# ---- design 1 ----
Figure 1. Signal metal coverage by tile (design 1).
37 x 37 tiles, from white (low) to dark blue (high), scaled to the fullest tile. Values are wire area over tile area, all layers added.
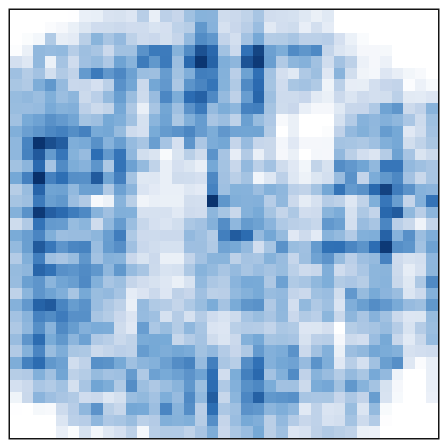
File: src/rtl/demux_pkg.sv
// Shared constants and types for the 1-to-N registered demultiplexer.
package demux_pkg;
    localparam int WIDTH_DEF = 8;
    localparam int LANES_DEF = 32;
    localparam int CNT_W     = 16;

    typedef logic [WIDTH_DEF-1:0] lane_t;
endpackage

File: src/rtl/demux_lane.sv
// One-entry output buffer. A load and a drain in the same cycle keep the lane
// full and hold the new beat.
module demux_lane
    import demux_pkg::*;
#(
    parameter int WIDTH = WIDTH_DEF
) (
    input  logic             clk,
    input  logic             rst,
    input  logic             load,
    input  logic [WIDTH-1:0] load_data,
    input  logic             out_ready,
    output logic             out_valid,
    output logic [WIDTH-1:0] out_data
);
    logic             full_q, full_d;
    logic [WIDTH-1:0] data_q, data_d;

    always_comb begin
        full_d = full_q;
        data_d = data_q;
        if (full_q && out_ready) begin
            full_d = 1'b0;
        end
        if (load) begin
            full_d = 1'b1;
            data_d = load_data;
        end
    end

    always_ff @(posedge clk) begin
        if (rst) begin
            full_q <= 1'b0;
            data_q <= '0;
        end else begin
            full_q <= full_d;
            data_q <= data_d;
        end
    end

    assign out_valid = full_q;
    assign out_data  = data_q;
endmodule

File: src/rtl/demux1to32.sv
// Registered 1-to-LANES demultiplexer: select decode, ready mux and accept
// counter at the top, one single-entry buffer per lane.
module demux1to32
    import demux_pkg::*;
#(
    parameter int WIDTH = WIDTH_DEF,
    parameter int LANES = LANES_DEF,
    localparam int SEL_W = (LANES > 1) ? $clog2(LANES) : 1
) (
    input  logic                        clk,
    input  logic                        rst,
    input  logic [WIDTH-1:0]            in_data,
    input  logic [SEL_W-1:0]            in_sel,
    input  logic                        in_valid,
    output logic                        in_ready,
    output logic [LANES-1:0][WIDTH-1:0] out_data,
    output logic [LANES-1:0]            out_valid,
    input  logic [LANES-1:0]            out_ready,
    output logic [CNT_W-1:0]            acc_cnt
);
    localparam logic [SEL_W:0] LANE_LIM = (SEL_W+1)'(LANES);

    logic             sel_ok;
    logic             accept;
    logic [LANES-1:0] load_vec;
    logic [CNT_W-1:0] acc_cnt_q, acc_cnt_d;

    // Out-of-range selects (non power-of-two LANES) are never accepted.
    assign sel_ok   = {1'b0, in_sel} < LANE_LIM;
    assign in_ready = !rst && sel_ok && (!out_valid[in_sel] || out_ready[in_sel]);
    assign accept   = in_valid && in_ready;

    always_comb begin
        load_vec = '0;
        if (accept) begin
            load_vec[in_sel] = 1'b1;
        end
    end

    always_comb begin
        acc_cnt_d = acc_cnt_q + CNT_W'(accept);
    end

    always_ff @(posedge clk) begin
        if (rst) begin
            acc_cnt_q <= '0;
        end else begin
            acc_cnt_q <= acc_cnt_d;
        end
    end

    assign acc_cnt = acc_cnt_q;

    for (genvar k = 0; k < LANES; k++) begin : g_lane
        demux_lane #(.WIDTH(WIDTH)) u_lane (
            .clk       (clk),
            .rst       (rst),
            .load      (load_vec[k]),
            .load_data (in_data),
            .out_ready (out_ready[k]),
            .out_valid (out_valid[k]),
            .out_data  (out_data[k])
        );
    end
endmodule

File: config.mk
export PLATFORM = sky130hd
export DESIGN_NAME = demux1to32
export DESIGN_NICKNAME = d
export VERILOG_FILES = /design/src/rtl/demux_pkg.sv /design/src/rtl/demux_lane.sv /design/src/rtl/demux1to32.sv
export SDC_FILE = /design/constraint.sdc
export NUM_CORES = 1
export LEC_CHECK = 0
export ABC_AREA = 1
export CELL_PAD_IN_SITES_DETAIL_PLACEMENT = 0
export CELL_PAD_IN_SITES_GLOBAL_PLACEMENT = 1
export CORE_MARGIN = 2
export CORE_UTILIZATION = 36
export CTS_CLUSTER_SIZE = 28
export DETAILED_ROUTE_END_ITERATION = 16
export GPL_ROUTABILITY_DRIVEN = 0
export PLACE_DENSITY = 0.85
export SETUP_SLACK_MARGIN = 0.5
export SYNTH_ARGS = -nofsm -noshare
export SYNTH_HDL_FRONTEND = slang
export SYNTH_HIERARCHICAL = 1
export SYNTH_SLANG_ARGS = --single-unit
File: constraint.sdc
create_clock -name clk -period 5.5 [get_ports clk]
set_input_delay 1.1 -clock clk [delete_from_list [all_inputs] [get_ports clk]]
set_output_delay 1.1 -clock clk [all_outputs]
set_load 0.02 [all_outputs]
==> flow_summary.yaml <==
# yosys + openroad results
worst_setup_path:
  crit_top_cell: "nand2_1"
  crit_end: "in_ready"
  r2r-start: "g_lane[25].u_lane/out_valid"
  crit_start: "in_sel[1]"
  r2r_cells: 22
timing:
  finalSetupViolations: 0
  timing.hold.ws_ns: 0.4841
  worst_slew_pin_slew_ns: 1.041
global_routing:
  use_met2: 0.4189
  grt_use_met3: 0.06593
  overflow: 0
pwr:
  powerDensity_nw_per_um2: 291.0
finish:
  post-route-util: 0.5291
  layout_top_cell: "nor2_1"
synth:
  synth_cell_types: 29
  synth_area_um2: 11560
  ys_sh_xor: 0.001516
  yosys-top-cells-count: "557 x nor2_1, 304 x dfxtp_1, 262 x o21ai_0"
  yosysChipArea_um2: 11560
  async_reset_ff_frac: 0
  synth_warnings: 6
  post_synth.cell_area_avg_um2: 7.413
  synthTopLogicFamily: "simple AND/OR/NAND/NOR gates"
routing:
  viasPerCell: 4.919
  vias: 11662
placed_design:
  dp_hpwl_mm: 30.18
  place_area_um2: 15500
cts:
  clk_path_buf_depth: 3
  postCtsSetupBuffers: 0
  cts_hold_buffers: 0
  ctsHtreeMaxLevel: 2
  post_cts_resized: 1
die:
  fp.dieH_um: 183.2
  die-width_um: 183.2
run_status:
  status: "completed"
hold_path:
  hold_path_class: "register to register"
Notes on Figure 1 above:
fullest tile: 0.59
densest ninth of the die: middle left
nearly empty tiles: 6.1%
tiles over half the peak: 24%
emptiest ninth of the die: upper right
Routed Wire Length: 43.82 mm
WL/cell: 18.48 um
GRT Overall Usage: 0.2548

area by class of cell:
class                      instances  area (um^2)  share of cell area
multi-input combinational       1116         4920              0.2947
antenna                            3        7.507           0.0004497
sequential                       304         6086              0.3645
tap                              402        503.0             0.03013
timing repair buffer             355         3505              0.2099
inverter                         130        490.5             0.02938
clock inverter                    13        126.4            0.007569
clock buffer                      48         1057             0.06333
state kept, by name, indices dropped and copies added (netlist names):
name,cells
g_lane.u_lane/out_data,256
acc_cnt,16
g_lane.u_lane/out_valid,32

# ---- design 2 ----
<file path="config.mk">
export PLATFORM = sky130hd
export DESIGN_NAME = traffic_light_monitor
export DESIGN_NICKNAME = d
export VERILOG_FILES = /design/src/rtl/traffic_light_monitor.sv
export SDC_FILE = /design/constraint.sdc
export NUM_CORES = 1
export LEC_CHECK = 0
export CAP_MARGIN = 20
export CORE_MARGIN = 2
export CORE_UTILIZATION = 50
export DETAILED_ROUTE_END_ITERATION = 6
export PLACE_DENSITY = 0.79
export REMOVE_ABC_BUFFERS = 1
export SYNTH_ARGS = -nofsm -noshare
export SYNTH_HDL_FRONTEND = slang
export SYNTH_SLANG_ARGS = --single-unit
</file>
<file path="constraint.sdc">
create_clock -name clk -period 2.7 [get_ports clk]
set_clock_uncertainty 0.15 [all_clocks]
set_input_delay 0.405 -clock clk [delete_from_list [all_inputs] [get_ports clk]]
set_output_delay 0.405 -clock clk [all_outputs]
set_load 0.02 [all_outputs]
</file>
<file path="src/rtl/traffic_light_monitor.sv">
// -----------------------------------------------------------------------------
// traffic_light_monitor
//
// Passive checker that watches the WE/NS light buses of an intersection
// traffic-light controller. It tracks the phase sequence
// WE_G -> WE_Y -> AR1 -> NS_G -> NS_Y -> AR2 -> WE_G, and flags bad light
// encodings, conflicting greens, illegal transitions and wrong phase dwell
// times. It never drives anything back into the controller.
//
// Optional feature macro: TLM_TIMING_CHECK_EN
//   defined   : dwell counter plus overstay/understay checks drive err_timing
//   undefined : no dwell counter, err_timing is tied to 0
//
// Ports:
//   clk          in   rising-edge clock, all sampling and state
//   rst_n        in   asynchronous active-low reset
//   lightWE      in   [2:0] WE light, one-hot 001 green / 010 yellow / 100 red
//   lightNS      in   [2:0] NS light, same encoding
//   clr_err      in   synchronous clear of the sticky error flags
//   locked       out  high after a legal phase transition has been seen
//   phase        out  [2:0] 0 SYNC,1 WE_G,2 WE_Y,3 AR1,4 NS_G,5 NS_Y,6 AR2
//   err_encoding out  sticky: a bus was not one-hot
//   err_conflict out  sticky: neither bus was red
//   err_sequence out  sticky: illegal phase transition
//   err_timing   out  sticky: phase dwell differed from its parameter
//   err_pulse    out  one-clock pulse on any newly detected error
//   cycles_done  out  [15:0] completed legal cycles, saturating
// -----------------------------------------------------------------------------
module traffic_light_monitor #(
  parameter int GREEN_CYCLES  = 14,
  parameter int YELLOW_CYCLES = 3,
  parameter int ALLRED_CYCLES = 3
) (
  input  logic        clk,
  input  logic        rst_n,
  input  logic [2:0]  lightWE,
  input  logic [2:0]  lightNS,
  input  logic        clr_err,
  output logic        locked,
  output logic [2:0]  phase,
  output logic        err_encoding,
  output logic        err_conflict,
  output logic        err_sequence,
  output logic        err_timing,
  output logic        err_pulse,
  output logic [15:0] cycles_done
);

  // The 8-bit saturating dwell counter must be able to reach limit+1.
  if (GREEN_CYCLES < 1 || GREEN_CYCLES > 254 ||
      YELLOW_CYCLES < 1 || YELLOW_CYCLES > 254 ||
      ALLRED_CYCLES < 1 || ALLRED_CYCLES > 254) begin : g_bad_param
    $error("traffic_light_monitor: dwell parameters must be in 1..254");
  end

  typedef enum logic [2:0] {
    PH_SYNC = 3'd0,
    PH_WE_G = 3'd1,
    PH_WE_Y = 3'd2,
    PH_AR1  = 3'd3,
    PH_NS_G = 3'd4,
    PH_NS_Y = 3'd5,
    PH_AR2  = 3'd6
  } phase_t;

  localparam logic [2:0] GRN = 3'b001;
  localparam logic [2:0] YEL = 3'b010;
  localparam logic [2:0] RED = 3'b100;

  phase_t      phase_reg, phase_next;
  phase_t      dec_phase, succ_phase;
  logic        partial_reg, partial_next;
  logic        locked_reg, locked_next;
  logic [2:0]  err_reg, err_next;        // {encoding, conflict, sequence}
  logic        pulse_reg, pulse_next;
  logic [15:0] cycles_reg, cycles_next;

  logic we_ok, ns_ok;
  logic ev_encoding, ev_conflict, ev_sequence, ev_timing;
  logic legal, is_stay, is_succ;

  // ---------------------------------------------------------------------------
  // Sample classification
  // ---------------------------------------------------------------------------
  always_comb begin
    we_ok       = (lightWE == GRN) || (lightWE == YEL) || (lightWE == RED);
    ns_ok       = (lightNS == GRN) || (lightNS == YEL) || (lightNS == RED);
    ev_encoding = !we_ok || !ns_ok;
    // Also covers the malformed case: a bad bus with no red anywhere.
    ev_conflict = (lightWE != RED) && (lightNS != RED);
    legal       = !ev_encoding && !ev_conflict;
  end

  // Decoded phase of a legal sample. All-red is ambiguous: it is a stay in
  // either all-red phase, AR1 after a WE phase, AR2 otherwise (incl. SYNC).
  always_comb begin
    if (lightWE == GRN)                                    dec_phase = PH_WE_G;
    else if (lightWE == YEL)                               dec_phase = PH_WE_Y;
    else if (lightNS == GRN)                               dec_phase = PH_NS_G;
    else if (lightNS == YEL)                               dec_phase = PH_NS_Y;
    else if (phase_reg == PH_AR1 || phase_reg == PH_AR2)   dec_phase = phase_reg;
    else if (phase_reg == PH_WE_G || phase_reg == PH_WE_Y) dec_phase = PH_AR1;
    else                                                   dec_phase = PH_AR2;
  end

  always_comb begin
    case (phase_reg)
      PH_WE_G: succ_phase = PH_WE_Y;
      PH_WE_Y: succ_phase = PH_AR1;
      PH_AR1:  succ_phase = PH_NS_G;
      PH_NS_G: succ_phase = PH_NS_Y;
      PH_NS_Y: succ_phase = PH_AR2;
      PH_AR2:  succ_phase = PH_WE_G;
      default: succ_phase = PH_SYNC;
    endcase
  end

  always_comb begin
    is_stay     = (phase_reg != PH_SYNC) && (dec_phase == phase_reg);
    is_succ     = (phase_reg != PH_SYNC) && (dec_phase == succ_phase);
    ev_sequence = legal && (phase_reg != PH_SYNC) && !is_stay && !is_succ;
  end

  // ---------------------------------------------------------------------------
  // Optional dwell checking
  // ---------------------------------------------------------------------------
`ifdef TLM_TIMING_CHECK_EN
  logic [7:0] dwell_reg, dwell_next, dwell_inc;
  logic [8:0] dwell_limit;
  logic       timing_reg;

  always_comb begin
    case (phase_reg)
      PH_WE_G, PH_NS_G: dwell_limit = 9'(GREEN_CYCLES);
      PH_WE_Y, PH_NS_Y: dwell_limit = 9'(YELLOW_CYCLES);
      PH_AR1, PH_AR2:   dwell_limit = 9'(ALLRED_CYCLES);
      default:          dwell_limit = 9'd0;
    endcase
  end

  always_comb begin
    dwell_inc = (dwell_reg == 8'hFF) ? 8'hFF : dwell_reg + 8'd1;
    if (!legal)       dwell_next = 8'd0;
    else if (is_stay) dwell_next = dwell_inc;
    else              dwell_next = 8'd1;
    // Dwell grows monotonically inside a phase, so the equality below can
    // only fire once per phase. Partially observed phases are never judged.
    ev_timing = legal && !partial_reg &&
                ((is_stay && ({1'b0, dwell_inc} == dwell_limit + 9'd1)) ||
                 (is_succ && ({1'b0, dwell_reg} <  dwell_limit)));
  end

  always_ff @(posedge clk or negedge rst_n) begin
    if (!rst_n) begin
      dwell_reg  <= 8'd0;
      timing_reg <= 1'b0;
    end else begin
      dwell_reg  <= dwell_next;
      timing_reg <= (timing_reg && !clr_err) || ev_timing;
    end
  end

  assign err_timing = timing_reg;
`else
  assign ev_timing  = 1'b0;
  assign err_timing = 1'b0;
`endif

  // ---------------------------------------------------------------------------
  // FSM: state register
  // ---------------------------------------------------------------------------
  always_ff @(posedge clk or negedge rst_n) begin
    if (!rst_n) begin
      phase_reg   <= PH_SYNC;
      partial_reg <= 1'b0;
      locked_reg  <= 1'b0;
      err_reg     <= 3'b000;
      pulse_reg   <= 1'b0;
      cycles_reg  <= 16'd0;
    end else begin
      phase_reg   <= phase_next;
      partial_reg <= partial_next;
      locked_reg  <= locked_next;
      err_reg     <= err_next;
      pulse_reg   <= pulse_next;
      cycles_reg  <= cycles_next;
    end
  end

  // ---------------------------------------------------------------------------
  // FSM: next-state logic
  // ---------------------------------------------------------------------------
  always_comb begin
    phase_next   = phase_reg;
    partial_next = partial_reg;
    locked_next  = locked_reg;
    if (!legal) begin
      phase_next   = PH_SYNC;
      partial_next = 1'b0;
      locked_next  = 1'b0;
    end else if (phase_reg == PH_SYNC) begin
      phase_next   = dec_phase;
      partial_next = 1'b1;
    end else if (is_succ) begin
      phase_next   = dec_phase;
      partial_next = 1'b0;
      locked_next  = 1'b1;
    end else if (!is_stay) begin
      // Illegal jump: follow the lights but distrust the new phase's start.
      phase_next   = dec_phase;
      partial_next = 1'b1;
      locked_next  = 1'b0;
    end
  end

  // ---------------------------------------------------------------------------
  // FSM: output logic (flags, pulse, cycle count), registered above
  // ---------------------------------------------------------------------------
  always_comb begin
    // A detection in the same sample as clr_err wins over the clear.
    err_next    = (err_reg & {3{~clr_err}}) | {ev_encoding, ev_conflict, ev_sequence};
    pulse_next  = ev_encoding || ev_conflict || ev_sequence || ev_timing;
    cycles_next = cycles_reg;
    if (legal && is_succ && (phase_reg == PH_AR2) && locked_reg && (cycles_reg != 16'hFFFF))
      cycles_next = cycles_reg + 16'd1;
  end

  assign phase        = phase_reg;
  assign locked       = locked_reg;
  assign err_encoding = err_reg[2];
  assign err_conflict = err_reg[1];
  assign err_sequence = err_reg[0];
  assign err_pulse    = pulse_reg;
  assign cycles_done  = cycles_reg;

endmodule

</file>
==> flow_summary.yaml <==
# yosys + openroad results
run_status:
  status: "completed"
routing:
  drtPass1Iterations: 4
  vias: 1371
finish:
  largest_class: "combinational gates"
  area_delta_synth_final_pct: 32.95
  mi_logic_area_um2: 863.3
  mostFrequentLayoutCells: "32 x clkdlybuf4s50_1, 24 x dfrtp_1, 21 x buf_4"
global_routing:
  antenna_found_initial: 0
  grt_pass1_wl_mm: 6.313
worst_setup_path:
  critPathRequiredTime_ns: 2.80
  critPathMaxStageDelay_ns: 0.44
  r2r-start: "phase[0]"
  r2r_cells: 6
  critPathMaxFanout: 4
  critPathArrivalTime_ns: 2.72
cts:
  postCtsSetupBuffers: 0
  post_cts_resized: 0
  clkTransAtPathRegs_ns: 0.13
synth:
  simple_gate_area_frac: 0.2796
  synth.largest_area_cell: "dfrtp_1"
  top_cell: "dfrtp_1"
  yosysChipArea_um2: 1530
  synth_area_um2: 1530
  synth.area.mux_share: 0.01472
  post_synth.cell_area_avg_um2: 9.504
  async_reset_ff_frac: 1.000
placed_design:
  routabilityCongestion: 0.8399
  place_area_um2: 1993
timing:
  timing.hold.ws_ns: 0.2688
==> metal layers <==
metal | track usage | vias up | part of all wire
met5 | 0 | - | 0
met4 | 0.07468 | 0 | 0.018
met3 | 0.01965 | 11 | 0.040
met2 | 0.4097 | 42 | 0.50
met1 | 0.2893 | 659 | 0.44
li1 | - | 659 | -
==> power by group through the flow <==
stage,Combinational (mW),Sequential (mW),Clock (mW)
after floorplan,0.0571,0.406,0
final,0.159,0.384,0.190
after global placement,0.156,0.390,0
after global routing,0.175,0.387,0.210
after CTS,0.159,0.384,0.194
after detailed placement,0.158,0.391,0
Figure 2. I/O pins on the die edge (design 2).
Scale bar: 20 um. Pins as bars across the die edge, other pins in grey.
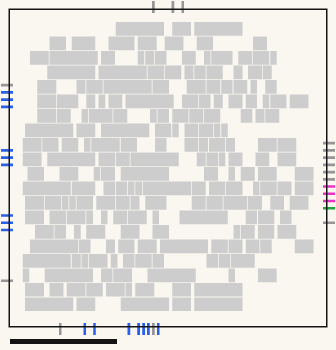
legend:
  blue:
    port: cycles_done
    pins: 16
    direction: output
    edge: 9 left, 7 bottom
  green:
    port: err_encoding
    pins: 1
    direction: output
    edge: right
  magenta:
    port: lightNS
    pins: 3
    direction: input
    edge: right
all pins by edge: 11 left, 11 right, 9 bottom, 3 top
Die Width: 59.32 um
die y size: 59.32 um
Port Buf Inserts: 32

Figure 3. Layout detail (design 2).
Scale bar: 5 um. Window x 20 to 40, y 32 to 52 um. Cells in grey, sequential cells in the stronger grey; small squares are vias.
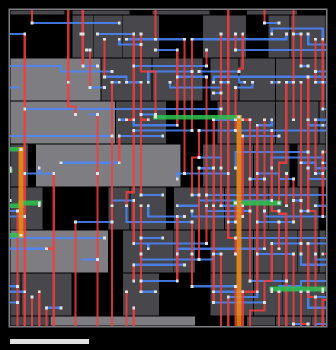
legend:
  green:
    layer: M3
  orange:
    layer: M4
  blue:
    layer: M1
  red:
    layer: M2
cells with their middle in the window: 37
netlist names of flops here include: cycles_done (2)
sequential cells in the window: 4
most frequent: nor2_1 (4), dfrtp_1 (4), buf_4 (3)

Figure 4. Gate families picked out (design 2).
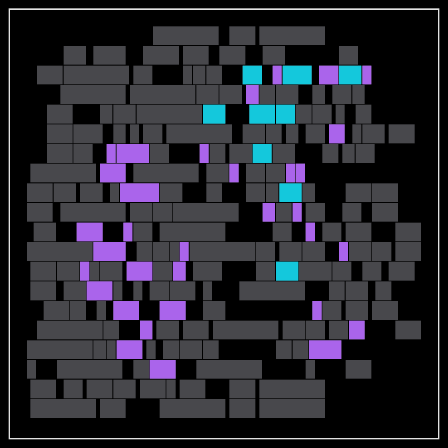
legend:
  purple:
    family: nor cells
    cells: 33
  cyan:
    family: non-inverting ao/oa cells
    cells: 9
final instance count without filler cells: 240
highest-count logic cell in the final layout: clkdlybuf4s50_1
Comb area share: 0.4244


# ---- design 3 ----
$ cat src/rtl/frame_streamer.sv
// Raster frame reader: streams a WIDTH x HEIGHT 8-bit frame from a 1-cycle-latency
// memory port as pixel/valid/ready with sol/eol/sof/eof markers and optional line gaps.
module frame_streamer #(
    parameter int WIDTH    = 8,
    parameter int HEIGHT   = 8,
    parameter int LINE_GAP = 0,
    parameter int ADDR_W   = $clog2(WIDTH * HEIGHT)
) (
    input  logic              clk,
    input  logic              rst,
    input  logic              start,
    output logic              mem_en,
    output logic [ADDR_W-1:0] mem_addr,
    input  logic [7:0]        mem_rdata,
    output logic [7:0]        pixel_out,
    output logic              pixel_valid,
    input  logic              pixel_ready,
    output logic              sol,
    output logic              eol,
    output logic              sof,
    output logic              eof,
    output logic              busy,
    output logic              done
);

    localparam int COL_W  = $clog2(WIDTH);
    localparam int LINE_W = (HEIGHT > 1) ? $clog2(HEIGHT) : 1;
    localparam int GAP_W  = (LINE_GAP > 1) ? $clog2(LINE_GAP) : 1;

    localparam logic [COL_W-1:0]  COL_LAST  = COL_W'(WIDTH - 1);
    localparam logic [LINE_W-1:0] LINE_LAST = LINE_W'(HEIGHT - 1);
    localparam logic [GAP_W-1:0]  GAP_LAST  = GAP_W'((LINE_GAP > 0) ? LINE_GAP - 1 : 0);

    // marker bit positions: {sof, eof, sol, eol}
    localparam int MK_SOF = 3;
    localparam int MK_EOF = 2;
    localparam int MK_SOL = 1;
    localparam int MK_EOL = 0;

    typedef enum logic [2:0] {
        S_IDLE,
        S_READ,
        S_GAP,
        S_DRAIN,
        S_DONE
    } state_t;

    state_t            state_q, state_d;
    logic [ADDR_W-1:0] addr_q, addr_d;
    logic [COL_W-1:0]  col_q, col_d;
    logic [LINE_W-1:0] line_q, line_d;
    logic [GAP_W-1:0]  gap_q, gap_d;
    logic              infl_q, infl_d;
    logic [3:0]        infl_mark_q, infl_mark_d;
    logic [1:0]        count_q, count_d;
    logic [7:0]        buf_data_q [2];
    logic [7:0]        buf_data_d [2];
    logic [3:0]        buf_mark_q [2];
    logic [3:0]        buf_mark_d [2];

    logic       xfer;
    logic       issue;
    logic       last_col;
    logic       last_line;
    logic [2:0] pend;
    logic [1:0] cnt_pop;

    always_comb begin
        state_d     = state_q;
        addr_d      = addr_q;
        col_d       = col_q;
        line_d      = line_q;
        gap_d       = gap_q;
        buf_data_d  = buf_data_q;
        buf_mark_d  = buf_mark_q;

        xfer      = (count_q != 2'd0) && pixel_ready;
        last_col  = (col_q == COL_LAST);
        last_line = (line_q == LINE_LAST);

        // A read may issue only if its data is guaranteed a buffer slot on return.
        pend  = 3'(count_q) + 3'(infl_q) - 3'(xfer);
        issue = (state_q == S_READ) && (pend <= 3'd1);

        infl_d      = issue;
        infl_mark_d = {addr_q == '0, last_col && last_line, col_q == '0, last_col};

        case (state_q)
            S_IDLE: begin
                if (start) begin
                    state_d = S_READ;
                    addr_d  = '0;
                    col_d   = '0;
                    line_d  = '0;
                end
            end
            S_READ: begin
                if (issue) begin
                    if (last_col) begin
                        col_d = '0;
                        if (last_line) begin
                            addr_d  = '0;
                            line_d  = '0;
                            state_d = S_DRAIN;
                        end else begin
                            addr_d = addr_q + 1'b1;
                            line_d = line_q + 1'b1;
                            if (LINE_GAP > 0) begin
                                gap_d   = '0;
                                state_d = S_GAP;
                            end
                        end
                    end else begin
                        addr_d = addr_q + 1'b1;
                        col_d  = col_q + 1'b1;
                    end
                end
            end
            S_GAP: begin
                if (gap_q == GAP_LAST) state_d = S_READ;
                else                   gap_d   = gap_q + 1'b1;
            end
            S_DRAIN: begin
                if (xfer && buf_mark_q[0][MK_EOF]) state_d = S_DONE;
            end
            S_DONE:  state_d = S_IDLE;
            default: state_d = S_IDLE;
        endcase

        // Two-entry FIFO: head in slot 0; returning read lands behind what remains.
        cnt_pop = count_q - 2'(xfer);
        if (xfer) begin
            buf_data_d[0] = buf_data_q[1];
            buf_mark_d[0] = buf_mark_q[1];
        end
        if (infl_q) begin
            buf_data_d[cnt_pop[0]] = mem_rdata;
            buf_mark_d[cnt_pop[0]] = infl_mark_q;
        end
        count_d = cnt_pop + 2'(infl_q);
    end

    always_ff @(posedge clk) begin
        if (!rst) begin
            state_q       <= S_IDLE;
            addr_q        <= '0;
            col_q         <= '0;
            line_q        <= '0;
            gap_q         <= '0;
            infl_q        <= 1'b0;
            infl_mark_q   <= '0;
            count_q       <= '0;
            buf_data_q[0] <= '0;
            buf_data_q[1] <= '0;
            buf_mark_q[0] <= '0;
            buf_mark_q[1] <= '0;
        end else begin
            state_q     <= state_d;
            addr_q      <= addr_d;
            col_q       <= col_d;
            line_q      <= line_d;
            gap_q       <= gap_d;
            infl_q      <= infl_d;
            infl_mark_q <= infl_mark_d;
            count_q     <= count_d;
            buf_data_q  <= buf_data_d;
            buf_mark_q  <= buf_mark_d;
        end
    end

    assign mem_en      = issue;
    assign mem_addr    = addr_q;
    assign pixel_valid = (count_q != 2'd0);
    assign pixel_out   = pixel_valid ? buf_data_q[0] : 8'd0;
    assign sof         = pixel_valid & buf_mark_q[0][MK_SOF];
    assign eof         = pixel_valid & buf_mark_q[0][MK_EOF];
    assign sol         = pixel_valid & buf_mark_q[0][MK_SOL];
    assign eol         = pixel_valid & buf_mark_q[0][MK_EOL];
    assign busy        = (state_q == S_READ) || (state_q == S_GAP) || (state_q == S_DRAIN);
    assign done        = (state_q == S_DONE);

endmodule

$ cat config.mk
export PLATFORM = sky130hd
export DESIGN_NAME = frame_streamer
export DESIGN_NICKNAME = d
export VERILOG_FILES = /design/src/rtl/frame_streamer.sv
export SDC_FILE = /design/constraint.sdc
export NUM_CORES = 1
export LEC_CHECK = 0
export CAP_MARGIN = 0
export CORE_MARGIN = 3
export CORE_UTILIZATION = 48
export CTS_CLUSTER_DIAMETER = 150
export CTS_CLUSTER_SIZE = 12
export DETAILED_ROUTE_END_ITERATION = 6
export PLACE_DENSITY = 0.85
export SLEW_MARGIN = 25
export SYNTH_ARGS = -nofsm -noshare
export SYNTH_HDL_FRONTEND = slang
export SYNTH_SLANG_ARGS = --single-unit
$ cat constraint.sdc
create_clock -name clk -period 2.1 [get_ports clk]
set_clock_uncertainty 0.05 [all_clocks]
set_input_delay 0.21 -clock clk [delete_from_list [all_inputs] [get_ports clk]]
set_output_delay 0.21 -clock clk [all_outputs]
set_load 0.03 [all_outputs]
Figure 5. I/O pins on the die edge (design 3).
Scale bar: 20 um. Pins as bars across the die edge, other pins in grey.
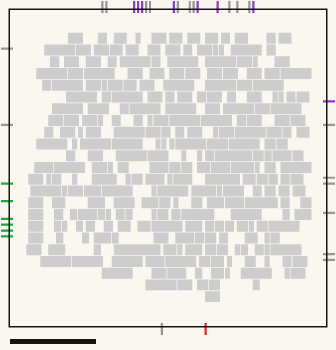
legend:
  purple:
    port: pixel_out
    pins: 8
    direction: output
    edge: 7 top, 1 right
  red:
    port: start
    pins: 1
    direction: input
    edge: bottom
  green:
    port: mem_addr
    pins: 6
    direction: output
    edge: left
Die Width: 73.19 um
die y size: 73.19 um
Port Buf Inserts: 33

==> flow_summary.yaml <==
# yosys + openroad results
placed_design:
  place_area_um2: 2683
  dp_cells: 315
worst_setup_path:
  crit_cells: 9
  r2r-start: "count_q[0]"
  cp_slowest_cell: "fa_2"
  crit_end: "mem_en"
cts:
  cts_root_buf: "clkbuf_8"
  clkLatencyLatePin_ns: 0.29
hold_path:
  hold_path_class: "primary input to register"
  hold_path_end: "state_q[2]"
global_routing:
  grt_pass1_wl_mm: 7.452
  overflow: 0
finish:
  n_antenna_cell: 0
  nNetsFinal: 300
  fill_cells: 325
run:
  warnings: 33
routing:
  drt_iter0_drc: 120
  drtAntennaViolNets: 0
pwr:
  powerSeq_uw: 930
  intPower_mw: 1.419
  p_leak_nw: 1.386
  p_switching_uw: 461.7
timing:
  timing.hold.ws_ns: 0.4045
  fin_tns_setup_ns: -2.447
  setup_ws_ns: -0.2833
  finalSetupViolations: 14
  drv_slew: 0
synth:
  ys.flops: 46
  top_cell: "dfxtp_1"
  syn_nets: 248
run_status:
  violations: "setup timing"
  status: "finished with violations"
die:
  fp_util: 0.5193
  nWellTaps: 50
==> metal layers <==
layer | wire (um) | track usage | up-vias
li1 | - | - | 882
met1 | 2107 | 0.2341 | 828
met2 | 2226 | 0.2860 | 31
met3 | 113 | 0.04959 | 2
met4 | 23 | 0.04508 | 0
met5 | 0 | 0 | -
==> cells by family (layout without fill, tap and decap cells) <==
kind of cell	count (synthesis)	in the layout	share of synthesized area
xor gates and xnor gates	3	3	0.01213
muxes	25	25	0.1155
DFF	46	46	0.4249
buffers and inverters	21	73	0.03926
and+or+nand+nor	85	85	0.2234
AOI/OAI and AO/OA	34	35	0.1178
adders and majority gates	11	11	0.06697

# ---- design 4 ----
==> config.mk <==
export PLATFORM = sky130hd
export DESIGN_NAME = sm_ex_commit_buf_flat
export DESIGN_NICKNAME = d
export VERILOG_FILES = /design/src/rtl/sm_ex_commit_buf_if.sv /design/src/rtl/sm_ex_commit_buf.sv /design/src/flat_wrapper.sv
export SDC_FILE = /design/constraint.sdc
export NUM_CORES = 1
export LEC_CHECK = 0
export ABC_AREA = 1
export CAP_MARGIN = 10
export CELL_PAD_IN_SITES_DETAIL_PLACEMENT = 1
export CELL_PAD_IN_SITES_GLOBAL_PLACEMENT = 1
export CORE_ASPECT_RATIO = 0.9
export CORE_MARGIN = 8
export CORE_UTILIZATION = 39
export DETAILED_ROUTE_END_ITERATION = 16
export DONT_BUFFER_PORTS = 1
export GPL_TIMING_DRIVEN = 0
export PLACE_DENSITY = 0.72
export SLEW_MARGIN = 20
export SYNTH_ARGS = -nofsm -noshare
export SYNTH_HDL_FRONTEND = slang
export SYNTH_SLANG_ARGS = --single-unit
==> constraint.sdc <==
create_clock -name clk -period 2 [get_ports clk]
set_input_delay 0.4 -clock clk [delete_from_list [all_inputs] [get_ports clk]]
set_output_delay 0.4 -clock clk [all_outputs]
set_load 0.005 [all_outputs]
==> src/rtl/sm_ex_commit_buf_if.sv <==
// sm_ex_commit_buf_if: upstream capture, commit and forwarding signals of the commit buffer
interface sm_ex_commit_buf_if #(parameter int N = 32, parameter int RD_W = 4);
  logic            in_valid, in_ready, in_cout, in_zero, in_overflow, in_neg, in_we, in_setflags;
  logic [N-1:0]    in_result, out_result, fwd_result;
  logic [RD_W-1:0] in_rd, out_rd, fwd_rd;
  logic            flush, out_valid, out_ready, out_we, fwd_valid;
  logic [3:0]      flags;
  modport master (
    output in_valid, in_result, in_cout, in_zero, in_overflow, in_neg, in_rd, in_we, in_setflags,
           flush, out_ready,
    input  in_ready, out_valid, out_result, out_rd, out_we, flags, fwd_valid, fwd_rd, fwd_result
  );
  modport slave (
    input  in_valid, in_result, in_cout, in_zero, in_overflow, in_neg, in_rd, in_we, in_setflags,
           flush, out_ready,
    output in_ready, out_valid, out_result, out_rd, out_we, flags, fwd_valid, fwd_rd, fwd_result
  );
endinterface

==> src/rtl/sm_ex_commit_buf.sv <==
// sm_ex_commit_buf: two-entry execute-to-commit skid buffer with NZCV commit and forwarding tap
module sm_ex_commit_buf #(parameter int N = 32, parameter int RD_W = 4) (
  input logic clk,
  input logic rst,
  sm_ex_commit_buf_if.slave bus
);
  typedef struct packed {
    logic [N-1:0]    result;
    logic [RD_W-1:0] rd;
    logic            we, sf, n, z, c, v;
  } ent_t;
  ent_t       head_q, head_d, tail_q, tail_d, new_e;
  logic [1:0] count_q, count_d;
  logic [3:0] flags_q, flags_d;
  logic       mz, accept, commit, fwd_t, fwd_h, unused_hi;
  assign unused_hi = ^bus.in_result[N-1:16];
  always_comb begin
    mz = bus.in_result[14:0] == '0;
    new_e.result = {{(N-16){1'b0}}, ~mz & bus.in_result[15], bus.in_result[14:0]};
    new_e.rd = bus.in_rd;
    new_e.we = bus.in_we;
    new_e.sf = bus.in_setflags;
    new_e.n = ~mz & bus.in_result[15];
    new_e.z = mz | bus.in_zero;
    new_e.c = bus.in_cout;
    new_e.v = bus.in_overflow;
    accept = bus.in_valid & (count_q != 2'd2);
    commit = bus.out_ready & (count_q != 2'd0);
    head_d = head_q;
    tail_d = tail_q;
    count_d = count_q;
    flags_d = commit & head_q.sf ? {head_q.n, head_q.z, head_q.c, head_q.v} : flags_q;
    if (bus.flush) count_d = 2'd0;
    else if (commit & accept) begin
      head_d = count_q == 2'd2 ? tail_q : new_e;
      tail_d = new_e;
    end else if (commit) begin
      head_d = tail_q;
      count_d = count_q - 2'd1;
    end else if (accept) begin
      head_d = count_q == 2'd0 ? new_e : head_q;
      tail_d = count_q == 2'd0 ? tail_q : new_e;
      count_d = count_q + 2'd1;
    end
  end
  always_ff @(posedge clk)
    if (!rst) begin
      head_q <= '0;
      tail_q <= '0;
      count_q <= '0;
      flags_q <= '0;
    end else begin
      head_q <= head_d;
      tail_q <= tail_d;
      count_q <= count_d;
      flags_q <= flags_d;
    end
  assign fwd_t = (count_q == 2'd2) & tail_q.we;
  assign fwd_h = (count_q != 2'd0) & head_q.we;
  assign bus.in_ready = count_q != 2'd2;
  assign bus.out_valid = count_q != 2'd0;
  assign bus.out_result = bus.out_valid ? head_q.result : '0;
  assign bus.out_rd = bus.out_valid ? head_q.rd : '0;
  assign bus.out_we = bus.out_valid & head_q.we;
  assign bus.flags = flags_q;
  assign bus.fwd_valid = fwd_t | fwd_h;
  assign bus.fwd_rd = fwd_t ? tail_q.rd : fwd_h ? head_q.rd : '0;
  assign bus.fwd_result = fwd_t ? tail_q.result : fwd_h ? head_q.result : '0;
endmodule
==> src/flat_wrapper.sv <==
// flat-port wrapper written by rule: the top's interface ports become plain ports
module sm_ex_commit_buf_flat 
#(parameter int N = 32, parameter int RD_W = 4)
  (clk, rst, bus_in_valid, bus_in_result, bus_in_cout, bus_in_zero, bus_in_overflow, bus_in_neg, bus_in_rd, bus_in_we, bus_in_setflags, bus_flush, bus_out_ready, bus_in_ready, bus_out_valid, bus_out_result, bus_out_rd, bus_out_we, bus_flags, bus_fwd_valid, bus_fwd_rd, bus_fwd_result);
  sm_ex_commit_buf_if #(.N(N), .RD_W(RD_W)) bus_i ();
  input logic clk;
  input logic rst;
  input wire logic [$bits(bus_i.in_valid)-1:0] bus_in_valid;
  input wire logic [$bits(bus_i.in_result)-1:0] bus_in_result;
  input wire logic [$bits(bus_i.in_cout)-1:0] bus_in_cout;
  input wire logic [$bits(bus_i.in_zero)-1:0] bus_in_zero;
  input wire logic [$bits(bus_i.in_overflow)-1:0] bus_in_overflow;
  input wire logic [$bits(bus_i.in_neg)-1:0] bus_in_neg;
  input wire logic [$bits(bus_i.in_rd)-1:0] bus_in_rd;
  input wire logic [$bits(bus_i.in_we)-1:0] bus_in_we;
  input wire logic [$bits(bus_i.in_setflags)-1:0] bus_in_setflags;
  input wire logic [$bits(bus_i.flush)-1:0] bus_flush;
  input wire logic [$bits(bus_i.out_ready)-1:0] bus_out_ready;
  output wire logic [$bits(bus_i.in_ready)-1:0] bus_in_ready;
  output wire logic [$bits(bus_i.out_valid)-1:0] bus_out_valid;
  output wire logic [$bits(bus_i.out_result)-1:0] bus_out_result;
  output wire logic [$bits(bus_i.out_rd)-1:0] bus_out_rd;
  output wire logic [$bits(bus_i.out_we)-1:0] bus_out_we;
  output wire logic [$bits(bus_i.flags)-1:0] bus_flags;
  output wire logic [$bits(bus_i.fwd_valid)-1:0] bus_fwd_valid;
  output wire logic [$bits(bus_i.fwd_rd)-1:0] bus_fwd_rd;
  output wire logic [$bits(bus_i.fwd_result)-1:0] bus_fwd_result;
  assign bus_i.in_valid = bus_in_valid;
  assign bus_i.in_result = bus_in_result;
  assign bus_i.in_cout = bus_in_cout;
  assign bus_i.in_zero = bus_in_zero;
  assign bus_i.in_overflow = bus_in_overflow;
  assign bus_i.in_neg = bus_in_neg;
  assign bus_i.in_rd = bus_in_rd;
  assign bus_i.in_we = bus_in_we;
  assign bus_i.in_setflags = bus_in_setflags;
  assign bus_i.flush = bus_flush;
  assign bus_i.out_ready = bus_out_ready;
  assign bus_in_ready = bus_i.in_ready;
  assign bus_out_valid = bus_i.out_valid;
  assign bus_out_result = bus_i.out_result;
  assign bus_out_rd = bus_i.out_rd;
  assign bus_out_we = bus_i.out_we;
  assign bus_flags = bus_i.flags;
  assign bus_fwd_valid = bus_i.fwd_valid;
  assign bus_fwd_rd = bus_i.fwd_rd;
  assign bus_fwd_result = bus_i.fwd_result;
  sm_ex_commit_buf #(.N(N), .RD_W(RD_W)) u_core (.clk(clk), .rst(rst), .bus(bus_i));
endmodule
Figure 6. I/O pins on the die edge (design 4).
Scale bar: 20 um. Pins as bars across the die edge, other pins in grey.
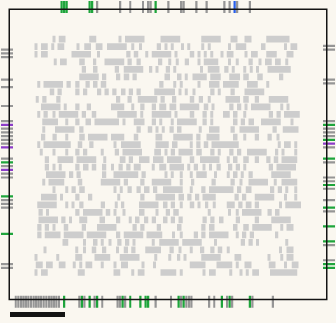
legend:
  blue:
    port: bus_flush
    pins: 1
    direction: input
    edge: top
  green:
    port: bus_fwd_result
    pins: 32
    direction: output
    edge: 14 bottom, 9 right, 6 top, 3 left
  purple:
    port: bus_fwd_rd
    pins: 4
    direction: output
    edge: 3 left, 1 right
Port Buf Inserts: 0
die y size: 104.4 um
Die Width: 114.2 um

## cell type report
type / count / area, um^2 / area share
clock buffers: 6 / 72.57 / 0.01725
well taps: 119 / 148.9 / 0.03540
flip-flops and latches: 56 / 1129 / 0.2683
plain buffers: 70 / 513.0 / 0.1220
multi-input cells: 332 / 1908 / 0.4536
clock inverters: 1 / 5.005 / 0.001190
inverters: 82 / 322.8 / 0.07674
repair buffers: 6 / 107.6 / 0.02558
## worst min-delay path: stages
cell	delay [ns]
inv_1	0.03
nand2_1	0.07
a211oi_1	0.05
==> flow_summary.yaml <==
# yosys + openroad results
pwr:
  powerDensity_nw_per_um2: 547.6
  p_switching_uw: 721.2
  combPwrFrac: 0.202
  seqPwrFrac: 0.523
  p_clk_frac: 0.275
synth:
  synth.area.mux_share: 0
  async_reset_ff_frac: 0
  aoi_share: 0.3507
  synth_warnings: 0
  synthTopLogicFamily: "AND-OR/OR-AND gates"
  yosysSeqAreaShare: 0.3311
  yosysChipArea_um2: 3386
  synthAdderAreaFrac: 0.007391
  synth_area_um2: 3386
  post_synth.cell_area_avg_um2: 6.652
placed_design:
  dpl_worst_slack_ns: -0.7442
  dp_cells: 659
finish:
  n_antenna_cell: 0
  mostFrequentLayoutCells: "81 x o21ai_0, 77 x inv_1, 71 x a21oi_1"
  post-route-util: 0.4956
  final_cells: 672
routing:
  drt_iter0_drc: 163
  viasPerCell: 5.360
  wl_per_cell_um: 19.31
  route.detailed.drc: 0
worst_setup_path:
  r2r-start: "u_core.count_q[1]"
  cp_top_family: "buffers and inverters"
  rr_endpoint: "u_core.head_q[5]"
  worst-path-buf-inv: 2
cts:
  clk_path_buf_depth: 2
  cts_buffers: 5
  cts_hold_buffers: 0
  clkTransAtPathRegs_ns: 0.10
hold_path:
  hold_path_end: "u_core.count_q[1]"
global_routing:
  overflow: 0
  antenna_found_initial: 0
die:
  dieArea_um2: 11920
  fp_util: 0.3989
run_status:
  status: "completed"

# ---- design 5 ----
Figure 7. Gate families picked out (design 5).
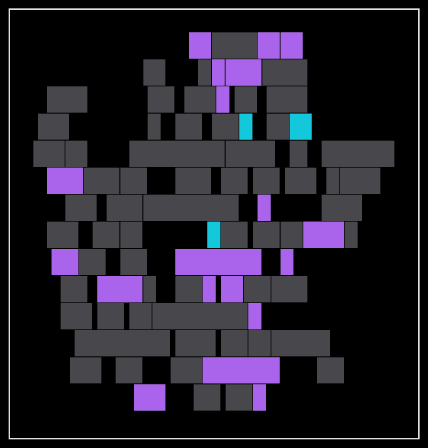
Figure 8. Layout detail (design 5).
Scale bar: 5 um. Window x 10 to 30, y 20 to 40 um. Cells in grey, sequential cells in the stronger grey; small squares are vias.
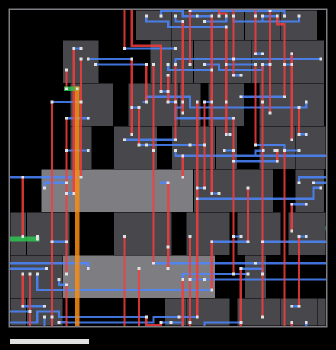
Figure 9. The clock network (design 5).
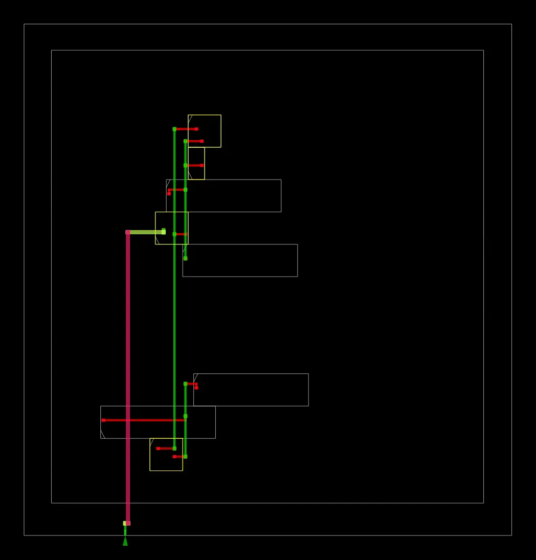
`src/rtl/riscv_ctrl_pkg.sv`:
```
// Shared control definitions for the multi-cycle RISC-V controller.
// Used by main_fsm and aludec.
package riscv_ctrl_pkg;

  typedef enum logic [3:0] {
    S_FETCH    = 4'd0,
    S_DECODE   = 4'd1,
    S_MEMADR   = 4'd2,
    S_MEMREAD  = 4'd3,
    S_MEMWB    = 4'd4,
    S_MEMWRITE = 4'd5,
    S_EXECUTER = 4'd6,
    S_EXECUTEI = 4'd7,
    S_ALUWB    = 4'd8,
    S_BEQ      = 4'd9,
    S_JAL      = 4'd10
  } state_t;

  localparam logic [6:0] OP_LW    = 7'b0000011;
  localparam logic [6:0] OP_SW    = 7'b0100011;
  localparam logic [6:0] OP_RTYPE = 7'b0110011;
  localparam logic [6:0] OP_ITYPE = 7'b0010011;
  localparam logic [6:0] OP_BEQ   = 7'b1100011;
  localparam logic [6:0] OP_JAL   = 7'b1101111;

  localparam logic [1:0] ALUOP_ADD   = 2'b00;
  localparam logic [1:0] ALUOP_SUB   = 2'b01;
  localparam logic [1:0] ALUOP_FUNCT = 2'b10;

  localparam logic [1:0] SRCA_PC    = 2'b00;
  localparam logic [1:0] SRCA_OLDPC = 2'b01;
  localparam logic [1:0] SRCA_RS1   = 2'b10;

  localparam logic [1:0] SRCB_RS2  = 2'b00;
  localparam logic [1:0] SRCB_IMM  = 2'b01;
  localparam logic [1:0] SRCB_FOUR = 2'b10;

  localparam logic [1:0] RES_ALUOUT = 2'b00;
  localparam logic [1:0] RES_RDATA  = 2'b01;
  localparam logic [1:0] RES_ALU    = 2'b10;

endpackage

```
`src/rtl/main_fsm.sv`:
```
// Multi-cycle main control FSM: sequences fetch/decode/execute/memory/writeback
// and decodes datapath enables and mux selects from the current state.
module main_fsm
  import riscv_ctrl_pkg::*;
(
  input  logic       i_clk,
  input  logic       i_rst_n,
  input  logic [6:0] i_op,
  input  logic       i_mem_ready,
  output logic [1:0] o_aluop,
  output logic [1:0] o_alusrca,
  output logic [1:0] o_alusrcb,
  output logic [1:0] o_resultsrc,
  output logic       o_adrsrc,
  output logic       o_irwrite,
  output logic       o_pcupdate,
  output logic       o_branch,
  output logic       o_regwrite,
  output logic       o_memwrite,
  output logic       o_illegal,
  output logic [3:0] o_state
);

  state_t state_q, state_d;

  // NOTE: state flops use non-blocking assignment so every flop samples
  // pre-edge values; reset is asynchronous so it acts without a clock.
  always_ff @(posedge i_clk or negedge i_rst_n) begin
    if (!i_rst_n) state_q <= S_FETCH;
    else          state_q <= state_d;
  end

  // NOTE: every signal written below gets a default first, so no path
  // through the case can leave one unassigned and infer a latch.
  always_comb begin
    state_d     = S_FETCH;
    o_aluop     = ALUOP_ADD;
    o_alusrca   = SRCA_PC;
    o_alusrcb   = SRCB_RS2;
    o_resultsrc = RES_ALUOUT;
    o_adrsrc    = 1'b0;
    o_irwrite   = 1'b0;
    o_pcupdate  = 1'b0;
    o_branch    = 1'b0;
    o_regwrite  = 1'b0;
    o_memwrite  = 1'b0;
    o_illegal   = 1'b0;

    unique case (state_q)
      S_FETCH: begin
        o_alusrcb   = SRCB_FOUR;
        o_resultsrc = RES_ALU;
        o_irwrite   = i_mem_ready;
        o_pcupdate  = i_mem_ready;
        state_d     = i_mem_ready ? S_DECODE : S_FETCH;
      end
      S_DECODE: begin
        // ALU precomputes the branch target into ALUOut.
        o_alusrca = SRCA_OLDPC;
        o_alusrcb = SRCB_IMM;
        case (i_op)
          OP_LW, OP_SW: state_d = S_MEMADR;
          OP_RTYPE:     state_d = S_EXECUTER;
          OP_ITYPE:     state_d = S_EXECUTEI;
          OP_BEQ:       state_d = S_BEQ;
          OP_JAL:       state_d = S_JAL;
          default: begin
            state_d   = S_FETCH;
            o_illegal = 1'b1;
          end
        endcase
      end
      S_MEMADR: begin
        o_alusrca = SRCA_RS1;
        o_alusrcb = SRCB_IMM;
        if (i_op == OP_LW)      state_d = S_MEMREAD;
        else if (i_op == OP_SW) state_d = S_MEMWRITE;
        else                    state_d = S_FETCH;
      end
      S_MEMREAD: begin
        o_adrsrc = 1'b1;
        state_d  = i_mem_ready ? S_MEMWB : S_MEMREAD;
      end
      S_MEMWB: begin
        o_resultsrc = RES_RDATA;
        o_regwrite  = 1'b1;
      end
      S_MEMWRITE: begin
        o_adrsrc   = 1'b1;
        o_memwrite = 1'b1;
        state_d    = i_mem_ready ? S_FETCH : S_MEMWRITE;
      end
      S_EXECUTER: begin
        o_alusrca = SRCA_RS1;
        o_aluop   = ALUOP_FUNCT;
        state_d   = S_ALUWB;
      end
      S_EXECUTEI: begin
        o_alusrca = SRCA_RS1;
        o_alusrcb = SRCB_IMM;
        o_aluop   = ALUOP_FUNCT;
        state_d   = S_ALUWB;
      end
      S_ALUWB: o_regwrite = 1'b1;
      S_BEQ: begin
        o_alusrca = SRCA_RS1;
        o_aluop   = ALUOP_SUB;
        o_branch  = 1'b1;
      end
      S_JAL: begin
        o_alusrca  = SRCA_OLDPC;
        o_alusrcb  = SRCB_FOUR;
        o_pcupdate = 1'b1;
        state_d    = S_ALUWB;
      end
      default: state_d = S_FETCH;
    endcase
  end

  assign o_state = state_q;

endmodule

```
`config.mk`:
```
export PLATFORM = sky130hd
export DESIGN_NAME = main_fsm
export DESIGN_NICKNAME = d
export VERILOG_FILES = /design/src/rtl/riscv_ctrl_pkg.sv /design/src/rtl/main_fsm.sv
export SDC_FILE = /design/constraint.sdc
export NUM_CORES = 1
export LEC_CHECK = 0
export CORE_AREA = 2 2 39 41
export DETAILED_ROUTE_END_ITERATION = 6
export DIE_AREA = 0 0 41 43
export DONT_BUFFER_PORTS = 1
export PLACE_DENSITY = 0.57
export SETUP_SLACK_MARGIN = 0.4
export SLEW_MARGIN = 20
export SYNTH_ARGS = -nofsm -noshare
export SYNTH_HDL_FRONTEND = slang
export SYNTH_SLANG_ARGS = --single-unit
export TNS_END_PERCENT = 30
```
`constraint.sdc`:
```
create_clock -name i_clk -period 1.6 [get_ports i_clk]
set_clock_uncertainty 0.1 [all_clocks]
set_input_delay 0.32 -clock i_clk [delete_from_list [all_inputs] [get_ports i_clk]]
set_output_delay 0.32 -clock i_clk [all_outputs]
set_load 0.005 [all_outputs]
```
==> flow_summary.yaml <==
# yosys + openroad results
run_status:
  status: "finished with violations"
  violations: "setup timing"
hold_path:
  hold_path_depth: 2
  hold_path_class: "primary input to register"
cts:
  clk_path_buf_depth: 2
  clkTransAtPathRegs_ns: 0.04
pwr:
  combPwrFrac: 0.319
  swShare: 0.2916
  ir_drop_uv: 278.5
  p_leak_nw: 0.2925
routing:
  wl_per_cell_um: 14.29
  vias: 574
  drtAntennaViolNets: 0
  dr_wl_met2_um: 703
  viasPerCell: 5.798
  topRoutingLayerUsed: "met4"
die:
  fp_util: 0.3761
  dieArea_um2: 1763
  die-width_um: 41
synth:
  synth_area_um2: 520.5
  flop_cell: "dfrtp_1"
  yosysCellCount: 69
finish:
  n_antenna_cell: 0
  mostFrequentLayoutCells: "10 x buf_4, 7 x nor2_1, 4 x nand2_1, 4 x dfrtp_2"
  nNetsFinal: 94
  layout_top_cell: "buf_4"
  largest_reg_flops: 4
  final_layout_size_suffix_gt1_frac: 0.4940
global_routing:
  overflow: 0
  use_met2: 0.2750
  met1_usage: 0.2387
timing:
  setup_ws_ns: -0.06846
  drv_slew: 0
  finalSetupViolations: 7
  relSlewSlack: 0.6917
  worst_slew_pin_slew_ns: 0.4562
worst_setup_path:
  crit_end: "o_illegal"
  rr_endpoint: "o_state[0]"
placed_design:
  dp_hpwl_mm: 1.035
  dp_cells: 88
About Figure 7:
legend:
  purple:
    family: nor cells
    cells: 19
  cyan:
    family: inv cells
    cells: 3
final instance count without filler cells: 99
Comb area share: 0.6195

About Figure 8:
legend:
  blue:
    layer: M1
  red:
    layer: M2
  green:
    layer: M3
  orange:
    layer: M4
netlist names of flops here include: o_state (2)
cells with their middle in the window: 36
most frequent: buf_4 (5), nor2_2 (3), nor2_1 (3)
sequential cells in the window: 2

About Figure 9:
clk latency late pin: 0.24 ns
Clock Sinks: 4

==> cells by family (layout without fill, tap and decap cells) <==
family,after synthesis,after routing,share of synthesized area
AOI/OAI and AO/OA,15,15,0.2091
xor gates and xnor gates,2,2,0.03366
buffers and inverters,7,21,0.08171
DFF,4,4,0.1923
muxes,1,1,0.01923
and+or+nand+nor,40,40,0.4640
==> cell type report <==
cell class              instances  share of cell area
clock buffers                   4             0.03415
well taps                      16             0.02602
multi-input cells              58              0.6195
repair buffers                 14              0.1659
flip-flops and latches          4              0.1366
inverters                       3             0.01789

# ---- design 6 ----
File: src/rtl/divider_batch_engine_if.sv
// Control, memory-channel and divider signals of the batch-division engine.
// master is the engine side; slave is the CSR/memory/divider side.
interface divider_batch_engine_if #(
  parameter int DATA_LEN  = 32,
  parameter int CL_ADDR_W = 42,
  parameter int CNT_W     = 16
);
  logic                 start;
  logic [CL_ADDR_W-1:0] in_base;
  logic [CL_ADDR_W-1:0] out_base;
  logic [CNT_W-1:0]     num_lines;
  logic                 busy;
  logic                 done;
  logic [CNT_W-1:0]     div0_count;
  logic                 rd_req_valid;
  logic [CL_ADDR_W-1:0] rd_req_addr;
  logic                 rd_req_almost_full;
  logic                 rd_rsp_valid;
  logic [511:0]         rd_rsp_data;
  logic                 wr_req_valid;
  logic [CL_ADDR_W-1:0] wr_req_addr;
  logic [511:0]         wr_req_data;
  logic                 wr_req_almost_full;
  logic                 wr_rsp_valid;
  logic [DATA_LEN-1:0]  div_a;
  logic [DATA_LEN-1:0]  div_b;
  logic                 div_in_valid;
  logic [DATA_LEN-1:0]  div_result;

  modport master (
    input  start, in_base, out_base, num_lines,
    input  rd_req_almost_full, rd_rsp_valid, rd_rsp_data,
    input  wr_req_almost_full, wr_rsp_valid, div_result,
    output busy, done, div0_count,
    output rd_req_valid, rd_req_addr,
    output wr_req_valid, wr_req_addr, wr_req_data,
    output div_a, div_b, div_in_valid
  );

  modport slave (
    output start, in_base, out_base, num_lines,
    output rd_req_almost_full, rd_rsp_valid, rd_rsp_data,
    output wr_req_almost_full, wr_rsp_valid, div_result,
    input  busy, done, div0_count,
    input  rd_req_valid, rd_req_addr,
    input  wr_req_valid, wr_req_addr, wr_req_data,
    input  div_a, div_b, div_in_valid
  );
endinterface

File: src/rtl/divider_batch_engine.sv
// Streams operand lines through a pipelined divider and writes result lines.
// A tag pipeline matched to the divider latency routes results to lane slots.
module divider_batch_engine #(
  parameter int DATA_LEN    = 32,
  parameter int LANES       = 8,
  parameter int DIV_LATENCY = 6,
  parameter int CL_ADDR_W   = 42,
  parameter int CNT_W       = 16
) (
  input logic clk,
  input logic reset,
  divider_batch_engine_if.master bus
);
  localparam int LW = (LANES > 1) ? $clog2(LANES) : 1;
  localparam logic [LW-1:0] LAST = LW'(LANES - 1);

  typedef enum logic [2:0] {
    IDLE, RD_REQ, RD_WAIT, FEED,
    DRAIN, WR_REQ, WR_WAIT, DONE
  } state_t;

  state_t state, state_nx;

  logic [CL_ADDR_W-1:0] in_base_q, out_base_q;
  logic [CNT_W-1:0]     num_q, line_idx, div0_cnt;
  logic [511:0]         line_q, line_out;
  logic [LW-1:0]        lane;
  logic [LW:0]          got, got_nx;
  logic [DATA_LEN-1:0]  slot [LANES];
  logic [LANES-1:0]     mask;
  logic                 done_q;
  logic                 rd_v, wr_v, iv;

  logic [DIV_LATENCY-1:0] tv, tz;
  logic [LW-1:0]          tl [DIV_LATENCY];
  logic                   tail_v, tail_z;
  logic [LW-1:0]          tail_l;

  logic [DATA_LEN-1:0] a_arr [LANES];
  logic [DATA_LEN-1:0] b_arr [LANES];

  for (genvar k = 0; k < LANES; k++) begin : g_lane
    assign a_arr[k] = line_q[2*k*DATA_LEN +: DATA_LEN];
    assign b_arr[k] = line_q[(2*k+1)*DATA_LEN +: DATA_LEN];
  end

  assign tail_v = tv[DIV_LATENCY-1];
  assign tail_z = tz[DIV_LATENCY-1];
  assign tail_l = tl[DIV_LATENCY-1];
  assign got_nx = got + {{LW{1'b0}}, tail_v};

  always_ff @(posedge clk) begin
    if (reset) state <= IDLE;
    else       state <= state_nx;
  end

  always_comb begin
    state_nx = state;
    rd_v     = 1'b0;
    wr_v     = 1'b0;
    iv       = 1'b0;
    unique case (state)
      IDLE:
        if (bus.start)
          state_nx = (bus.num_lines == '0) ? DONE : RD_REQ;
      RD_REQ:
        if (!bus.rd_req_almost_full) begin
          rd_v     = 1'b1;
          state_nx = RD_WAIT;
        end
      RD_WAIT:
        if (bus.rd_rsp_valid) state_nx = FEED;
      FEED: begin
        iv = 1'b1;
        if (lane == LAST) state_nx = DRAIN;
      end
      DRAIN:
        if (got_nx == (LW+1)'(LANES)) state_nx = WR_REQ;
      WR_REQ:
        if (!bus.wr_req_almost_full) begin
          wr_v     = 1'b1;
          state_nx = WR_WAIT;
        end
      WR_WAIT:
        if (bus.wr_rsp_valid)
          state_nx = (line_idx + 1'b1 == num_q) ? DONE : RD_REQ;
      DONE:
        state_nx = IDLE;
    endcase
  end

  always_ff @(posedge clk) begin
    if (reset) begin
      in_base_q  <= '0;
      out_base_q <= '0;
      num_q      <= '0;
      line_idx   <= '0;
      div0_cnt   <= '0;
      line_q     <= '0;
      lane       <= '0;
      got        <= '0;
      mask       <= '0;
      done_q     <= 1'b0;
      tv         <= '0;
      tz         <= '0;
      for (int i = 0; i < DIV_LATENCY; i++) tl[i] <= '0;
      for (int k = 0; k < LANES; k++) slot[k] <= '0;
    end else begin
      done_q <= (state == DONE);
      if (state == IDLE && bus.start) begin
        in_base_q  <= bus.in_base;
        out_base_q <= bus.out_base;
        num_q      <= bus.num_lines;
        line_idx   <= '0;
        div0_cnt   <= '0;
      end
      if (state == RD_WAIT && bus.rd_rsp_valid) line_q <= bus.rd_rsp_data;
      if (iv) lane <= (lane == LAST) ? '0 : lane + 1'b1;
      tv[0] <= iv;
      tz[0] <= iv && (b_arr[lane] == '0);
      tl[0] <= lane;
      for (int i = 1; i < DIV_LATENCY; i++) begin
        tv[i] <= tv[i-1];
        tz[i] <= tz[i-1];
        tl[i] <= tl[i-1];
      end
      if (tail_v) begin
        got <= got_nx;
        slot[tail_l] <= tail_z ? '1 : bus.div_result;
        if (tail_z) begin
          mask[tail_l] <= 1'b1;
          div0_cnt     <= div0_cnt + 1'b1;
        end
      end
      if (state == WR_WAIT && bus.wr_rsp_valid) begin
        line_idx <= line_idx + 1'b1;
        got      <= '0;
        mask     <= '0;
        for (int k = 0; k < LANES; k++) slot[k] <= '0;
      end
    end
  end

  always_comb begin
    line_out           = '0;
    line_out[7:0]      = 8'h01;
    line_out[16 +: LANES] = mask;
    line_out[63:32]    = 32'(line_idx);
    for (int k = 0; k < LANES; k++)
      line_out[64 + k*DATA_LEN +: DATA_LEN] = slot[k];
  end

  assign bus.busy         = (state != IDLE);
  assign bus.done         = done_q;
  assign bus.div0_count   = div0_cnt;
  assign bus.rd_req_valid = rd_v;
  assign bus.rd_req_addr  = in_base_q + CL_ADDR_W'(line_idx);
  assign bus.wr_req_valid = wr_v;
  assign bus.wr_req_addr  = out_base_q + CL_ADDR_W'(line_idx);
  assign bus.wr_req_data  = wr_v ? line_out : '0;
  assign bus.div_in_valid = iv;
  assign bus.div_a        = iv ? a_arr[lane] : '0;
  assign bus.div_b        = iv ? b_arr[lane] : '0;
endmodule

File: src/flat_wrapper.sv
// flat-port wrapper written by rule: the top's interface ports become plain ports
module divider_batch_engine_flat 
#(
  parameter int DATA_LEN    = 32,
  parameter int LANES       = 8,
  parameter int DIV_LATENCY = 6,
  parameter int CL_ADDR_W   = 42,
  parameter int CNT_W       = 16
)
  (clk, reset, bus_start, bus_in_base, bus_out_base, bus_num_lines, bus_rd_req_almost_full, bus_rd_rsp_valid, bus_rd_rsp_data, bus_wr_req_almost_full, bus_wr_rsp_valid, bus_div_result, bus_busy, bus_done, bus_div0_count, bus_rd_req_valid, bus_rd_req_addr, bus_wr_req_valid, bus_wr_req_addr, bus_wr_req_data, bus_div_a, bus_div_b, bus_div_in_valid);
  divider_batch_engine_if #(.DATA_LEN(DATA_LEN), .CL_ADDR_W(CL_ADDR_W), .CNT_W(CNT_W)) bus_i ();
  input logic clk;
  input logic reset;
  input wire logic [$bits(bus_i.start)-1:0] bus_start;
  input wire logic [$bits(bus_i.in_base)-1:0] bus_in_base;
  input wire logic [$bits(bus_i.out_base)-1:0] bus_out_base;
  input wire logic [$bits(bus_i.num_lines)-1:0] bus_num_lines;
  input wire logic [$bits(bus_i.rd_req_almost_full)-1:0] bus_rd_req_almost_full;
  input wire logic [$bits(bus_i.rd_rsp_valid)-1:0] bus_rd_rsp_valid;
  input wire logic [$bits(bus_i.rd_rsp_data)-1:0] bus_rd_rsp_data;
  input wire logic [$bits(bus_i.wr_req_almost_full)-1:0] bus_wr_req_almost_full;
  input wire logic [$bits(bus_i.wr_rsp_valid)-1:0] bus_wr_rsp_valid;
  input wire logic [$bits(bus_i.div_result)-1:0] bus_div_result;
  output wire logic [$bits(bus_i.busy)-1:0] bus_busy;
  output wire logic [$bits(bus_i.done)-1:0] bus_done;
  output wire logic [$bits(bus_i.div0_count)-1:0] bus_div0_count;
  output wire logic [$bits(bus_i.rd_req_valid)-1:0] bus_rd_req_valid;
  output wire logic [$bits(bus_i.rd_req_addr)-1:0] bus_rd_req_addr;
  output wire logic [$bits(bus_i.wr_req_valid)-1:0] bus_wr_req_valid;
  output wire logic [$bits(bus_i.wr_req_addr)-1:0] bus_wr_req_addr;
  output wire logic [$bits(bus_i.wr_req_data)-1:0] bus_wr_req_data;
  output wire logic [$bits(bus_i.div_a)-1:0] bus_div_a;
  output wire logic [$bits(bus_i.div_b)-1:0] bus_div_b;
  output wire logic [$bits(bus_i.div_in_valid)-1:0] bus_div_in_valid;
  assign bus_i.start = bus_start;
  assign bus_i.in_base = bus_in_base;
  assign bus_i.out_base = bus_out_base;
  assign bus_i.num_lines = bus_num_lines;
  assign bus_i.rd_req_almost_full = bus_rd_req_almost_full;
  assign bus_i.rd_rsp_valid = bus_rd_rsp_valid;
  assign bus_i.rd_rsp_data = bus_rd_rsp_data;
  assign bus_i.wr_req_almost_full = bus_wr_req_almost_full;
  assign bus_i.wr_rsp_valid = bus_wr_rsp_valid;
  assign bus_i.div_result = bus_div_result;
  assign bus_busy = bus_i.busy;
  assign bus_done = bus_i.done;
  assign bus_div0_count = bus_i.div0_count;
  assign bus_rd_req_valid = bus_i.rd_req_valid;
  assign bus_rd_req_addr = bus_i.rd_req_addr;
  assign bus_wr_req_valid = bus_i.wr_req_valid;
  assign bus_wr_req_addr = bus_i.wr_req_addr;
  assign bus_wr_req_data = bus_i.wr_req_data;
  assign bus_div_a = bus_i.div_a;
  assign bus_div_b = bus_i.div_b;
  assign bus_div_in_valid = bus_i.div_in_valid;
  divider_batch_engine #(.DATA_LEN(DATA_LEN), .LANES(LANES), .DIV_LATENCY(DIV_LATENCY), .CL_ADDR_W(CL_ADDR_W), .CNT_W(CNT_W)) u_core (.clk(clk), .reset(reset), .bus(bus_i));
endmodule
File: config.mk
export PLATFORM = sky130hd
export DESIGN_NAME = divider_batch_engine_flat
export DESIGN_NICKNAME = d
export VERILOG_FILES = /design/src/rtl/divider_batch_engine_if.sv /design/src/rtl/divider_batch_engine.sv /design/src/flat_wrapper.sv
export SDC_FILE = /design/constraint.sdc
export NUM_CORES = 2
export LEC_CHECK = 0
export ABC_AREA = 1
export CAP_MARGIN = 20
export CORE_AREA = 2 2 521 523
export DETAILED_ROUTE_END_ITERATION = 10
export DIE_AREA = 0 0 523 525
export GPL_ROUTABILITY_DRIVEN = 1
export SYNTH_ARGS = -nofsm -noshare
export SYNTH_HDL_FRONTEND = slang
export SYNTH_SLANG_ARGS = --single-unit
File: constraint.sdc
create_clock -name clk -period 5.08 [get_ports clk]
set_clock_uncertainty 0.2 [all_clocks]
set_input_delay 1.016 -clock clk [delete_from_list [all_inputs] [get_ports clk]]
set_output_delay 1.016 -clock clk [all_outputs]
set_load 0.01 [all_outputs]
==> flow_summary.yaml <==
# yosys + openroad results
routing:
  route.detailed.drc: 0
  wl_per_cell_um: 19.94
cts:
  cts_hold_buffers: 0
  cts_root_buf: "clkbuf_16"
  ctsHtreeMaxLevel: 3
run_status:
  status: "completed"
pwr:
  powerDensity_nw_per_um2: 366.8
  ir_drop_uv: 275.0
die:
  nWellTaps: 3570
  fp_util: 0.1682
  die-width_um: 523
finish:
  num-multi-input-gates: 4358
  seqCellArea_um2: 21590
  nNetsFinal: 7834
  n_antenna_cell: 30
  clk_share: 0.05866
synth:
  aoi_share: 0.1472
  yosysSeqAreaShare: 0.4758
  async_reset_ff_frac: 0
  synthAdderAreaFrac: 0.01138
  synth_area_um2: 45310
  top_cell: "nor2_1"
hold_path:
  hold_path_end: "u_core.tz[4]"
  min_from: "u_core.tz[3]"
worst_setup_path:
  r2r_cells: 11
  critPathArrivalTime_ns: 3.67
  crit_cells: 13
placed_design:
  dpl_worst_slack_ns: 0.4561
  dp_cells: 10595
global_routing:
  antenna_found_initial: 72
timing:
  timing.hold.ws_ns: 0.1832
power groups by stage:
stage          registers (mW)  logic, mW  clock network, mW
5_1_grt                  9.48       6.33               8.73
2_1_floorplan            9.27       3.38                  0
3_5_place_dp             9.54       5.78                  0
6_report                 9.39       5.74               8.24
4_1_cts                  9.38       5.80               8.48
3_3_place_gp             9.51       5.76                  0
worst register-to-register path, delay by kind of cell (launching register included):
family	cells	cell delay, ns
buffers and inverters	4	0.94
and+or+nand+nor	4	0.79
AOI/OAI and AO/OA	3	0.66
DFF	1	0.59
Figure 10. I/O nets highlighted (design 6).
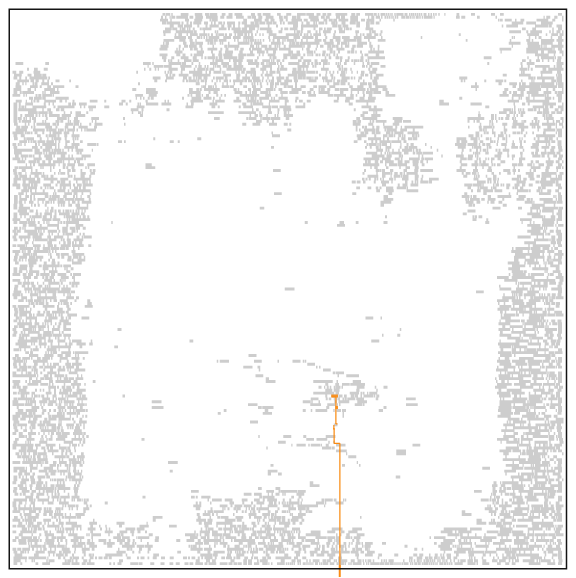
legend:
  orange:
    port: bus_rd_rsp_valid
    direction: input
    edge: bottom
    end_cells: 2
    buffers: 1
    wire: 170 um
Port Buf Inserts: 1,100
number of I/O pins: 1,332

Figure 11. The clock network (design 6).
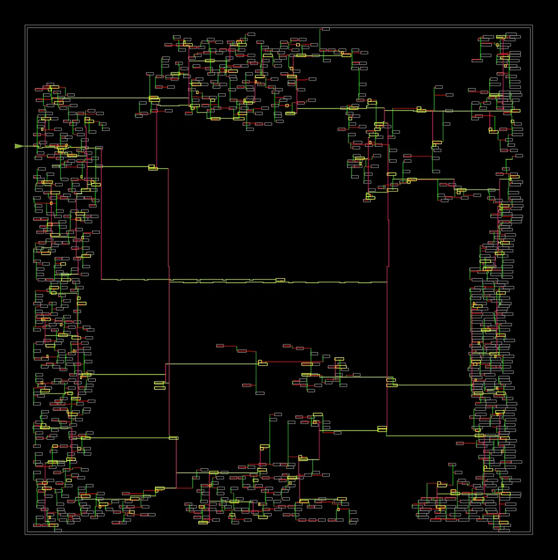
Layout clock buffers: 149
clk latency late pin: 0.78 ns


# ---- design 7 ----
Figure 12. Gate families picked out (design 7).
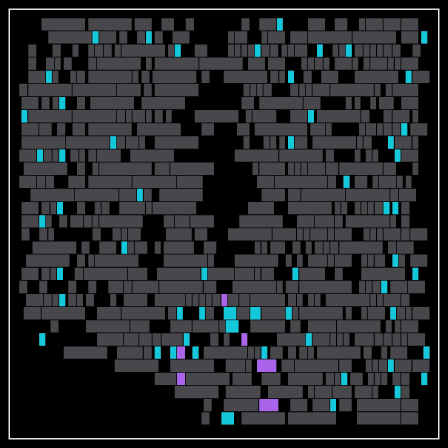
Figure 13. Signal metal coverage by tile (design 7).
18 x 18 tiles, from white (low) to dark blue (high), scaled to the fullest tile. Values are wire area over tile area, all layers added.
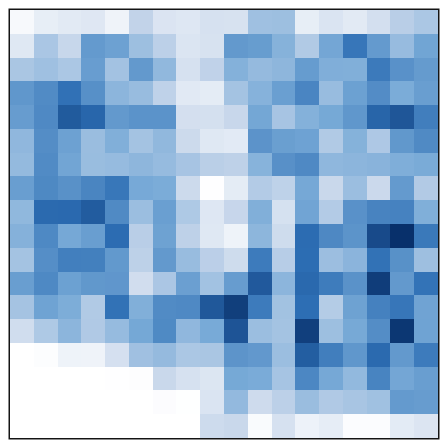
Figure 14. Layout detail (design 7).
Scale bar: 5 um. Window x 34 to 54, y 52 to 72 um. Cells in grey, sequential cells in the stronger grey; small squares are vias.
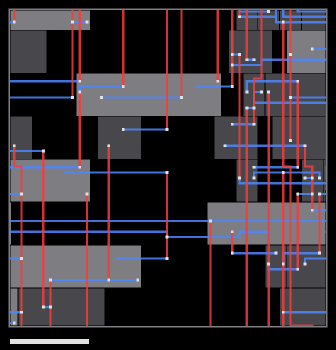
--- config.mk ---
export PLATFORM = sky130hd
export DESIGN_NAME = mem_arbiter_flat
export DESIGN_NICKNAME = d
export VERILOG_FILES = /design/src/rtl/mem_arbiter_pkg.sv /design/src/rtl/mem_arbiter_if.sv /design/src/rtl/mem_arbiter_rr_arb2.sv /design/src/rtl/mem_arbiter.sv /design/src/flat_wrapper.sv
export SDC_FILE = /design/constraint.sdc
export NUM_CORES = 1
export LEC_CHECK = 0
export ABC_AREA = 1
export CAP_MARGIN = 0
export CORE_MARGIN = 1.5
export CORE_UTILIZATION = 42
export DETAILED_ROUTE_END_ITERATION = 16
export GPL_TIMING_DRIVEN = 0
export HOLD_SLACK_MARGIN = 0.12
export PLACE_DENSITY = 0.8
export SYNTH_ARGS = -nofsm -noshare
export SYNTH_HDL_FRONTEND = slang
export SYNTH_HIERARCHICAL = 1
export SYNTH_SLANG_ARGS = --single-unit
--- constraint.sdc ---
create_clock -name clk -period 1.46 [get_ports clk]
set_input_delay 0.292 -clock clk [delete_from_list [all_inputs] [get_ports clk]]
set_output_delay 0.292 -clock clk [all_outputs]
set_load 0.1 [all_outputs]
--- src/rtl/mem_arbiter_pkg.sv ---
// Shared types for the RAM arbiter: command encoding, widths, FSM states.
// Imported by the arbiter, its round-robin picker and the testbench.
package mem_pkg;

  localparam int MEM_ADDR_W = 9;
  localparam int MEM_DATA_W = 16;

  typedef enum logic [1:0] {
    MNONE  = 2'b00,
    MREAD  = 2'b01,
    MWRITE = 2'b10
  } mem_cmd_t;

  typedef enum logic [1:0] {
    IDLE,
    ACCESS,
    RDWAIT
  } arb_state_t;

  // 2'b11 is not a real command and must never win arbitration
  function automatic logic is_req(
    input logic [1:0] c
  );
    return (c == MREAD) || (c == MWRITE);
  endfunction

endpackage

--- src/rtl/mem_arbiter_if.sv ---
// Requester-side and RAM-side bundles of the shared RAM arbiter.
// Requesters use master, the arbiter presents slave.
interface mem_port_if #(
  parameter int AW = mem_pkg::MEM_ADDR_W,
  parameter int DW = mem_pkg::MEM_DATA_W
);
  logic [1:0]    cmd;
  logic [AW-1:0] addr;
  logic [DW-1:0] wdata;
  logic          ready;
  logic          rvalid;
  logic [DW-1:0] rdata;

  modport master (
    output cmd, addr, wdata,
    input  ready, rvalid, rdata
  );

  modport slave (
    input  cmd, addr, wdata,
    output ready, rvalid, rdata
  );
endinterface

interface ram_if #(
  parameter int AW = mem_pkg::MEM_ADDR_W,
  parameter int DW = mem_pkg::MEM_DATA_W
);
  logic [1:0]    cmd;
  logic [AW-1:0] addr;
  logic [DW-1:0] wdata;
  logic [DW-1:0] rdata;

  modport master (
    output cmd, addr, wdata,
    input  rdata
  );

  modport slave (
    input  cmd, addr, wdata,
    output rdata
  );
endinterface

--- src/rtl/mem_arbiter_rr_arb2.sv ---
// Two-way round-robin pick; ptr=0 favours port 0 on a tie.
// The pointer register is owned by the parent.
module rr_arb2 (
  input  logic [1:0] req,
  input  logic       ptr,
  output logic [1:0] gnt
);

  always_comb begin
    gnt = 2'b00;
    unique case (1'b1)
      (req == 2'b11): gnt = ptr ? 2'b10 : 2'b01;
      (req == 2'b01): gnt = 2'b01;
      (req == 2'b10): gnt = 2'b10;
      default:        gnt = 2'b00;
    endcase
  end

endmodule

--- src/rtl/mem_arbiter.sv ---
// Serialises cpu (port 0) and loader (port 1) onto the single-port RAM.
// Round-robin grant in IDLE, one ACCESS cycle, RDWAIT for RD_LAT cycles.
module mem_arbiter
  import mem_pkg::*;
#(
  parameter int ADDR_W = MEM_ADDR_W,
  parameter int DATA_W = MEM_DATA_W,
  parameter int RD_LAT = 1
) (
  input  logic       clk,
  input  logic       reset,
  mem_port_if.slave  p0,
  mem_port_if.slave  p1,
  ram_if.master      ram,
  output logic       busy
);

  localparam logic [1:0] LAT = 2'(RD_LAT);

  arb_state_t        state;
  arb_state_t        state_nx;
  logic              rr_ptr;
  logic              owner;
  logic [1:0]        cmd_q;
  logic [ADDR_W-1:0] addr_q;
  logic [DATA_W-1:0] wdata_q;
  logic [1:0]        cnt;
  logic [DATA_W-1:0] rdata0_q;
  logic [DATA_W-1:0] rdata1_q;
  logic              rvalid0_q;
  logic              rvalid1_q;
  logic [1:0]        req;
  logic [1:0]        gnt;
  logic              idle;

  assign req  = {is_req(p1.cmd), is_req(p0.cmd)};
  assign idle = (state == IDLE);
  assign busy = !idle;

  rr_arb2 u_rr (
    .req (req),
    .ptr (rr_ptr),
    .gnt (gnt)
  );

  assign p0.ready  = reset && idle && gnt[0];
  assign p1.ready  = reset && idle && gnt[1];
  assign p0.rvalid = rvalid0_q;
  assign p1.rvalid = rvalid1_q;
  assign p0.rdata  = rdata0_q;
  assign p1.rdata  = rdata1_q;

  assign ram.cmd   = (state == ACCESS) ? cmd_q : MNONE;
  assign ram.addr  = addr_q;
  assign ram.wdata = wdata_q;

  always_comb begin
    state_nx = state;
    unique case (state)
      IDLE:    if (|gnt) state_nx = ACCESS;
      ACCESS:  state_nx = (cmd_q == MREAD) ? RDWAIT : IDLE;
      RDWAIT:  if (cnt == 2'd1) state_nx = IDLE;
      default: state_nx = IDLE;
    endcase
  end

  always_ff @(posedge clk or negedge reset) begin
    if (!reset) begin
      state     <= IDLE;
      rr_ptr    <= 1'b0;
      owner     <= 1'b0;
      cmd_q     <= MNONE;
      addr_q    <= '0;
      wdata_q   <= '0;
      cnt       <= '0;
      rdata0_q  <= '0;
      rdata1_q  <= '0;
      rvalid0_q <= 1'b0;
      rvalid1_q <= 1'b0;
    end else begin
      state     <= state_nx;
      rvalid0_q <= 1'b0;
      rvalid1_q <= 1'b0;
      unique case (state)
        IDLE: begin
          if (|gnt) begin
            owner   <= gnt[1];
            cmd_q   <= gnt[1] ? p1.cmd : p0.cmd;
            addr_q  <= gnt[1] ? p1.addr : p0.addr;
            wdata_q <= gnt[1] ? p1.wdata : p0.wdata;
            rr_ptr  <= gnt[0];
          end
        end
        ACCESS: cnt <= LAT;
        RDWAIT: begin
          cnt <= cnt - 2'd1;
          // last latency cycle: RAM data is valid now
          if (cnt == 2'd1) begin
            if (owner) begin
              rdata1_q  <= ram.rdata;
              rvalid1_q <= 1'b1;
            end else begin
              rdata0_q  <= ram.rdata;
              rvalid0_q <= 1'b1;
            end
          end
        end
        default: ;
      endcase
    end
  end

endmodule

--- src/flat_wrapper.sv ---
// flat-port wrapper written by rule: the top's interface ports become plain ports
module mem_arbiter_flat import mem_pkg::*;
#(
  parameter int ADDR_W = MEM_ADDR_W,
  parameter int DATA_W = MEM_DATA_W,
  parameter int RD_LAT = 1
)
  (clk, reset, busy, p0_cmd, p0_addr, p0_wdata, p0_ready, p0_rvalid, p0_rdata, p1_cmd, p1_addr, p1_wdata, p1_ready, p1_rvalid, p1_rdata, ram_cmd, ram_addr, ram_wdata, ram_rdata);
  mem_port_if p0_i ();
  mem_port_if p1_i ();
  ram_if ram_i ();
  input  logic clk;
  input  logic reset;
  output logic busy;
  input wire logic [$bits(p0_i.cmd)-1:0] p0_cmd;
  input wire logic [$bits(p0_i.addr)-1:0] p0_addr;
  input wire logic [$bits(p0_i.wdata)-1:0] p0_wdata;
  output wire logic [$bits(p0_i.ready)-1:0] p0_ready;
  output wire logic [$bits(p0_i.rvalid)-1:0] p0_rvalid;
  output wire logic [$bits(p0_i.rdata)-1:0] p0_rdata;
  input wire logic [$bits(p1_i.cmd)-1:0] p1_cmd;
  input wire logic [$bits(p1_i.addr)-1:0] p1_addr;
  input wire logic [$bits(p1_i.wdata)-1:0] p1_wdata;
  output wire logic [$bits(p1_i.ready)-1:0] p1_ready;
  output wire logic [$bits(p1_i.rvalid)-1:0] p1_rvalid;
  output wire logic [$bits(p1_i.rdata)-1:0] p1_rdata;
  output wire logic [$bits(ram_i.cmd)-1:0] ram_cmd;
  output wire logic [$bits(ram_i.addr)-1:0] ram_addr;
  output wire logic [$bits(ram_i.wdata)-1:0] ram_wdata;
  input wire logic [$bits(ram_i.rdata)-1:0] ram_rdata;
  assign p0_i.cmd = p0_cmd;
  assign p0_i.addr = p0_addr;
  assign p0_i.wdata = p0_wdata;
  assign p0_ready = p0_i.ready;
  assign p0_rvalid = p0_i.rvalid;
  assign p0_rdata = p0_i.rdata;
  assign p1_i.cmd = p1_cmd;
  assign p1_i.addr = p1_addr;
  assign p1_i.wdata = p1_wdata;
  assign p1_ready = p1_i.ready;
  assign p1_rvalid = p1_i.rvalid;
  assign p1_rdata = p1_i.rdata;
  assign ram_cmd = ram_i.cmd;
  assign ram_addr = ram_i.addr;
  assign ram_wdata = ram_i.wdata;
  assign ram_i.rdata = ram_rdata;
  mem_arbiter #(.ADDR_W(ADDR_W), .DATA_W(DATA_W), .RD_LAT(RD_LAT)) u_core (.clk(clk), .reset(reset), .p0(p0_i), .p1(p1_i), .ram(ram_i), .busy(busy));
endmodule
==> flow_summary.yaml <==
# yosys + openroad results
routing:
  viasPerCell: 4.691
  drt_iter0_drc: 122
  route.met3.wl_um: 862
  drtAntennaViolNets: 0
  met1_length_mm: 3.950
timing:
  skew_ns: 0.01144
  setup_ws_ns: -0.2048
  post-route-period-util: 1.140
  timing.hold.ws_ns: -0.1147
  hold_viol_final: 67
  finalSetupViolations: 34
  fin_tns_setup_ns: -1.808
finish:
  design_area_um2: 5197
  clkbuf_count: 9
  num-multi-input-gates: 241
  seqCellArea_um2: 1677
  area_delta_synth_final_pct: 68.72
synth:
  ys.flops: 67
  syn_nets: 460
  yosysCellCount: 381
  synth_area_um2: 3080
global_routing:
  antenna_found_initial: 0
  use_met2: 0.3795
  overflow: 0
  grt_pass1_wl_mm: 13.66
placed_design:
  dpl_worst_slack_ns: -1.541
  place_area_um2: 4592
  routabilityCongestion: 0.8107
run_status:
  status: "finished with violations"
  violations: "hold timing, setup timing"
run:
  warnings: 36
worst_setup_path:
  startpoint_type: "register"
  r2r_cells: 8
  critPathRequiredTime_ns: 1.17
  critPathArrivalTime_ns: 1.37
  worstSetupPathType: "register to output port"
die:
  nWellTaps: 99
  fp.dieH_um: 88.64
  die-width_um: 88.64
cts:
  cts_root_buf: "clkbuf_8"
  clock-sinks: 67
About Figure 12:
legend:
  purple:
    family: nor cells
    cells: 6
    where: bottom centre
  cyan:
    family: inv cells
    cells: 56
    where: spread over the die
final instance count without filler cells: 651
highest-count logic cell in the final layout: nand2_1
Comb area share: 0.2395

About Figure 13:
mean over tiles: 0.20
emptiest ninth of the die: lower left
nearly empty tiles: 8.3%
tiles over half the peak: 41%
Routed Wire Length: 9.423 mm
WL/cell: 14.47 um
GRT Overall Usage: 0.2262
DR vias: 3,054

About Figure 14:
legend:
  blue:
    layer: M1
  red:
    layer: M2
sequential cells in the window: 4
cells with their middle in the window: 14
most frequent: nand2_1 (4), dfrtp_1 (4), clkbuf_4 (2)

[worst max-delay path: stages (launching register included)]
cell        delay [ns]
dfrtp_1           0.39
inv_2             0.11
ha_2              0.20
nand2_2           0.08
clkinvlp_4        0.09
buf_12            0.17
[logic make-up (layout without fill, tap and decap cells)]
logic type / after synthesis / count (layout) / share of synthesized area
flip-flops: 67 / 67 / 0.5443
XOR/XNOR: 2 / 2 / 0.005687
AND/OR/NAND/NOR: 169 / 169 / 0.2128
AND-OR/OR-AND: 63 / 63 / 0.1032
adder cells (fa/ha/maj): 7 / 7 / 0.02843
buffers and inverters: 73 / 244 / 0.1056

# ---- design 8 ----
<file path="src/rtl/fei4_rx_word_align_if.sv">
// Serial input and aligned-symbol output bundle for the FEI4 receive word aligner.
// master drives the serial stream; slave is the aligner itself.
interface fei4_rx_word_align_if;
  logic       sdata;
  logic       enable;
  logic [9:0] data_out;
  logic       data_valid;
  logic       is_comma;
  logic       locked;
  logic [7:0] realign_cnt;

  modport master (
    output sdata, enable,
    input  data_out, data_valid, is_comma, locked, realign_cnt
  );

  modport slave (
    input  sdata, enable,
    output data_out, data_valid, is_comma, locked, realign_cnt
  );
endinterface

</file>
<file path="src/rtl/fei4_rx_word_align.sv">
// Comma-based 10-bit word aligner for the FEI4 serial stream.
// Hunts for a K28 comma, then frames every 10 bits and realigns after repeated off-boundary commas.
module fei4_rx_word_align #(
  parameter int MISALIGN_LIMIT = 4
) (
  input  logic                  clk,
  input  logic                  rst,
  fei4_rx_word_align_if.slave   bus
);

  typedef enum logic {
    HUNT   = 1'b0,
    LOCKED = 1'b1
  } state_t;

  state_t     state_r, state_s;
  logic [9:0] sr_r, sr_s;
  logic [3:0] cnt_r, cnt_s;
  logic [7:0] mis_r, mis_s;
  logic [9:0] data_out_r, data_out_s;
  logic       data_valid_r, data_valid_s;
  logic       is_comma_r, is_comma_s;
  logic [7:0] realign_r, realign_s;

  logic [9:0] sr_shift_s;
  logic       comma_s;
  logic [7:0] mis_inc_s;

  // Both comma polarities share the 7-bit singular prefix.
  function automatic logic is_comma_prefix(input logic [6:0] p);
    return (p == 7'b0011111) || (p == 7'b1100000);
  endfunction

  assign sr_shift_s = {sr_r[8:0], bus.sdata};
  assign comma_s    = is_comma_prefix(sr_shift_s[9:3]);
  assign mis_inc_s  = mis_r + 8'd1;

  // Next-state, framing counter and output word selection.
  always_comb begin
    state_s      = state_r;
    sr_s         = sr_r;
    cnt_s        = cnt_r;
    mis_s        = mis_r;
    data_out_s   = data_out_r;
    data_valid_s = 1'b0;
    is_comma_s   = 1'b0;
    realign_s    = realign_r;

    if (!bus.enable) begin
      state_s = HUNT;
      cnt_s   = 4'd0;
      mis_s   = 8'd0;
    end else begin
      sr_s = sr_shift_s;
      case (state_r)
        HUNT: begin
          if (comma_s) begin
            state_s      = LOCKED;
            cnt_s        = 4'd0;
            mis_s        = 8'd0;
            data_out_s   = sr_shift_s;
            data_valid_s = 1'b1;
            is_comma_s   = 1'b1;
          end else begin
            state_s = HUNT;
          end
        end
        LOCKED: begin
          if (cnt_r == 4'd9) begin
            cnt_s        = 4'd0;
            data_out_s   = sr_shift_s;
            data_valid_s = 1'b1;
            is_comma_s   = comma_s;
            if (comma_s) begin
              mis_s = 8'd0;
            end else begin
              mis_s = mis_r;
            end
          end else begin
            cnt_s = cnt_r + 4'd1;
            // An off-boundary comma that reaches the limit becomes the new word boundary.
            if (comma_s) begin
              if (int'(mis_inc_s) >= MISALIGN_LIMIT) begin
                cnt_s        = 4'd0;
                mis_s        = 8'd0;
                data_out_s   = sr_shift_s;
                data_valid_s = 1'b1;
                is_comma_s   = 1'b1;
                if (realign_r != 8'hFF) begin
                  realign_s = realign_r + 8'd1;
                end else begin
                  realign_s = realign_r;
                end
              end else begin
                mis_s = mis_inc_s;
              end
            end else begin
              mis_s = mis_r;
            end
          end
        end
        default: begin
          state_s = HUNT;
          cnt_s   = 4'd0;
          mis_s   = 8'd0;
        end
      endcase
    end
  end

  // State and output registers.
  always_ff @(posedge clk or posedge rst) begin
    if (rst) begin
      state_r      <= HUNT;
      sr_r         <= 10'h000;
      cnt_r        <= 4'd0;
      mis_r        <= 8'd0;
      data_out_r   <= 10'h000;
      data_valid_r <= 1'b0;
      is_comma_r   <= 1'b0;
      realign_r    <= 8'd0;
    end else begin
      state_r      <= state_s;
      sr_r         <= sr_s;
      cnt_r        <= cnt_s;
      mis_r        <= mis_s;
      data_out_r   <= data_out_s;
      data_valid_r <= data_valid_s;
      is_comma_r   <= is_comma_s;
      realign_r    <= realign_s;
    end
  end

  assign bus.data_out    = data_out_r;
  assign bus.data_valid  = data_valid_r;
  assign bus.is_comma    = is_comma_r;
  assign bus.locked      = (state_r == LOCKED);
  assign bus.realign_cnt = realign_r;

endmodule

</file>
<file path="src/flat_wrapper.sv">
// flat-port wrapper written by rule: the top's interface ports become plain ports
module fei4_rx_word_align_flat 
#(
  parameter int MISALIGN_LIMIT = 4
)
  (clk, rst, bus_sdata, bus_enable, bus_data_out, bus_data_valid, bus_is_comma, bus_locked, bus_realign_cnt);
  fei4_rx_word_align_if bus_i ();
  input  logic clk;
  input  logic rst;
  input wire logic [$bits(bus_i.sdata)-1:0] bus_sdata;
  input wire logic [$bits(bus_i.enable)-1:0] bus_enable;
  output wire logic [$bits(bus_i.data_out)-1:0] bus_data_out;
  output wire logic [$bits(bus_i.data_valid)-1:0] bus_data_valid;
  output wire logic [$bits(bus_i.is_comma)-1:0] bus_is_comma;
  output wire logic [$bits(bus_i.locked)-1:0] bus_locked;
  output wire logic [$bits(bus_i.realign_cnt)-1:0] bus_realign_cnt;
  assign bus_i.sdata = bus_sdata;
  assign bus_i.enable = bus_enable;
  assign bus_data_out = bus_i.data_out;
  assign bus_data_valid = bus_i.data_valid;
  assign bus_is_comma = bus_i.is_comma;
  assign bus_locked = bus_i.locked;
  assign bus_realign_cnt = bus_i.realign_cnt;
  fei4_rx_word_align #(.MISALIGN_LIMIT(MISALIGN_LIMIT)) u_core (.clk(clk), .rst(rst), .bus(bus_i));
endmodule
</file>
<file path="config.mk">
export PLATFORM = sky130hd
export DESIGN_NAME = fei4_rx_word_align_flat
export DESIGN_NICKNAME = d
export VERILOG_FILES = /design/src/rtl/fei4_rx_word_align_if.sv /design/src/rtl/fei4_rx_word_align.sv /design/src/flat_wrapper.sv
export SDC_FILE = /design/constraint.sdc
export NUM_CORES = 1
export LEC_CHECK = 0
export CAP_MARGIN = 5
export CORE_ASPECT_RATIO = 1.75
export CORE_MARGIN = 2
export CORE_UTILIZATION = 30
export CTS_CLUSTER_DIAMETER = 100
export CTS_CLUSTER_SIZE = 30
export DETAILED_ROUTE_END_ITERATION = 8
export PLACE_DENSITY = 0.55
export SYNTH_ARGS = -nofsm -noshare
export SYNTH_HDL_FRONTEND = slang
export SYNTH_SLANG_ARGS = --single-unit
export TNS_END_PERCENT = 20
</file>
<file path="constraint.sdc">
create_clock -name clk -period 2.1 [get_ports clk]
set_clock_uncertainty 0.15 [all_clocks]
set_input_delay 0.42 -clock clk [delete_from_list [all_inputs] [get_ports clk]]
set_output_delay 0.42 -clock clk [all_outputs]
set_load 0.02 [all_outputs]
</file>
Figure 15. Signal metal coverage by tile (design 8).
13 x 22 tiles, from white (low) to dark blue (high), scaled to the fullest tile. Values are wire area over tile area, all layers added.
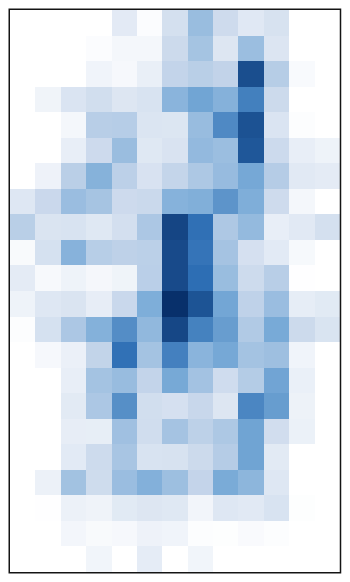
densest ninth of the die: centre
fullest tile: 0.42
mean over tiles: 0.093
WL/cell: 14.80 um
Routed Wire Length: 4.351 mm
GRT Overall Usage: 0.1326

Figure 16. The clock network (design 8).
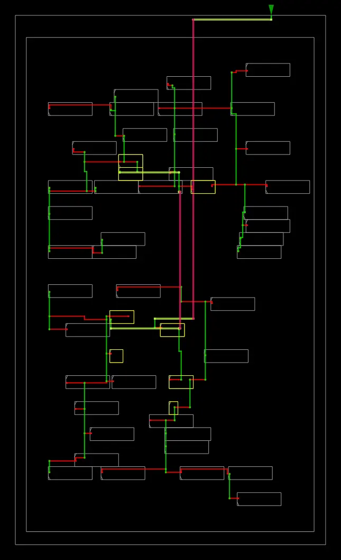
Clk. pwr: 544 uW
Clock Sinks: 42

Figure 17. I/O pins on the die edge (design 8).
Scale bar: 20 um. Pins as bars across the die edge, other pins in grey.
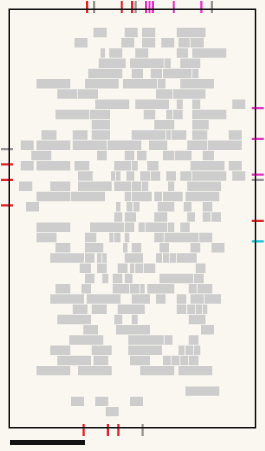
legend:
  magenta:
    port: bus_realign_cnt
    pins: 8
    direction: output
    edge: 5 top, 3 right
  red:
    port: bus_data_out
    pins: 10
    direction: output
    edge: 3 left, 3 top, 3 bottom, 1 right
  cyan:
    port: bus_enable
    pins: 1
    direction: input
    edge: right
all pins by edge: 11 top, 6 right, 4 left, 4 bottom
die y size: 110.7 um
Die Width: 64.98 um
Port Buf Inserts: 24

[power by group through the flow]
stage | sequential [mW] | clock, mW | combinational [mW]
finish | 1.00 | 0.544 | 0.474
global route | 1.02 | 0.602 | 0.508
CTS | 1.01 | 0.562 | 0.475
detailed placement | 1.02 | 0 | 0.468
global placement | 1.02 | 0 | 0.464
floorplan | 1.07 | 0 | 0.188
[registers in the layout, indices dropped and copies added, names as in the netlist]
name,flops
u_core.sr_r,9
u_core.bus.realign_cnt,8
u_core.mis_r,8
u_core.cnt_r,4
u_core.bus.data_out,10
u_core.bus.locked,1
u_core.bus.data_valid,1
u_core.bus.is_comma,1
==> flow_summary.yaml <==
# yosys + openroad results
synth:
  top_cell: "dfrtp_1"
  yosysChipArea_um2: 1952
  edf_count: 0
  synth_area_um2: 1952
  synthAdderAreaFrac: 0.02564
die:
  fp_util: 0.3134
worst_setup_path:
  timing.reg2reg.setup_slack_ns: -0.11
  critPathMaxFanout: 5
  rr_endpoint: "u_core.bus.realign_cnt[1]"
  r2r_cells: 7
run_status:
  status: "finished with violations"
  violations: "setup timing"
cts:
  post_cts_resized: 6
  clkLatencyLatePin_ns: 0.29
  postCtsSetupBuffers: 0
finish:
  n_antenna_cell: 0
  sh_comb_area: 0.3592
  final_cells: 294
  design_area_um2: 2738
routing:
  topRoutingLayerUsed: "met4"
timing:
  setup_ws_ns: -0.1062
  worst_slew_pin_slew_ns: 0.3362
  finalSetupViolations: 14
global_routing:
  grt_use_met3: 0.02234
  antenna_found_initial: 0
  grt_pass1_wl_mm: 7.403
pwr:
  p_clk_frac: 0.269

# ---- design 9 ----
Figure 18. I/O pins on the die edge (design 9).
Scale bar: 20 um. Pins as bars across the die edge, other pins in grey.
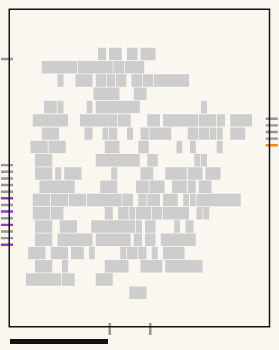
Figure 19. Signal metal coverage by tile (design 9).
11 x 13 tiles, from white (low) to dark blue (high), scaled to the fullest tile. Values are wire area over tile area, all layers added.
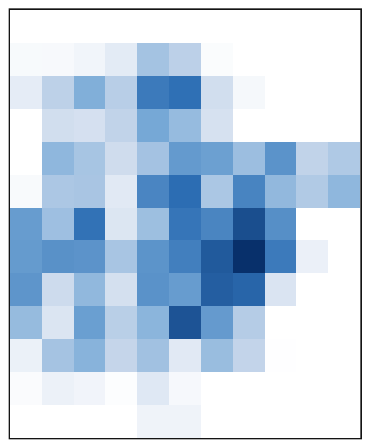
Figure 20. Gate families picked out (design 9).
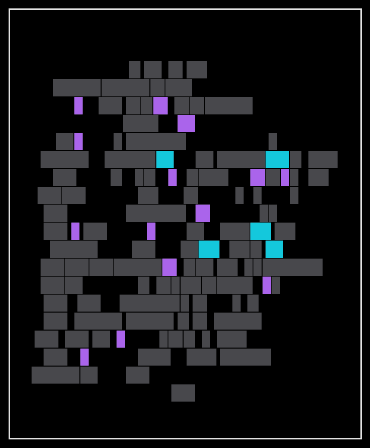
$ cat src/rtl/mux_2_4_arbiter.sv
// Round-robin arbiter that shares a registered WIDTH-bit output channel between
// requesters A and B, with a per-grant burst limit and a one-deep output register.
module mux_2_4_arbiter #(
    parameter int WIDTH = 4,
    parameter int BURST = 4
) (
    input  logic             clk,
    input  logic             reset,
    input  logic             req_a,
    input  logic [WIDTH-1:0] data_a,
    output logic             ack_a,
    input  logic             req_b,
    input  logic [WIDTH-1:0] data_b,
    output logic             ack_b,
    output logic             sel,
    output logic             out_valid,
    output logic [WIDTH-1:0] out_data,
    input  logic             out_ready
);

    typedef enum logic [1:0] {
        IDLE  = 2'd0,
        GNT_A = 2'd1,
        GNT_B = 2'd2
    } state_t;

    localparam logic [3:0] BURST_L = 4'(BURST);

    state_t           state_q, state_d;
    logic             sel_q, sel_d;
    logic             last_q, last_d;          // 1 = B was served last
    logic [3:0]       count_q, count_d;
    logic             out_valid_q, out_valid_d;
    logic [WIDTH-1:0] out_data_q, out_data_d;

    logic             can_load;
    logic             burst_done;
    logic [WIDTH-1:0] mux_data;

    assign can_load   = !out_valid_q || out_ready;
    assign burst_done = (count_q + 4'd1) == BURST_L;
    assign mux_data   = sel_q ? data_b : data_a;

    // State register
    always_ff @(posedge clk) begin
        if (reset) begin
            state_q     <= IDLE;
            sel_q       <= 1'b0;
            last_q      <= 1'b1;
            count_q     <= 4'd0;
            out_valid_q <= 1'b0;
            out_data_q  <= '0;
        end else begin
            state_q     <= state_d;
            sel_q       <= sel_d;
            last_q      <= last_d;
            count_q     <= count_d;
            out_valid_q <= out_valid_d;
            out_data_q  <= out_data_d;
        end
    end

    // Next-state logic
    always_comb begin
        state_d = state_q;
        count_d = count_q;
        last_d  = last_q;
        case (state_q)
            IDLE: begin
                if (req_a && req_b)
                    state_d = last_q ? GNT_A : GNT_B;
                else if (req_a)
                    state_d = GNT_A;
                else if (req_b)
                    state_d = GNT_B;
            end
            GNT_A: begin
                if (ack_a) begin
                    last_d = 1'b0;
                    if (burst_done) begin
                        count_d = 4'd0;
                        if (req_b)
                            state_d = GNT_B;
                    end else begin
                        count_d = count_q + 4'd1;
                    end
                end else if (!req_a) begin
                    count_d = 4'd0;
                    state_d = req_b ? GNT_B : IDLE;
                end
            end
            GNT_B: begin
                if (ack_b) begin
                    last_d = 1'b1;
                    if (burst_done) begin
                        count_d = 4'd0;
                        if (req_a)
                            state_d = GNT_A;
                    end else begin
                        count_d = count_q + 4'd1;
                    end
                end else if (!req_b) begin
                    count_d = 4'd0;
                    state_d = req_a ? GNT_A : IDLE;
                end
            end
            default: state_d = IDLE;
        endcase
        // Select follows the grant and keeps its last value while idle
        sel_d = sel_q;
        if (state_d == GNT_A)
            sel_d = 1'b0;
        else if (state_d == GNT_B)
            sel_d = 1'b1;
    end

    // Output logic
    always_comb begin
        ack_a = !reset && (state_q == GNT_A) && req_a && can_load;
        ack_b = !reset && (state_q == GNT_B) && req_b && can_load;
    end

    // Output register: a load replaces any word being drained in the same cycle
    always_comb begin
        out_valid_d = out_valid_q;
        out_data_d  = out_data_q;
        if (ack_a || ack_b) begin
            out_valid_d = 1'b1;
            out_data_d  = mux_data;
        end else if (out_valid_q && out_ready) begin
            out_valid_d = 1'b0;
        end
    end

    assign sel       = sel_q;
    assign out_valid = out_valid_q;
    assign out_data  = out_data_q;

endmodule

$ cat config.mk
export PLATFORM = sky130hd
export DESIGN_NAME = mux_2_4_arbiter
export DESIGN_NICKNAME = d
export VERILOG_FILES = /design/src/rtl/mux_2_4_arbiter.sv
export SDC_FILE = /design/constraint.sdc
export NUM_CORES = 1
export LEC_CHECK = 0
export CAP_MARGIN = 20
export CORE_ASPECT_RATIO = 1.25
export CORE_MARGIN = 3
export CORE_UTILIZATION = 30
export CTS_BUF_LIST = sky130_fd_sc_hd__clkbuf_16
export DETAILED_ROUTE_END_ITERATION = 12
export GPL_ROUTABILITY_DRIVEN = 0
export GPL_TIMING_DRIVEN = 0
export PLACE_DENSITY = 0.55
export SLEW_MARGIN = 40
export SYNTH_ARGS = -nofsm -noshare
export SYNTH_HDL_FRONTEND = slang
export SYNTH_SLANG_ARGS = --single-unit
$ cat constraint.sdc
create_clock -name clk -period 2.06 [get_ports clk]
set_input_delay 0.309 -clock clk [delete_from_list [all_inputs] [get_ports clk]]
set_output_delay 0.309 -clock clk [all_outputs]
set_load 0.01 [all_outputs]
==> flow_summary.yaml <==
# yosys + openroad results
worst_setup_path:
  timing.reg2reg.setup_slack_ns: 0.03
  cp-end-kind: "register"
  worst-path-buf-inv: 0
synth:
  flop_cell: "dfxtp_1"
  simple_gate_area_frac: 0.2338
  topCellsByArea: "dfxtp_1 31%, ha_1 7.5%, mux2i_1 6.0%"
  async_reset_ff_frac: 0
  synthTopLogicFamily: "AND-OR/OR-AND gates"
  synth_cell_types: 39
  edf_count: 0
  synth_area_um2: 829.5
routing:
  dr_wl_met2_um: 944
  drt_iter0_drc: 11
  wl_per_cell_um: 13.06
  drtPass1Iterations: 4
  route.met3.wl_um: 116
hold_path:
  hold_path_class: "register to register"
  hold_path_end: "count_q[0]"
  hold_path_depth: 2
global_routing:
  grt_max_degree: 11
  grt_use_met3: 0.03448
  overflow: 0
  grt_pass1_wl_mm: 3.574
cts:
  cts_buffers: 3
  post_cts_resized: 8
die:
  rows: 20
run_status:
  status: "completed"
run:
  warnings: 30
timing:
  finalSetupViolations: 0
  skew_ns: 0.002156
finish:
  fill_cells: 260
placed_design:
  place_area_um2: 1041
## Picture notes: Figure 18
legend:
  purple:
    port: data_a
    pins: 4
    direction: input
    edge: left
  orange:
    port: req_b
    pins: 1
    direction: input
    edge: right
all pins by edge: 14 left, 5 right, 2 bottom
Port Buf Inserts: 17
die y size: 64.79 um
Die Width: 53.04 um

## Picture notes: Figure 19
nearly empty tiles: 35%
densest ninth of the die: centre
emptiest ninth of the die: upper right
tiles over half the peak: 22%
Routed Wire Length: 2.025 mm
DR vias: 804

## Picture notes: Figure 20
legend:
  purple:
    family: nor cells
    cells: 14
  cyan:
    family: non-inverting ao/oa cells
    cells: 5
final instance count without filler cells: 155
highest-count logic cell in the final layout: clkdlybuf4s50_1

## where the power goes
part,internal (mW),switching [mW],total (mW)
sequential,0.271,0.0175,0.289
combinational,0.105,0.110,0.215
clock,0.255,0.0993,0.354
## layout make-up
type | instances | area (um^2) | share of cell area
multi-input cells | 77 | 561.8 | 0.4849
well taps | 33 | 41.29 | 0.03564
clock inverters | 1 | 3.754 | 0.003240
repair buffers | 17 | 171.4 | 0.1479
plain buffers | 5 | 20.02 | 0.01728
flip-flops and latches | 13 | 262.8 | 0.2268
clock buffers | 3 | 75.07 | 0.06479
inverters | 6 | 22.52 | 0.01944

# ---- design 10 ----
Figure 21. I/O pins on the die edge (design 10).
Scale bar: 20 um. Pins as bars across the die edge, other pins in grey.
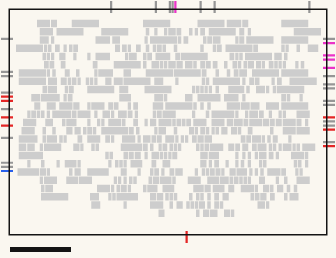
Figure 22. Layout detail (design 10).
Scale bar: 5 um. Window x 42 to 62, y 42 to 62 um. Cells in grey, sequential cells in the stronger grey; small squares are vias.
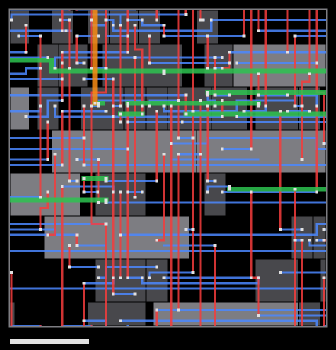
`config.mk`:
```
export PLATFORM = sky130hd
export DESIGN_NAME = seq_alu
export DESIGN_NICKNAME = d
export VERILOG_FILES = /design/src/rtl/seq_alu.sv
export SDC_FILE = /design/constraint.sdc
export NUM_CORES = 1
export LEC_CHECK = 0
export ABC_AREA = 1
export CAP_MARGIN = 20
export CORE_ASPECT_RATIO = 0.7
export CORE_MARGIN = 1.5
export CORE_UTILIZATION = 48
export DETAILED_ROUTE_END_ITERATION = 8
export DONT_BUFFER_PORTS = 1
export HOLD_SLACK_MARGIN = 0.02
export PLACE_DENSITY = 0.74
export RECOVER_POWER = 100
export SETUP_SLACK_MARGIN = 0.5
export SLEW_MARGIN = 20
export SYNTH_ARGS = -nofsm -noshare
export SYNTH_HDL_FRONTEND = slang
export SYNTH_SLANG_ARGS = --single-unit
```
`constraint.sdc`:
```
create_clock -name Clk -period 2.9 [get_ports Clk]
set_clock_uncertainty 0.05 [all_clocks]
set_input_delay 0.435 -clock Clk [delete_from_list [all_inputs] [get_ports Clk]]
set_output_delay 0.435 -clock Clk [all_outputs]
set_load 0.01 [all_outputs]
```
`src/rtl/seq_alu.sv`:
```
// seq_alu: registered ALU with a Start/Done handshake. It runs one operation per
// transaction and holds Result and Flags {CARRY, EQUAL, PARITY, BEVEN, ZERO}
// until the next completion.
// LSL/LSR shift one bit per cycle in the SHIFT state. When the macro
// SEQ_ALU_FAST_SHIFT_EN is defined, a barrel shifter is used instead and every
// operation completes in a single cycle.
module seq_alu #(
    parameter int WIDTH = 8
) (
    input  logic             Clk,
    input  logic             Reset_n,
    input  logic             Start,
    input  logic [2:0]       Op,
    input  logic [WIDTH-1:0] A,
    input  logic [WIDTH-1:0] B,
    input  logic             Carry_in,
    output logic             Busy,
    output logic             Done,
    output logic [WIDTH-1:0] Result,
    output logic [4:0]       Flags
);
    localparam int CNT_W = $clog2(WIDTH + 1);

    localparam logic [2:0] OP_ADD = 3'd0;
    localparam logic [2:0] OP_LSL = 3'd1;
    localparam logic [2:0] OP_XOR = 3'd2;
    localparam logic [2:0] OP_AND = 3'd3;
    localparam logic [2:0] OP_CMP = 3'd4;
    localparam logic [2:0] OP_SET = 3'd5;
    localparam logic [2:0] OP_LSR = 3'd6;
    localparam logic [2:0] OP_SUB = 3'd7;

    localparam logic [CNT_W-1:0] AMT_MAX = CNT_W'(WIDTH);

    typedef enum logic {S_IDLE, S_SHIFT} state_t;

    state_t           state, state_nxt;
    logic [CNT_W-1:0] amt, cnt;
    logic [WIDTH-1:0] work, work_nxt, imm_res;
    logic [WIDTH:0]   sum, diff;
    logic [4:0]       imm_flags;
    logic             shift_left, parity_r, equal_r;
    logic             go_shift, imm_done, last_step, out_bit;
    logic             imm_carry, imm_write;

    // Flags are always built from a carry, the captured-operand bits and a result word.
    function automatic logic [4:0] pack_flags(input logic carry, input logic equal,
                                              input logic parity, input logic [WIDTH-1:0] r);
        return {carry, equal, parity, ~r[0], (r == '0)};
    endfunction

    // Amounts of WIDTH or more all clamp to WIDTH, which clears the word.
    assign amt  = (B >= WIDTH'(WIDTH)) ? AMT_MAX : B[CNT_W-1:0];
    assign sum  = {1'b0, A} + {1'b0, B} + {{WIDTH{1'b0}}, Carry_in};
    assign diff = {1'b0, A} - {1'b0, B} - {{WIDTH{1'b0}}, Carry_in};

`ifdef SEQ_ALU_FAST_SHIFT_EN
    assign go_shift = 1'b0;
`else
    assign go_shift = ((Op == OP_LSL) || (Op == OP_LSR)) && (amt != '0);
`endif

    // Single-cycle evaluation of every operation that finishes on the Start edge.
    always_comb begin
        imm_res   = '0;
        imm_carry = 1'b0;
        imm_write = 1'b1;
        case (Op)
            OP_ADD: {imm_carry, imm_res} = sum;
            OP_SUB: {imm_carry, imm_res} = diff;
            OP_XOR: imm_res = A ^ B;
            OP_AND: imm_res = A & B;
            OP_SET: imm_res = B;
            OP_CMP: begin
                imm_res   = diff[WIDTH-1:0] + {{(WIDTH-1){1'b0}}, Carry_in};
                imm_carry = (A < B);
                imm_write = 1'b0;
            end
`ifdef SEQ_ALU_FAST_SHIFT_EN
            OP_LSL: {imm_carry, imm_res} = {1'b0, A} << amt;
            OP_LSR: {imm_res, imm_carry} = {A, 1'b0} >> amt;
`else
            // Only zero-amount shifts take this path: the word passes through unchanged.
            OP_LSL: imm_res = A;
            OP_LSR: imm_res = A;
`endif
            default: imm_res = '0;
        endcase
        imm_flags = pack_flags(imm_carry, (A == B), ^A, imm_res);
    end

    // One-bit step of the iterative shifter; out_bit is the bit leaving the word.
    always_comb begin
        if (shift_left) begin
            work_nxt = {work[WIDTH-2:0], 1'b0};
            out_bit  = work[WIDTH-1];
        end else begin
            work_nxt = {1'b0, work[WIDTH-1:1]};
            out_bit  = work[0];
        end
    end

    // State register.
    always_ff @(posedge Clk or negedge Reset_n) begin
        if (!Reset_n) state <= S_IDLE;
        else          state <= state_nxt;
    end

    // Next-state logic: Start is only looked at in IDLE.
    always_comb begin
        state_nxt = state;
        case (state)
            S_IDLE:  if (Start && go_shift) state_nxt = S_SHIFT;
            S_SHIFT: if (cnt == CNT_W'(1))  state_nxt = S_IDLE;
            default: state_nxt = S_IDLE;
        endcase
    end

    // FSM outputs: busy indication and the two kinds of completion.
    always_comb begin
        Busy      = (state == S_SHIFT);
        imm_done  = (state == S_IDLE) && Start && !go_shift;
        last_step = (state == S_SHIFT) && (cnt == CNT_W'(1));
    end

    // Datapath: operand capture, shift iteration and result/flag writeback.
    always_ff @(posedge Clk or negedge Reset_n) begin
        if (!Reset_n) begin
            Done       <= 1'b0;
            Result     <= '0;
            Flags      <= '0;
            work       <= '0;
            cnt        <= '0;
            shift_left <= 1'b0;
            parity_r   <= 1'b0;
            equal_r    <= 1'b0;
        end else begin
            Done <= imm_done || last_step;
            if ((state == S_IDLE) && Start && go_shift) begin
                work       <= A;
                cnt        <= amt;
                shift_left <= (Op == OP_LSL);
                parity_r   <= ^A;
                equal_r    <= (A == B);
            end
            if (imm_done) begin
                if (imm_write) Result <= imm_res;
                Flags <= imm_flags;
            end
            if (state == S_SHIFT) begin
                work <= work_nxt;
                cnt  <= cnt - CNT_W'(1);
            end
            if (last_step) begin
                Result <= work_nxt;
                Flags  <= pack_flags(out_bit, equal_r, parity_r, work_nxt);
            end
        end
    end
endmodule

```
==> flow_summary.yaml <==
# yosys + openroad results
finish:
  post-route-util: 0.5521
  mi_logic_area_um2: 2444
pwr:
  powerClk_uw: 365
  pg_comb_mw: 1.21
  powerSeq_uw: 828
  combPwrFrac: 0.504
  intPower_mw: 1.239
run_status:
  status: "finished with violations"
  violations: "capacitance limit, slew limit"
timing:
  drv_slew: 31
  worst_slew_pin_slew_ns: 1.628
cts:
  clk_path_buf_depth: 2
  cts_buffers: 5
global_routing:
  grt_pass1_vias: 3132
  met1_usage: 0.4145
synth:
  edf_count: 0
  topCellsByArea: "dfrtp_1 22%, nand2_1 14%, ha_1 12%"
  yosys-top-cells-count: "131 x nand2_1, 68 x inv_1, 43 x nor2_1"
run:
  maxCapViolCount: 1
worst_setup_path:
  critPathRequiredTime_ns: 3.08
  critPathMaxStageDelay_ns: 0.49
  cp_top_family: "simple AND/OR/NAND/NOR gates"
routing:
  met1_length_mm: 4.988
## Picture notes: Figure 21
legend:
  blue:
    port: Carry_in
    pins: 1
    direction: input
    edge: left
  red:
    port: B
    pins: 8
    direction: input
    edge: 4 left, 3 right, 1 bottom
  magenta:
    port: Flags
    pins: 5
    direction: output
    edge: 4 right, 1 top
all pins by edge: 16 right, 13 left, 8 top, 1 bottom
Port Buf Inserts: 0
Die Width: 104.1 um

## Picture notes: Figure 22
legend:
  red:
    layer: M2
  orange:
    layer: M4
  blue:
    layer: M1
  green:
    layer: M3
netlist names of flops here include: Result (4), work (1)
cells with their middle in the window: 32
sequential cells in the window: 5
most frequent: nand2_1 (10), dfrtp_1 (5), o21ai_0 (4)

-- flip-flops by register name, summed over array words and instances (netlist names) --
| signal | flops |
|---|---|
| Busy | 1 |
| Done | 1 |
| Flags | 5 |
| Result | 8 |
| cnt | 4 |
| equal_r | 1 |
| parity_r | 1 |
| shift_left | 1 |
| work | 8 |
-- repair_timing --
item	CTS	global route
setup endpoints to repair	4	6
pin swaps	5	20
hold buffers	2	0
gates resized	6	29
buffers inserted	0	3
endpoints found under the hold margin	30	0

# ---- design 11 ----
Figure 23. The clock network (design 11).
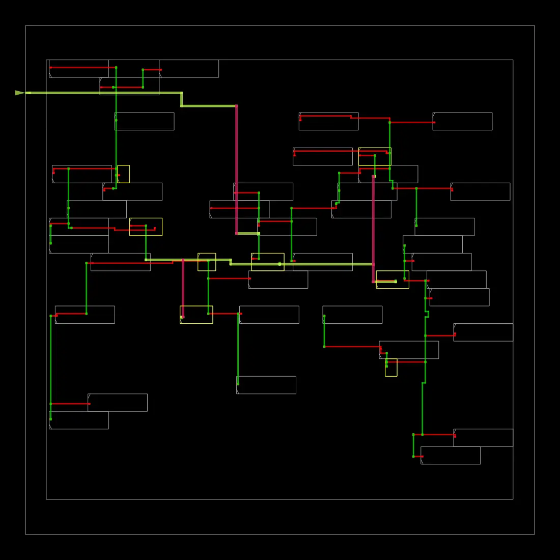
Figure 24. I/O pins on the die edge (design 11).
Scale bar: 20 um. Pins as bars across the die edge, other pins in grey.
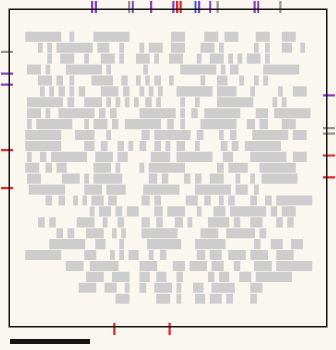
$ cat config.mk
export PLATFORM = sky130hd
export DESIGN_NAME = bcd_to_bin
export DESIGN_NICKNAME = d
export VERILOG_FILES = /design/src/rtl/bcd_to_bin.sv
export SDC_FILE = /design/constraint.sdc
export NUM_CORES = 1
export LEC_CHECK = 0
export CAP_MARGIN = 15
export CELL_PAD_IN_SITES_DETAIL_PLACEMENT = 1
export CELL_PAD_IN_SITES_GLOBAL_PLACEMENT = 1
export CORE_MARGIN = 3
export CORE_UTILIZATION = 42
export CTS_BUF_LIST = sky130_fd_sc_hd__clkbuf_8 sky130_fd_sc_hd__clkbuf_16
export CTS_CLUSTER_SIZE = 20
export DETAILED_ROUTE_END_ITERATION = 8
export PLACE_DENSITY_LB_ADDON = 0.2
export SLEW_MARGIN = 40
export SYNTH_ARGS = -nofsm -noshare
export SYNTH_HDL_FRONTEND = slang
export SYNTH_SLANG_ARGS = --single-unit
$ cat constraint.sdc
create_clock -name clk -period 3.6 [get_ports clk]
set_input_delay 1.08 -clock clk [delete_from_list [all_inputs] [get_ports clk]]
set_output_delay 1.08 -clock clk [all_outputs]
set_load 0.02 [all_outputs]
$ cat src/rtl/bcd_to_bin.sv
// Sequential packed-BCD to 8-bit binary converter with a start/busy/done handshake.
// One digit is folded per cycle, most significant first, as acc = acc*10 + digit.
module bcd_to_bin #(
   parameter int DIGITS   = 3,
   parameter bit SATURATE = 1'b1
) (
   input  logic                clk,
   input  logic                rst,
   input  logic                start,
   input  logic [4*DIGITS-1:0] bcd_in,
   output logic                busy,
   output logic                done,
   output logic [7:0]          bin_out,
   output logic                ovf,
   output logic                invalid
);
   localparam int AW = 4*DIGITS;
   localparam int IW = (DIGITS > 1) ? $clog2(DIGITS) : 1;

   typedef enum logic [1:0] {IDLE = 2'd0, CONV = 2'd1, DONE = 2'd2} state_t;

   state_t        state, state_nxt;
   logic [AW-1:0] opnd;
   logic [AW-1:0] acc;
   logic [AW-1:0] acc_nxt;
   logic [IW-1:0] idx;
   logic [3:0]    digit;
   logic [31:0]   acc_ext;

   function automatic logic [7:0] sat_result(input logic [31:0] v);
      if ((v > 32'd255) && SATURATE)
         return 8'hFF;
      return v[7:0];
   endfunction

   always_ff @(posedge clk or posedge rst) begin
      if (rst)
         state <= IDLE;
      else
         state <= state_nxt;
   end

   always_comb begin
      state_nxt = state;
      case (state)
         IDLE:    if (start) state_nxt = CONV;
         CONV:    if (idx == '0) state_nxt = DONE;
         DONE:    state_nxt = IDLE;
         default: state_nxt = IDLE;
      endcase
   end

   // Raw nibble is accumulated even when it is not a decimal digit.
   always_comb begin
      digit = 4'd0;
      for (int i = 0; i < DIGITS; i++)
         if (idx == IW'(i)) digit = opnd[4*i +: 4];
      acc_nxt = acc * AW'(10) + AW'(digit);
      acc_ext = 32'(acc_nxt);
   end

   always_ff @(posedge clk or posedge rst) begin
      if (rst) begin
         opnd    <= '0;
         acc     <= '0;
         idx     <= '0;
         bin_out <= 8'h00;
         ovf     <= 1'b0;
         invalid <= 1'b0;
      end else begin
         case (state)
            IDLE: if (start) begin
               opnd    <= bcd_in;
               acc     <= '0;
               idx     <= IW'(DIGITS-1);
               bin_out <= 8'h00;
               ovf     <= 1'b0;
               invalid <= 1'b0;
            end
            CONV: begin
               acc <= acc_nxt;
               idx <= idx - IW'(1);
               if (digit > 4'd9) invalid <= 1'b1;
               // Results are latched on the final digit and held until the next start.
               if (idx == '0) begin
                  ovf     <= (acc_ext > 32'd255);
                  bin_out <= sat_result(acc_ext);
               end
            end
            default: ;
         endcase
      end
   end

   assign busy = (state != IDLE);
   assign done = (state == DONE);

endmodule

==> flow_summary.yaml <==
# yosys + openroad results
run_status:
  status: "completed"
synth:
  yosys-top-cells-count: "52 x nand2_1, 37 x dfrtp_1, 21 x ha_1"
  flop_cell: "dfrtp_1"
  synth_warnings: 0
  topCellsByArea: "dfrtp_1 42%, ha_1 12%, nand2_1 8.8%"
  synth_area_um2: 2223
  top_area_frac: 0.4164
finish:
  post-route-util: 0.5455
  design_area_um2: 2679
  seq_area_frac: 0.3456
  nNonClkBuffers: 31
  clk_share: 0.03223
  nNetsFinal: 313
  area_delta_synth_final_pct: 20.48
  ff_count: 37
cts:
  cts_buffers: 5
  clkTransAtPathRegs_ns: 0.08
  cts_hold_buffers: 0
  cts_root_buf: "clkbuf_8"
  clk_path_buf_depth: 2
worst_setup_path:
  path_cells: "inv_1 -> ha_1 -> nor2_1 -> a21oi_1 -> nor2_1 -> a21oi_2 -> inv_1 -> ha_1 -> a21oi_1 -> a2bb2oi_1 -> buf_4 -> nor4b_4 -> nand4_1 -> o31ai_4 -> buf_12 -> a31oi_1"
  crit_start: "idx[1]"
  cp-end-kind: "register"
  rr_endpoint: "bin_out[5]"
  worst-path-buf-inv: 4
timing:
  timing.hold.ws_ns: 0.4952
  fin_tns_setup_ns: 0
  worst_slew_pin_slew_ns: 0.7453
routing:
  route.detailed.drc: 0
  drt_iter0_drc: 74
  viasPerCell: 5.341
pwr:
  ir_drop_uv: 404.9
  p_leak_nw: 1.259
  p_total_mw: 2.704
placed_design:
  dpl_worst_slack_ns: 0.1862
die:
  io_pins: 27
  fp_util: 0.4527
  rows: 25
  dieArea_um2: 6203
global_routing:
  grt_pass1_wl_mm: 9.584
  grt_usage: 0.1979
hold_path:
  hold_path_depth: 2
Notes on Figure 23 above:
clk latency late pin: 0.29 ns
Layout clock buffers: 5

Notes on Figure 24 above:
legend:
  blue:
    port: start
    pins: 1
    direction: input
    edge: top
  purple:
    port: bcd_in
    pins: 12
    direction: input
    edge: 9 top, 2 left, 1 right
  red:
    port: bin_out
    pins: 8
    direction: output
    edge: 2 top, 2 left, 2 bottom, 2 right
all pins by edge: 15 top, 5 left, 5 right, 2 bottom
Port Buf Inserts: 26
Die Width: 78.76 um
die y size: 78.76 um

[state kept, by name, indices dropped and copies added (netlist names)]
| name | flops |
|---|---|
| invalid | 1 |
| bin_out | 8 |
| idx | 2 |
| acc | 11 |
| state | 2 |
| ovf | 1 |
| opnd | 12 |
[report_power, final]
group,switching [mW],leakage (nW),internal (mW)
registers,0.156,0.465,0.612
logic,0.967,0.750,0.681
clock network,0.154,0.0439,0.134
[kinds of logic after synthesis]
logic type	synth area share
fa+ha+maj	0.1362
xor+xnor	0.05515
mux	0.004502
flops	0.4164
buf+inv	0.03208
compound gates	0.1700
simple gates	0.1857


==> gallery <==
I/O pins on the die edge.
Plate I
Scale bar: 10 um. Pins as bars across the die edge, other pins in grey.
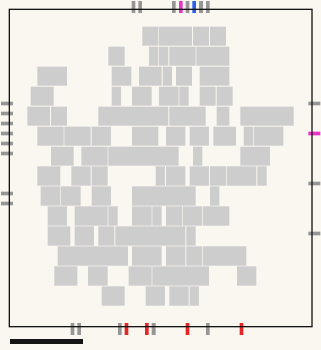
Plate II
Scale bar: 200 um. Pins as bars across the die edge, other pins in grey.
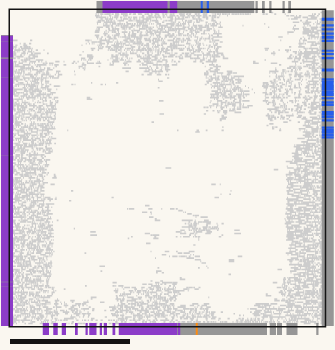
Plate III
Scale bar: 20 um. Pins as bars across the die edge, other pins in grey.
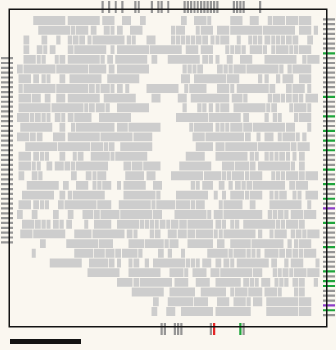
Plate IV
Scale bar: 50 um. Pins as bars across the die edge, other pins in grey.
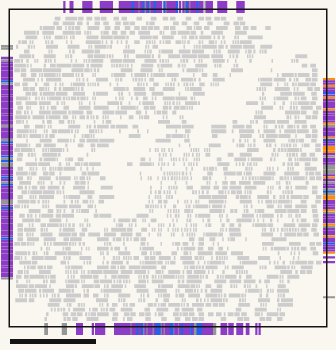
| picture | from |
|---|---|
| Plate IV | design 1 |
| Plate I | design 5 |
| Plate III | design 7 |
| Plate II | design 6 |


## Gallery

Gate families picked out.
shot_01.png
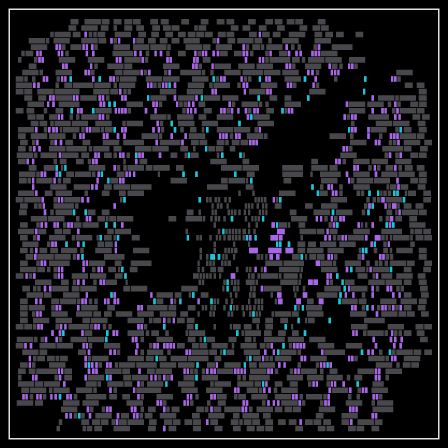
shot_02.png
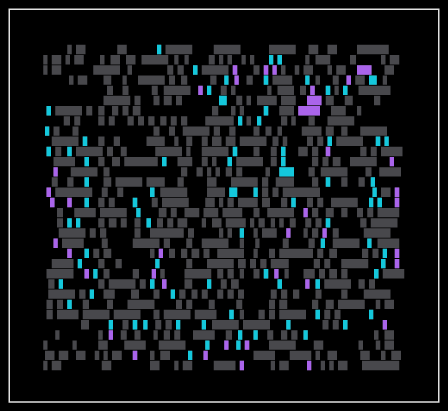
shot_03.png
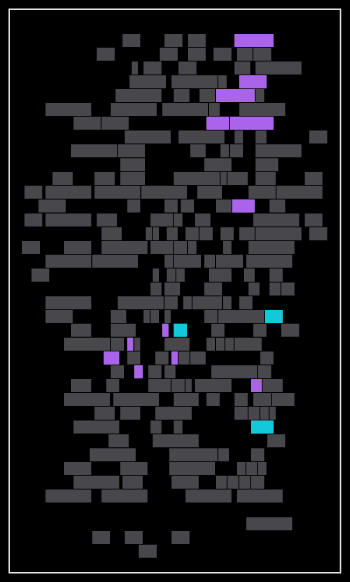
shot_04.png
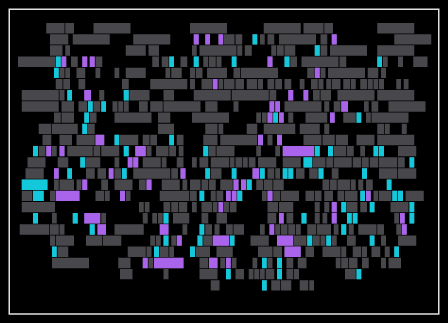
shot_05.png
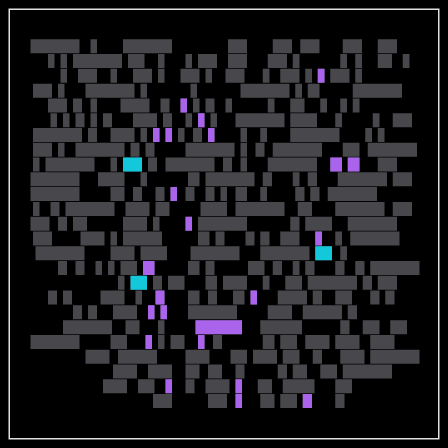
shot_06.png
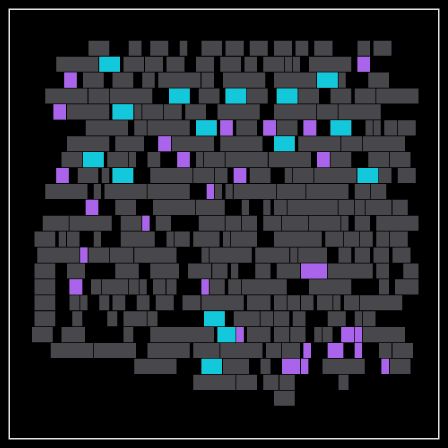
shot_05.png is design 11.
shot_02.png is design 4.
shot_06.png is design 3.
shot_04.png is design 10.
shot_03.png is design 8.
shot_01.png is design 1.
Of these, most cells: shot_01.png

Key to shot_01.png:
legend:
  purple:
    family: nor cells
    cells: 579
    where: spread over the die
  cyan:
    family: inv cells
    cells: 130

Power figures rest on the tool's default switching activity, not on a simulated workload.
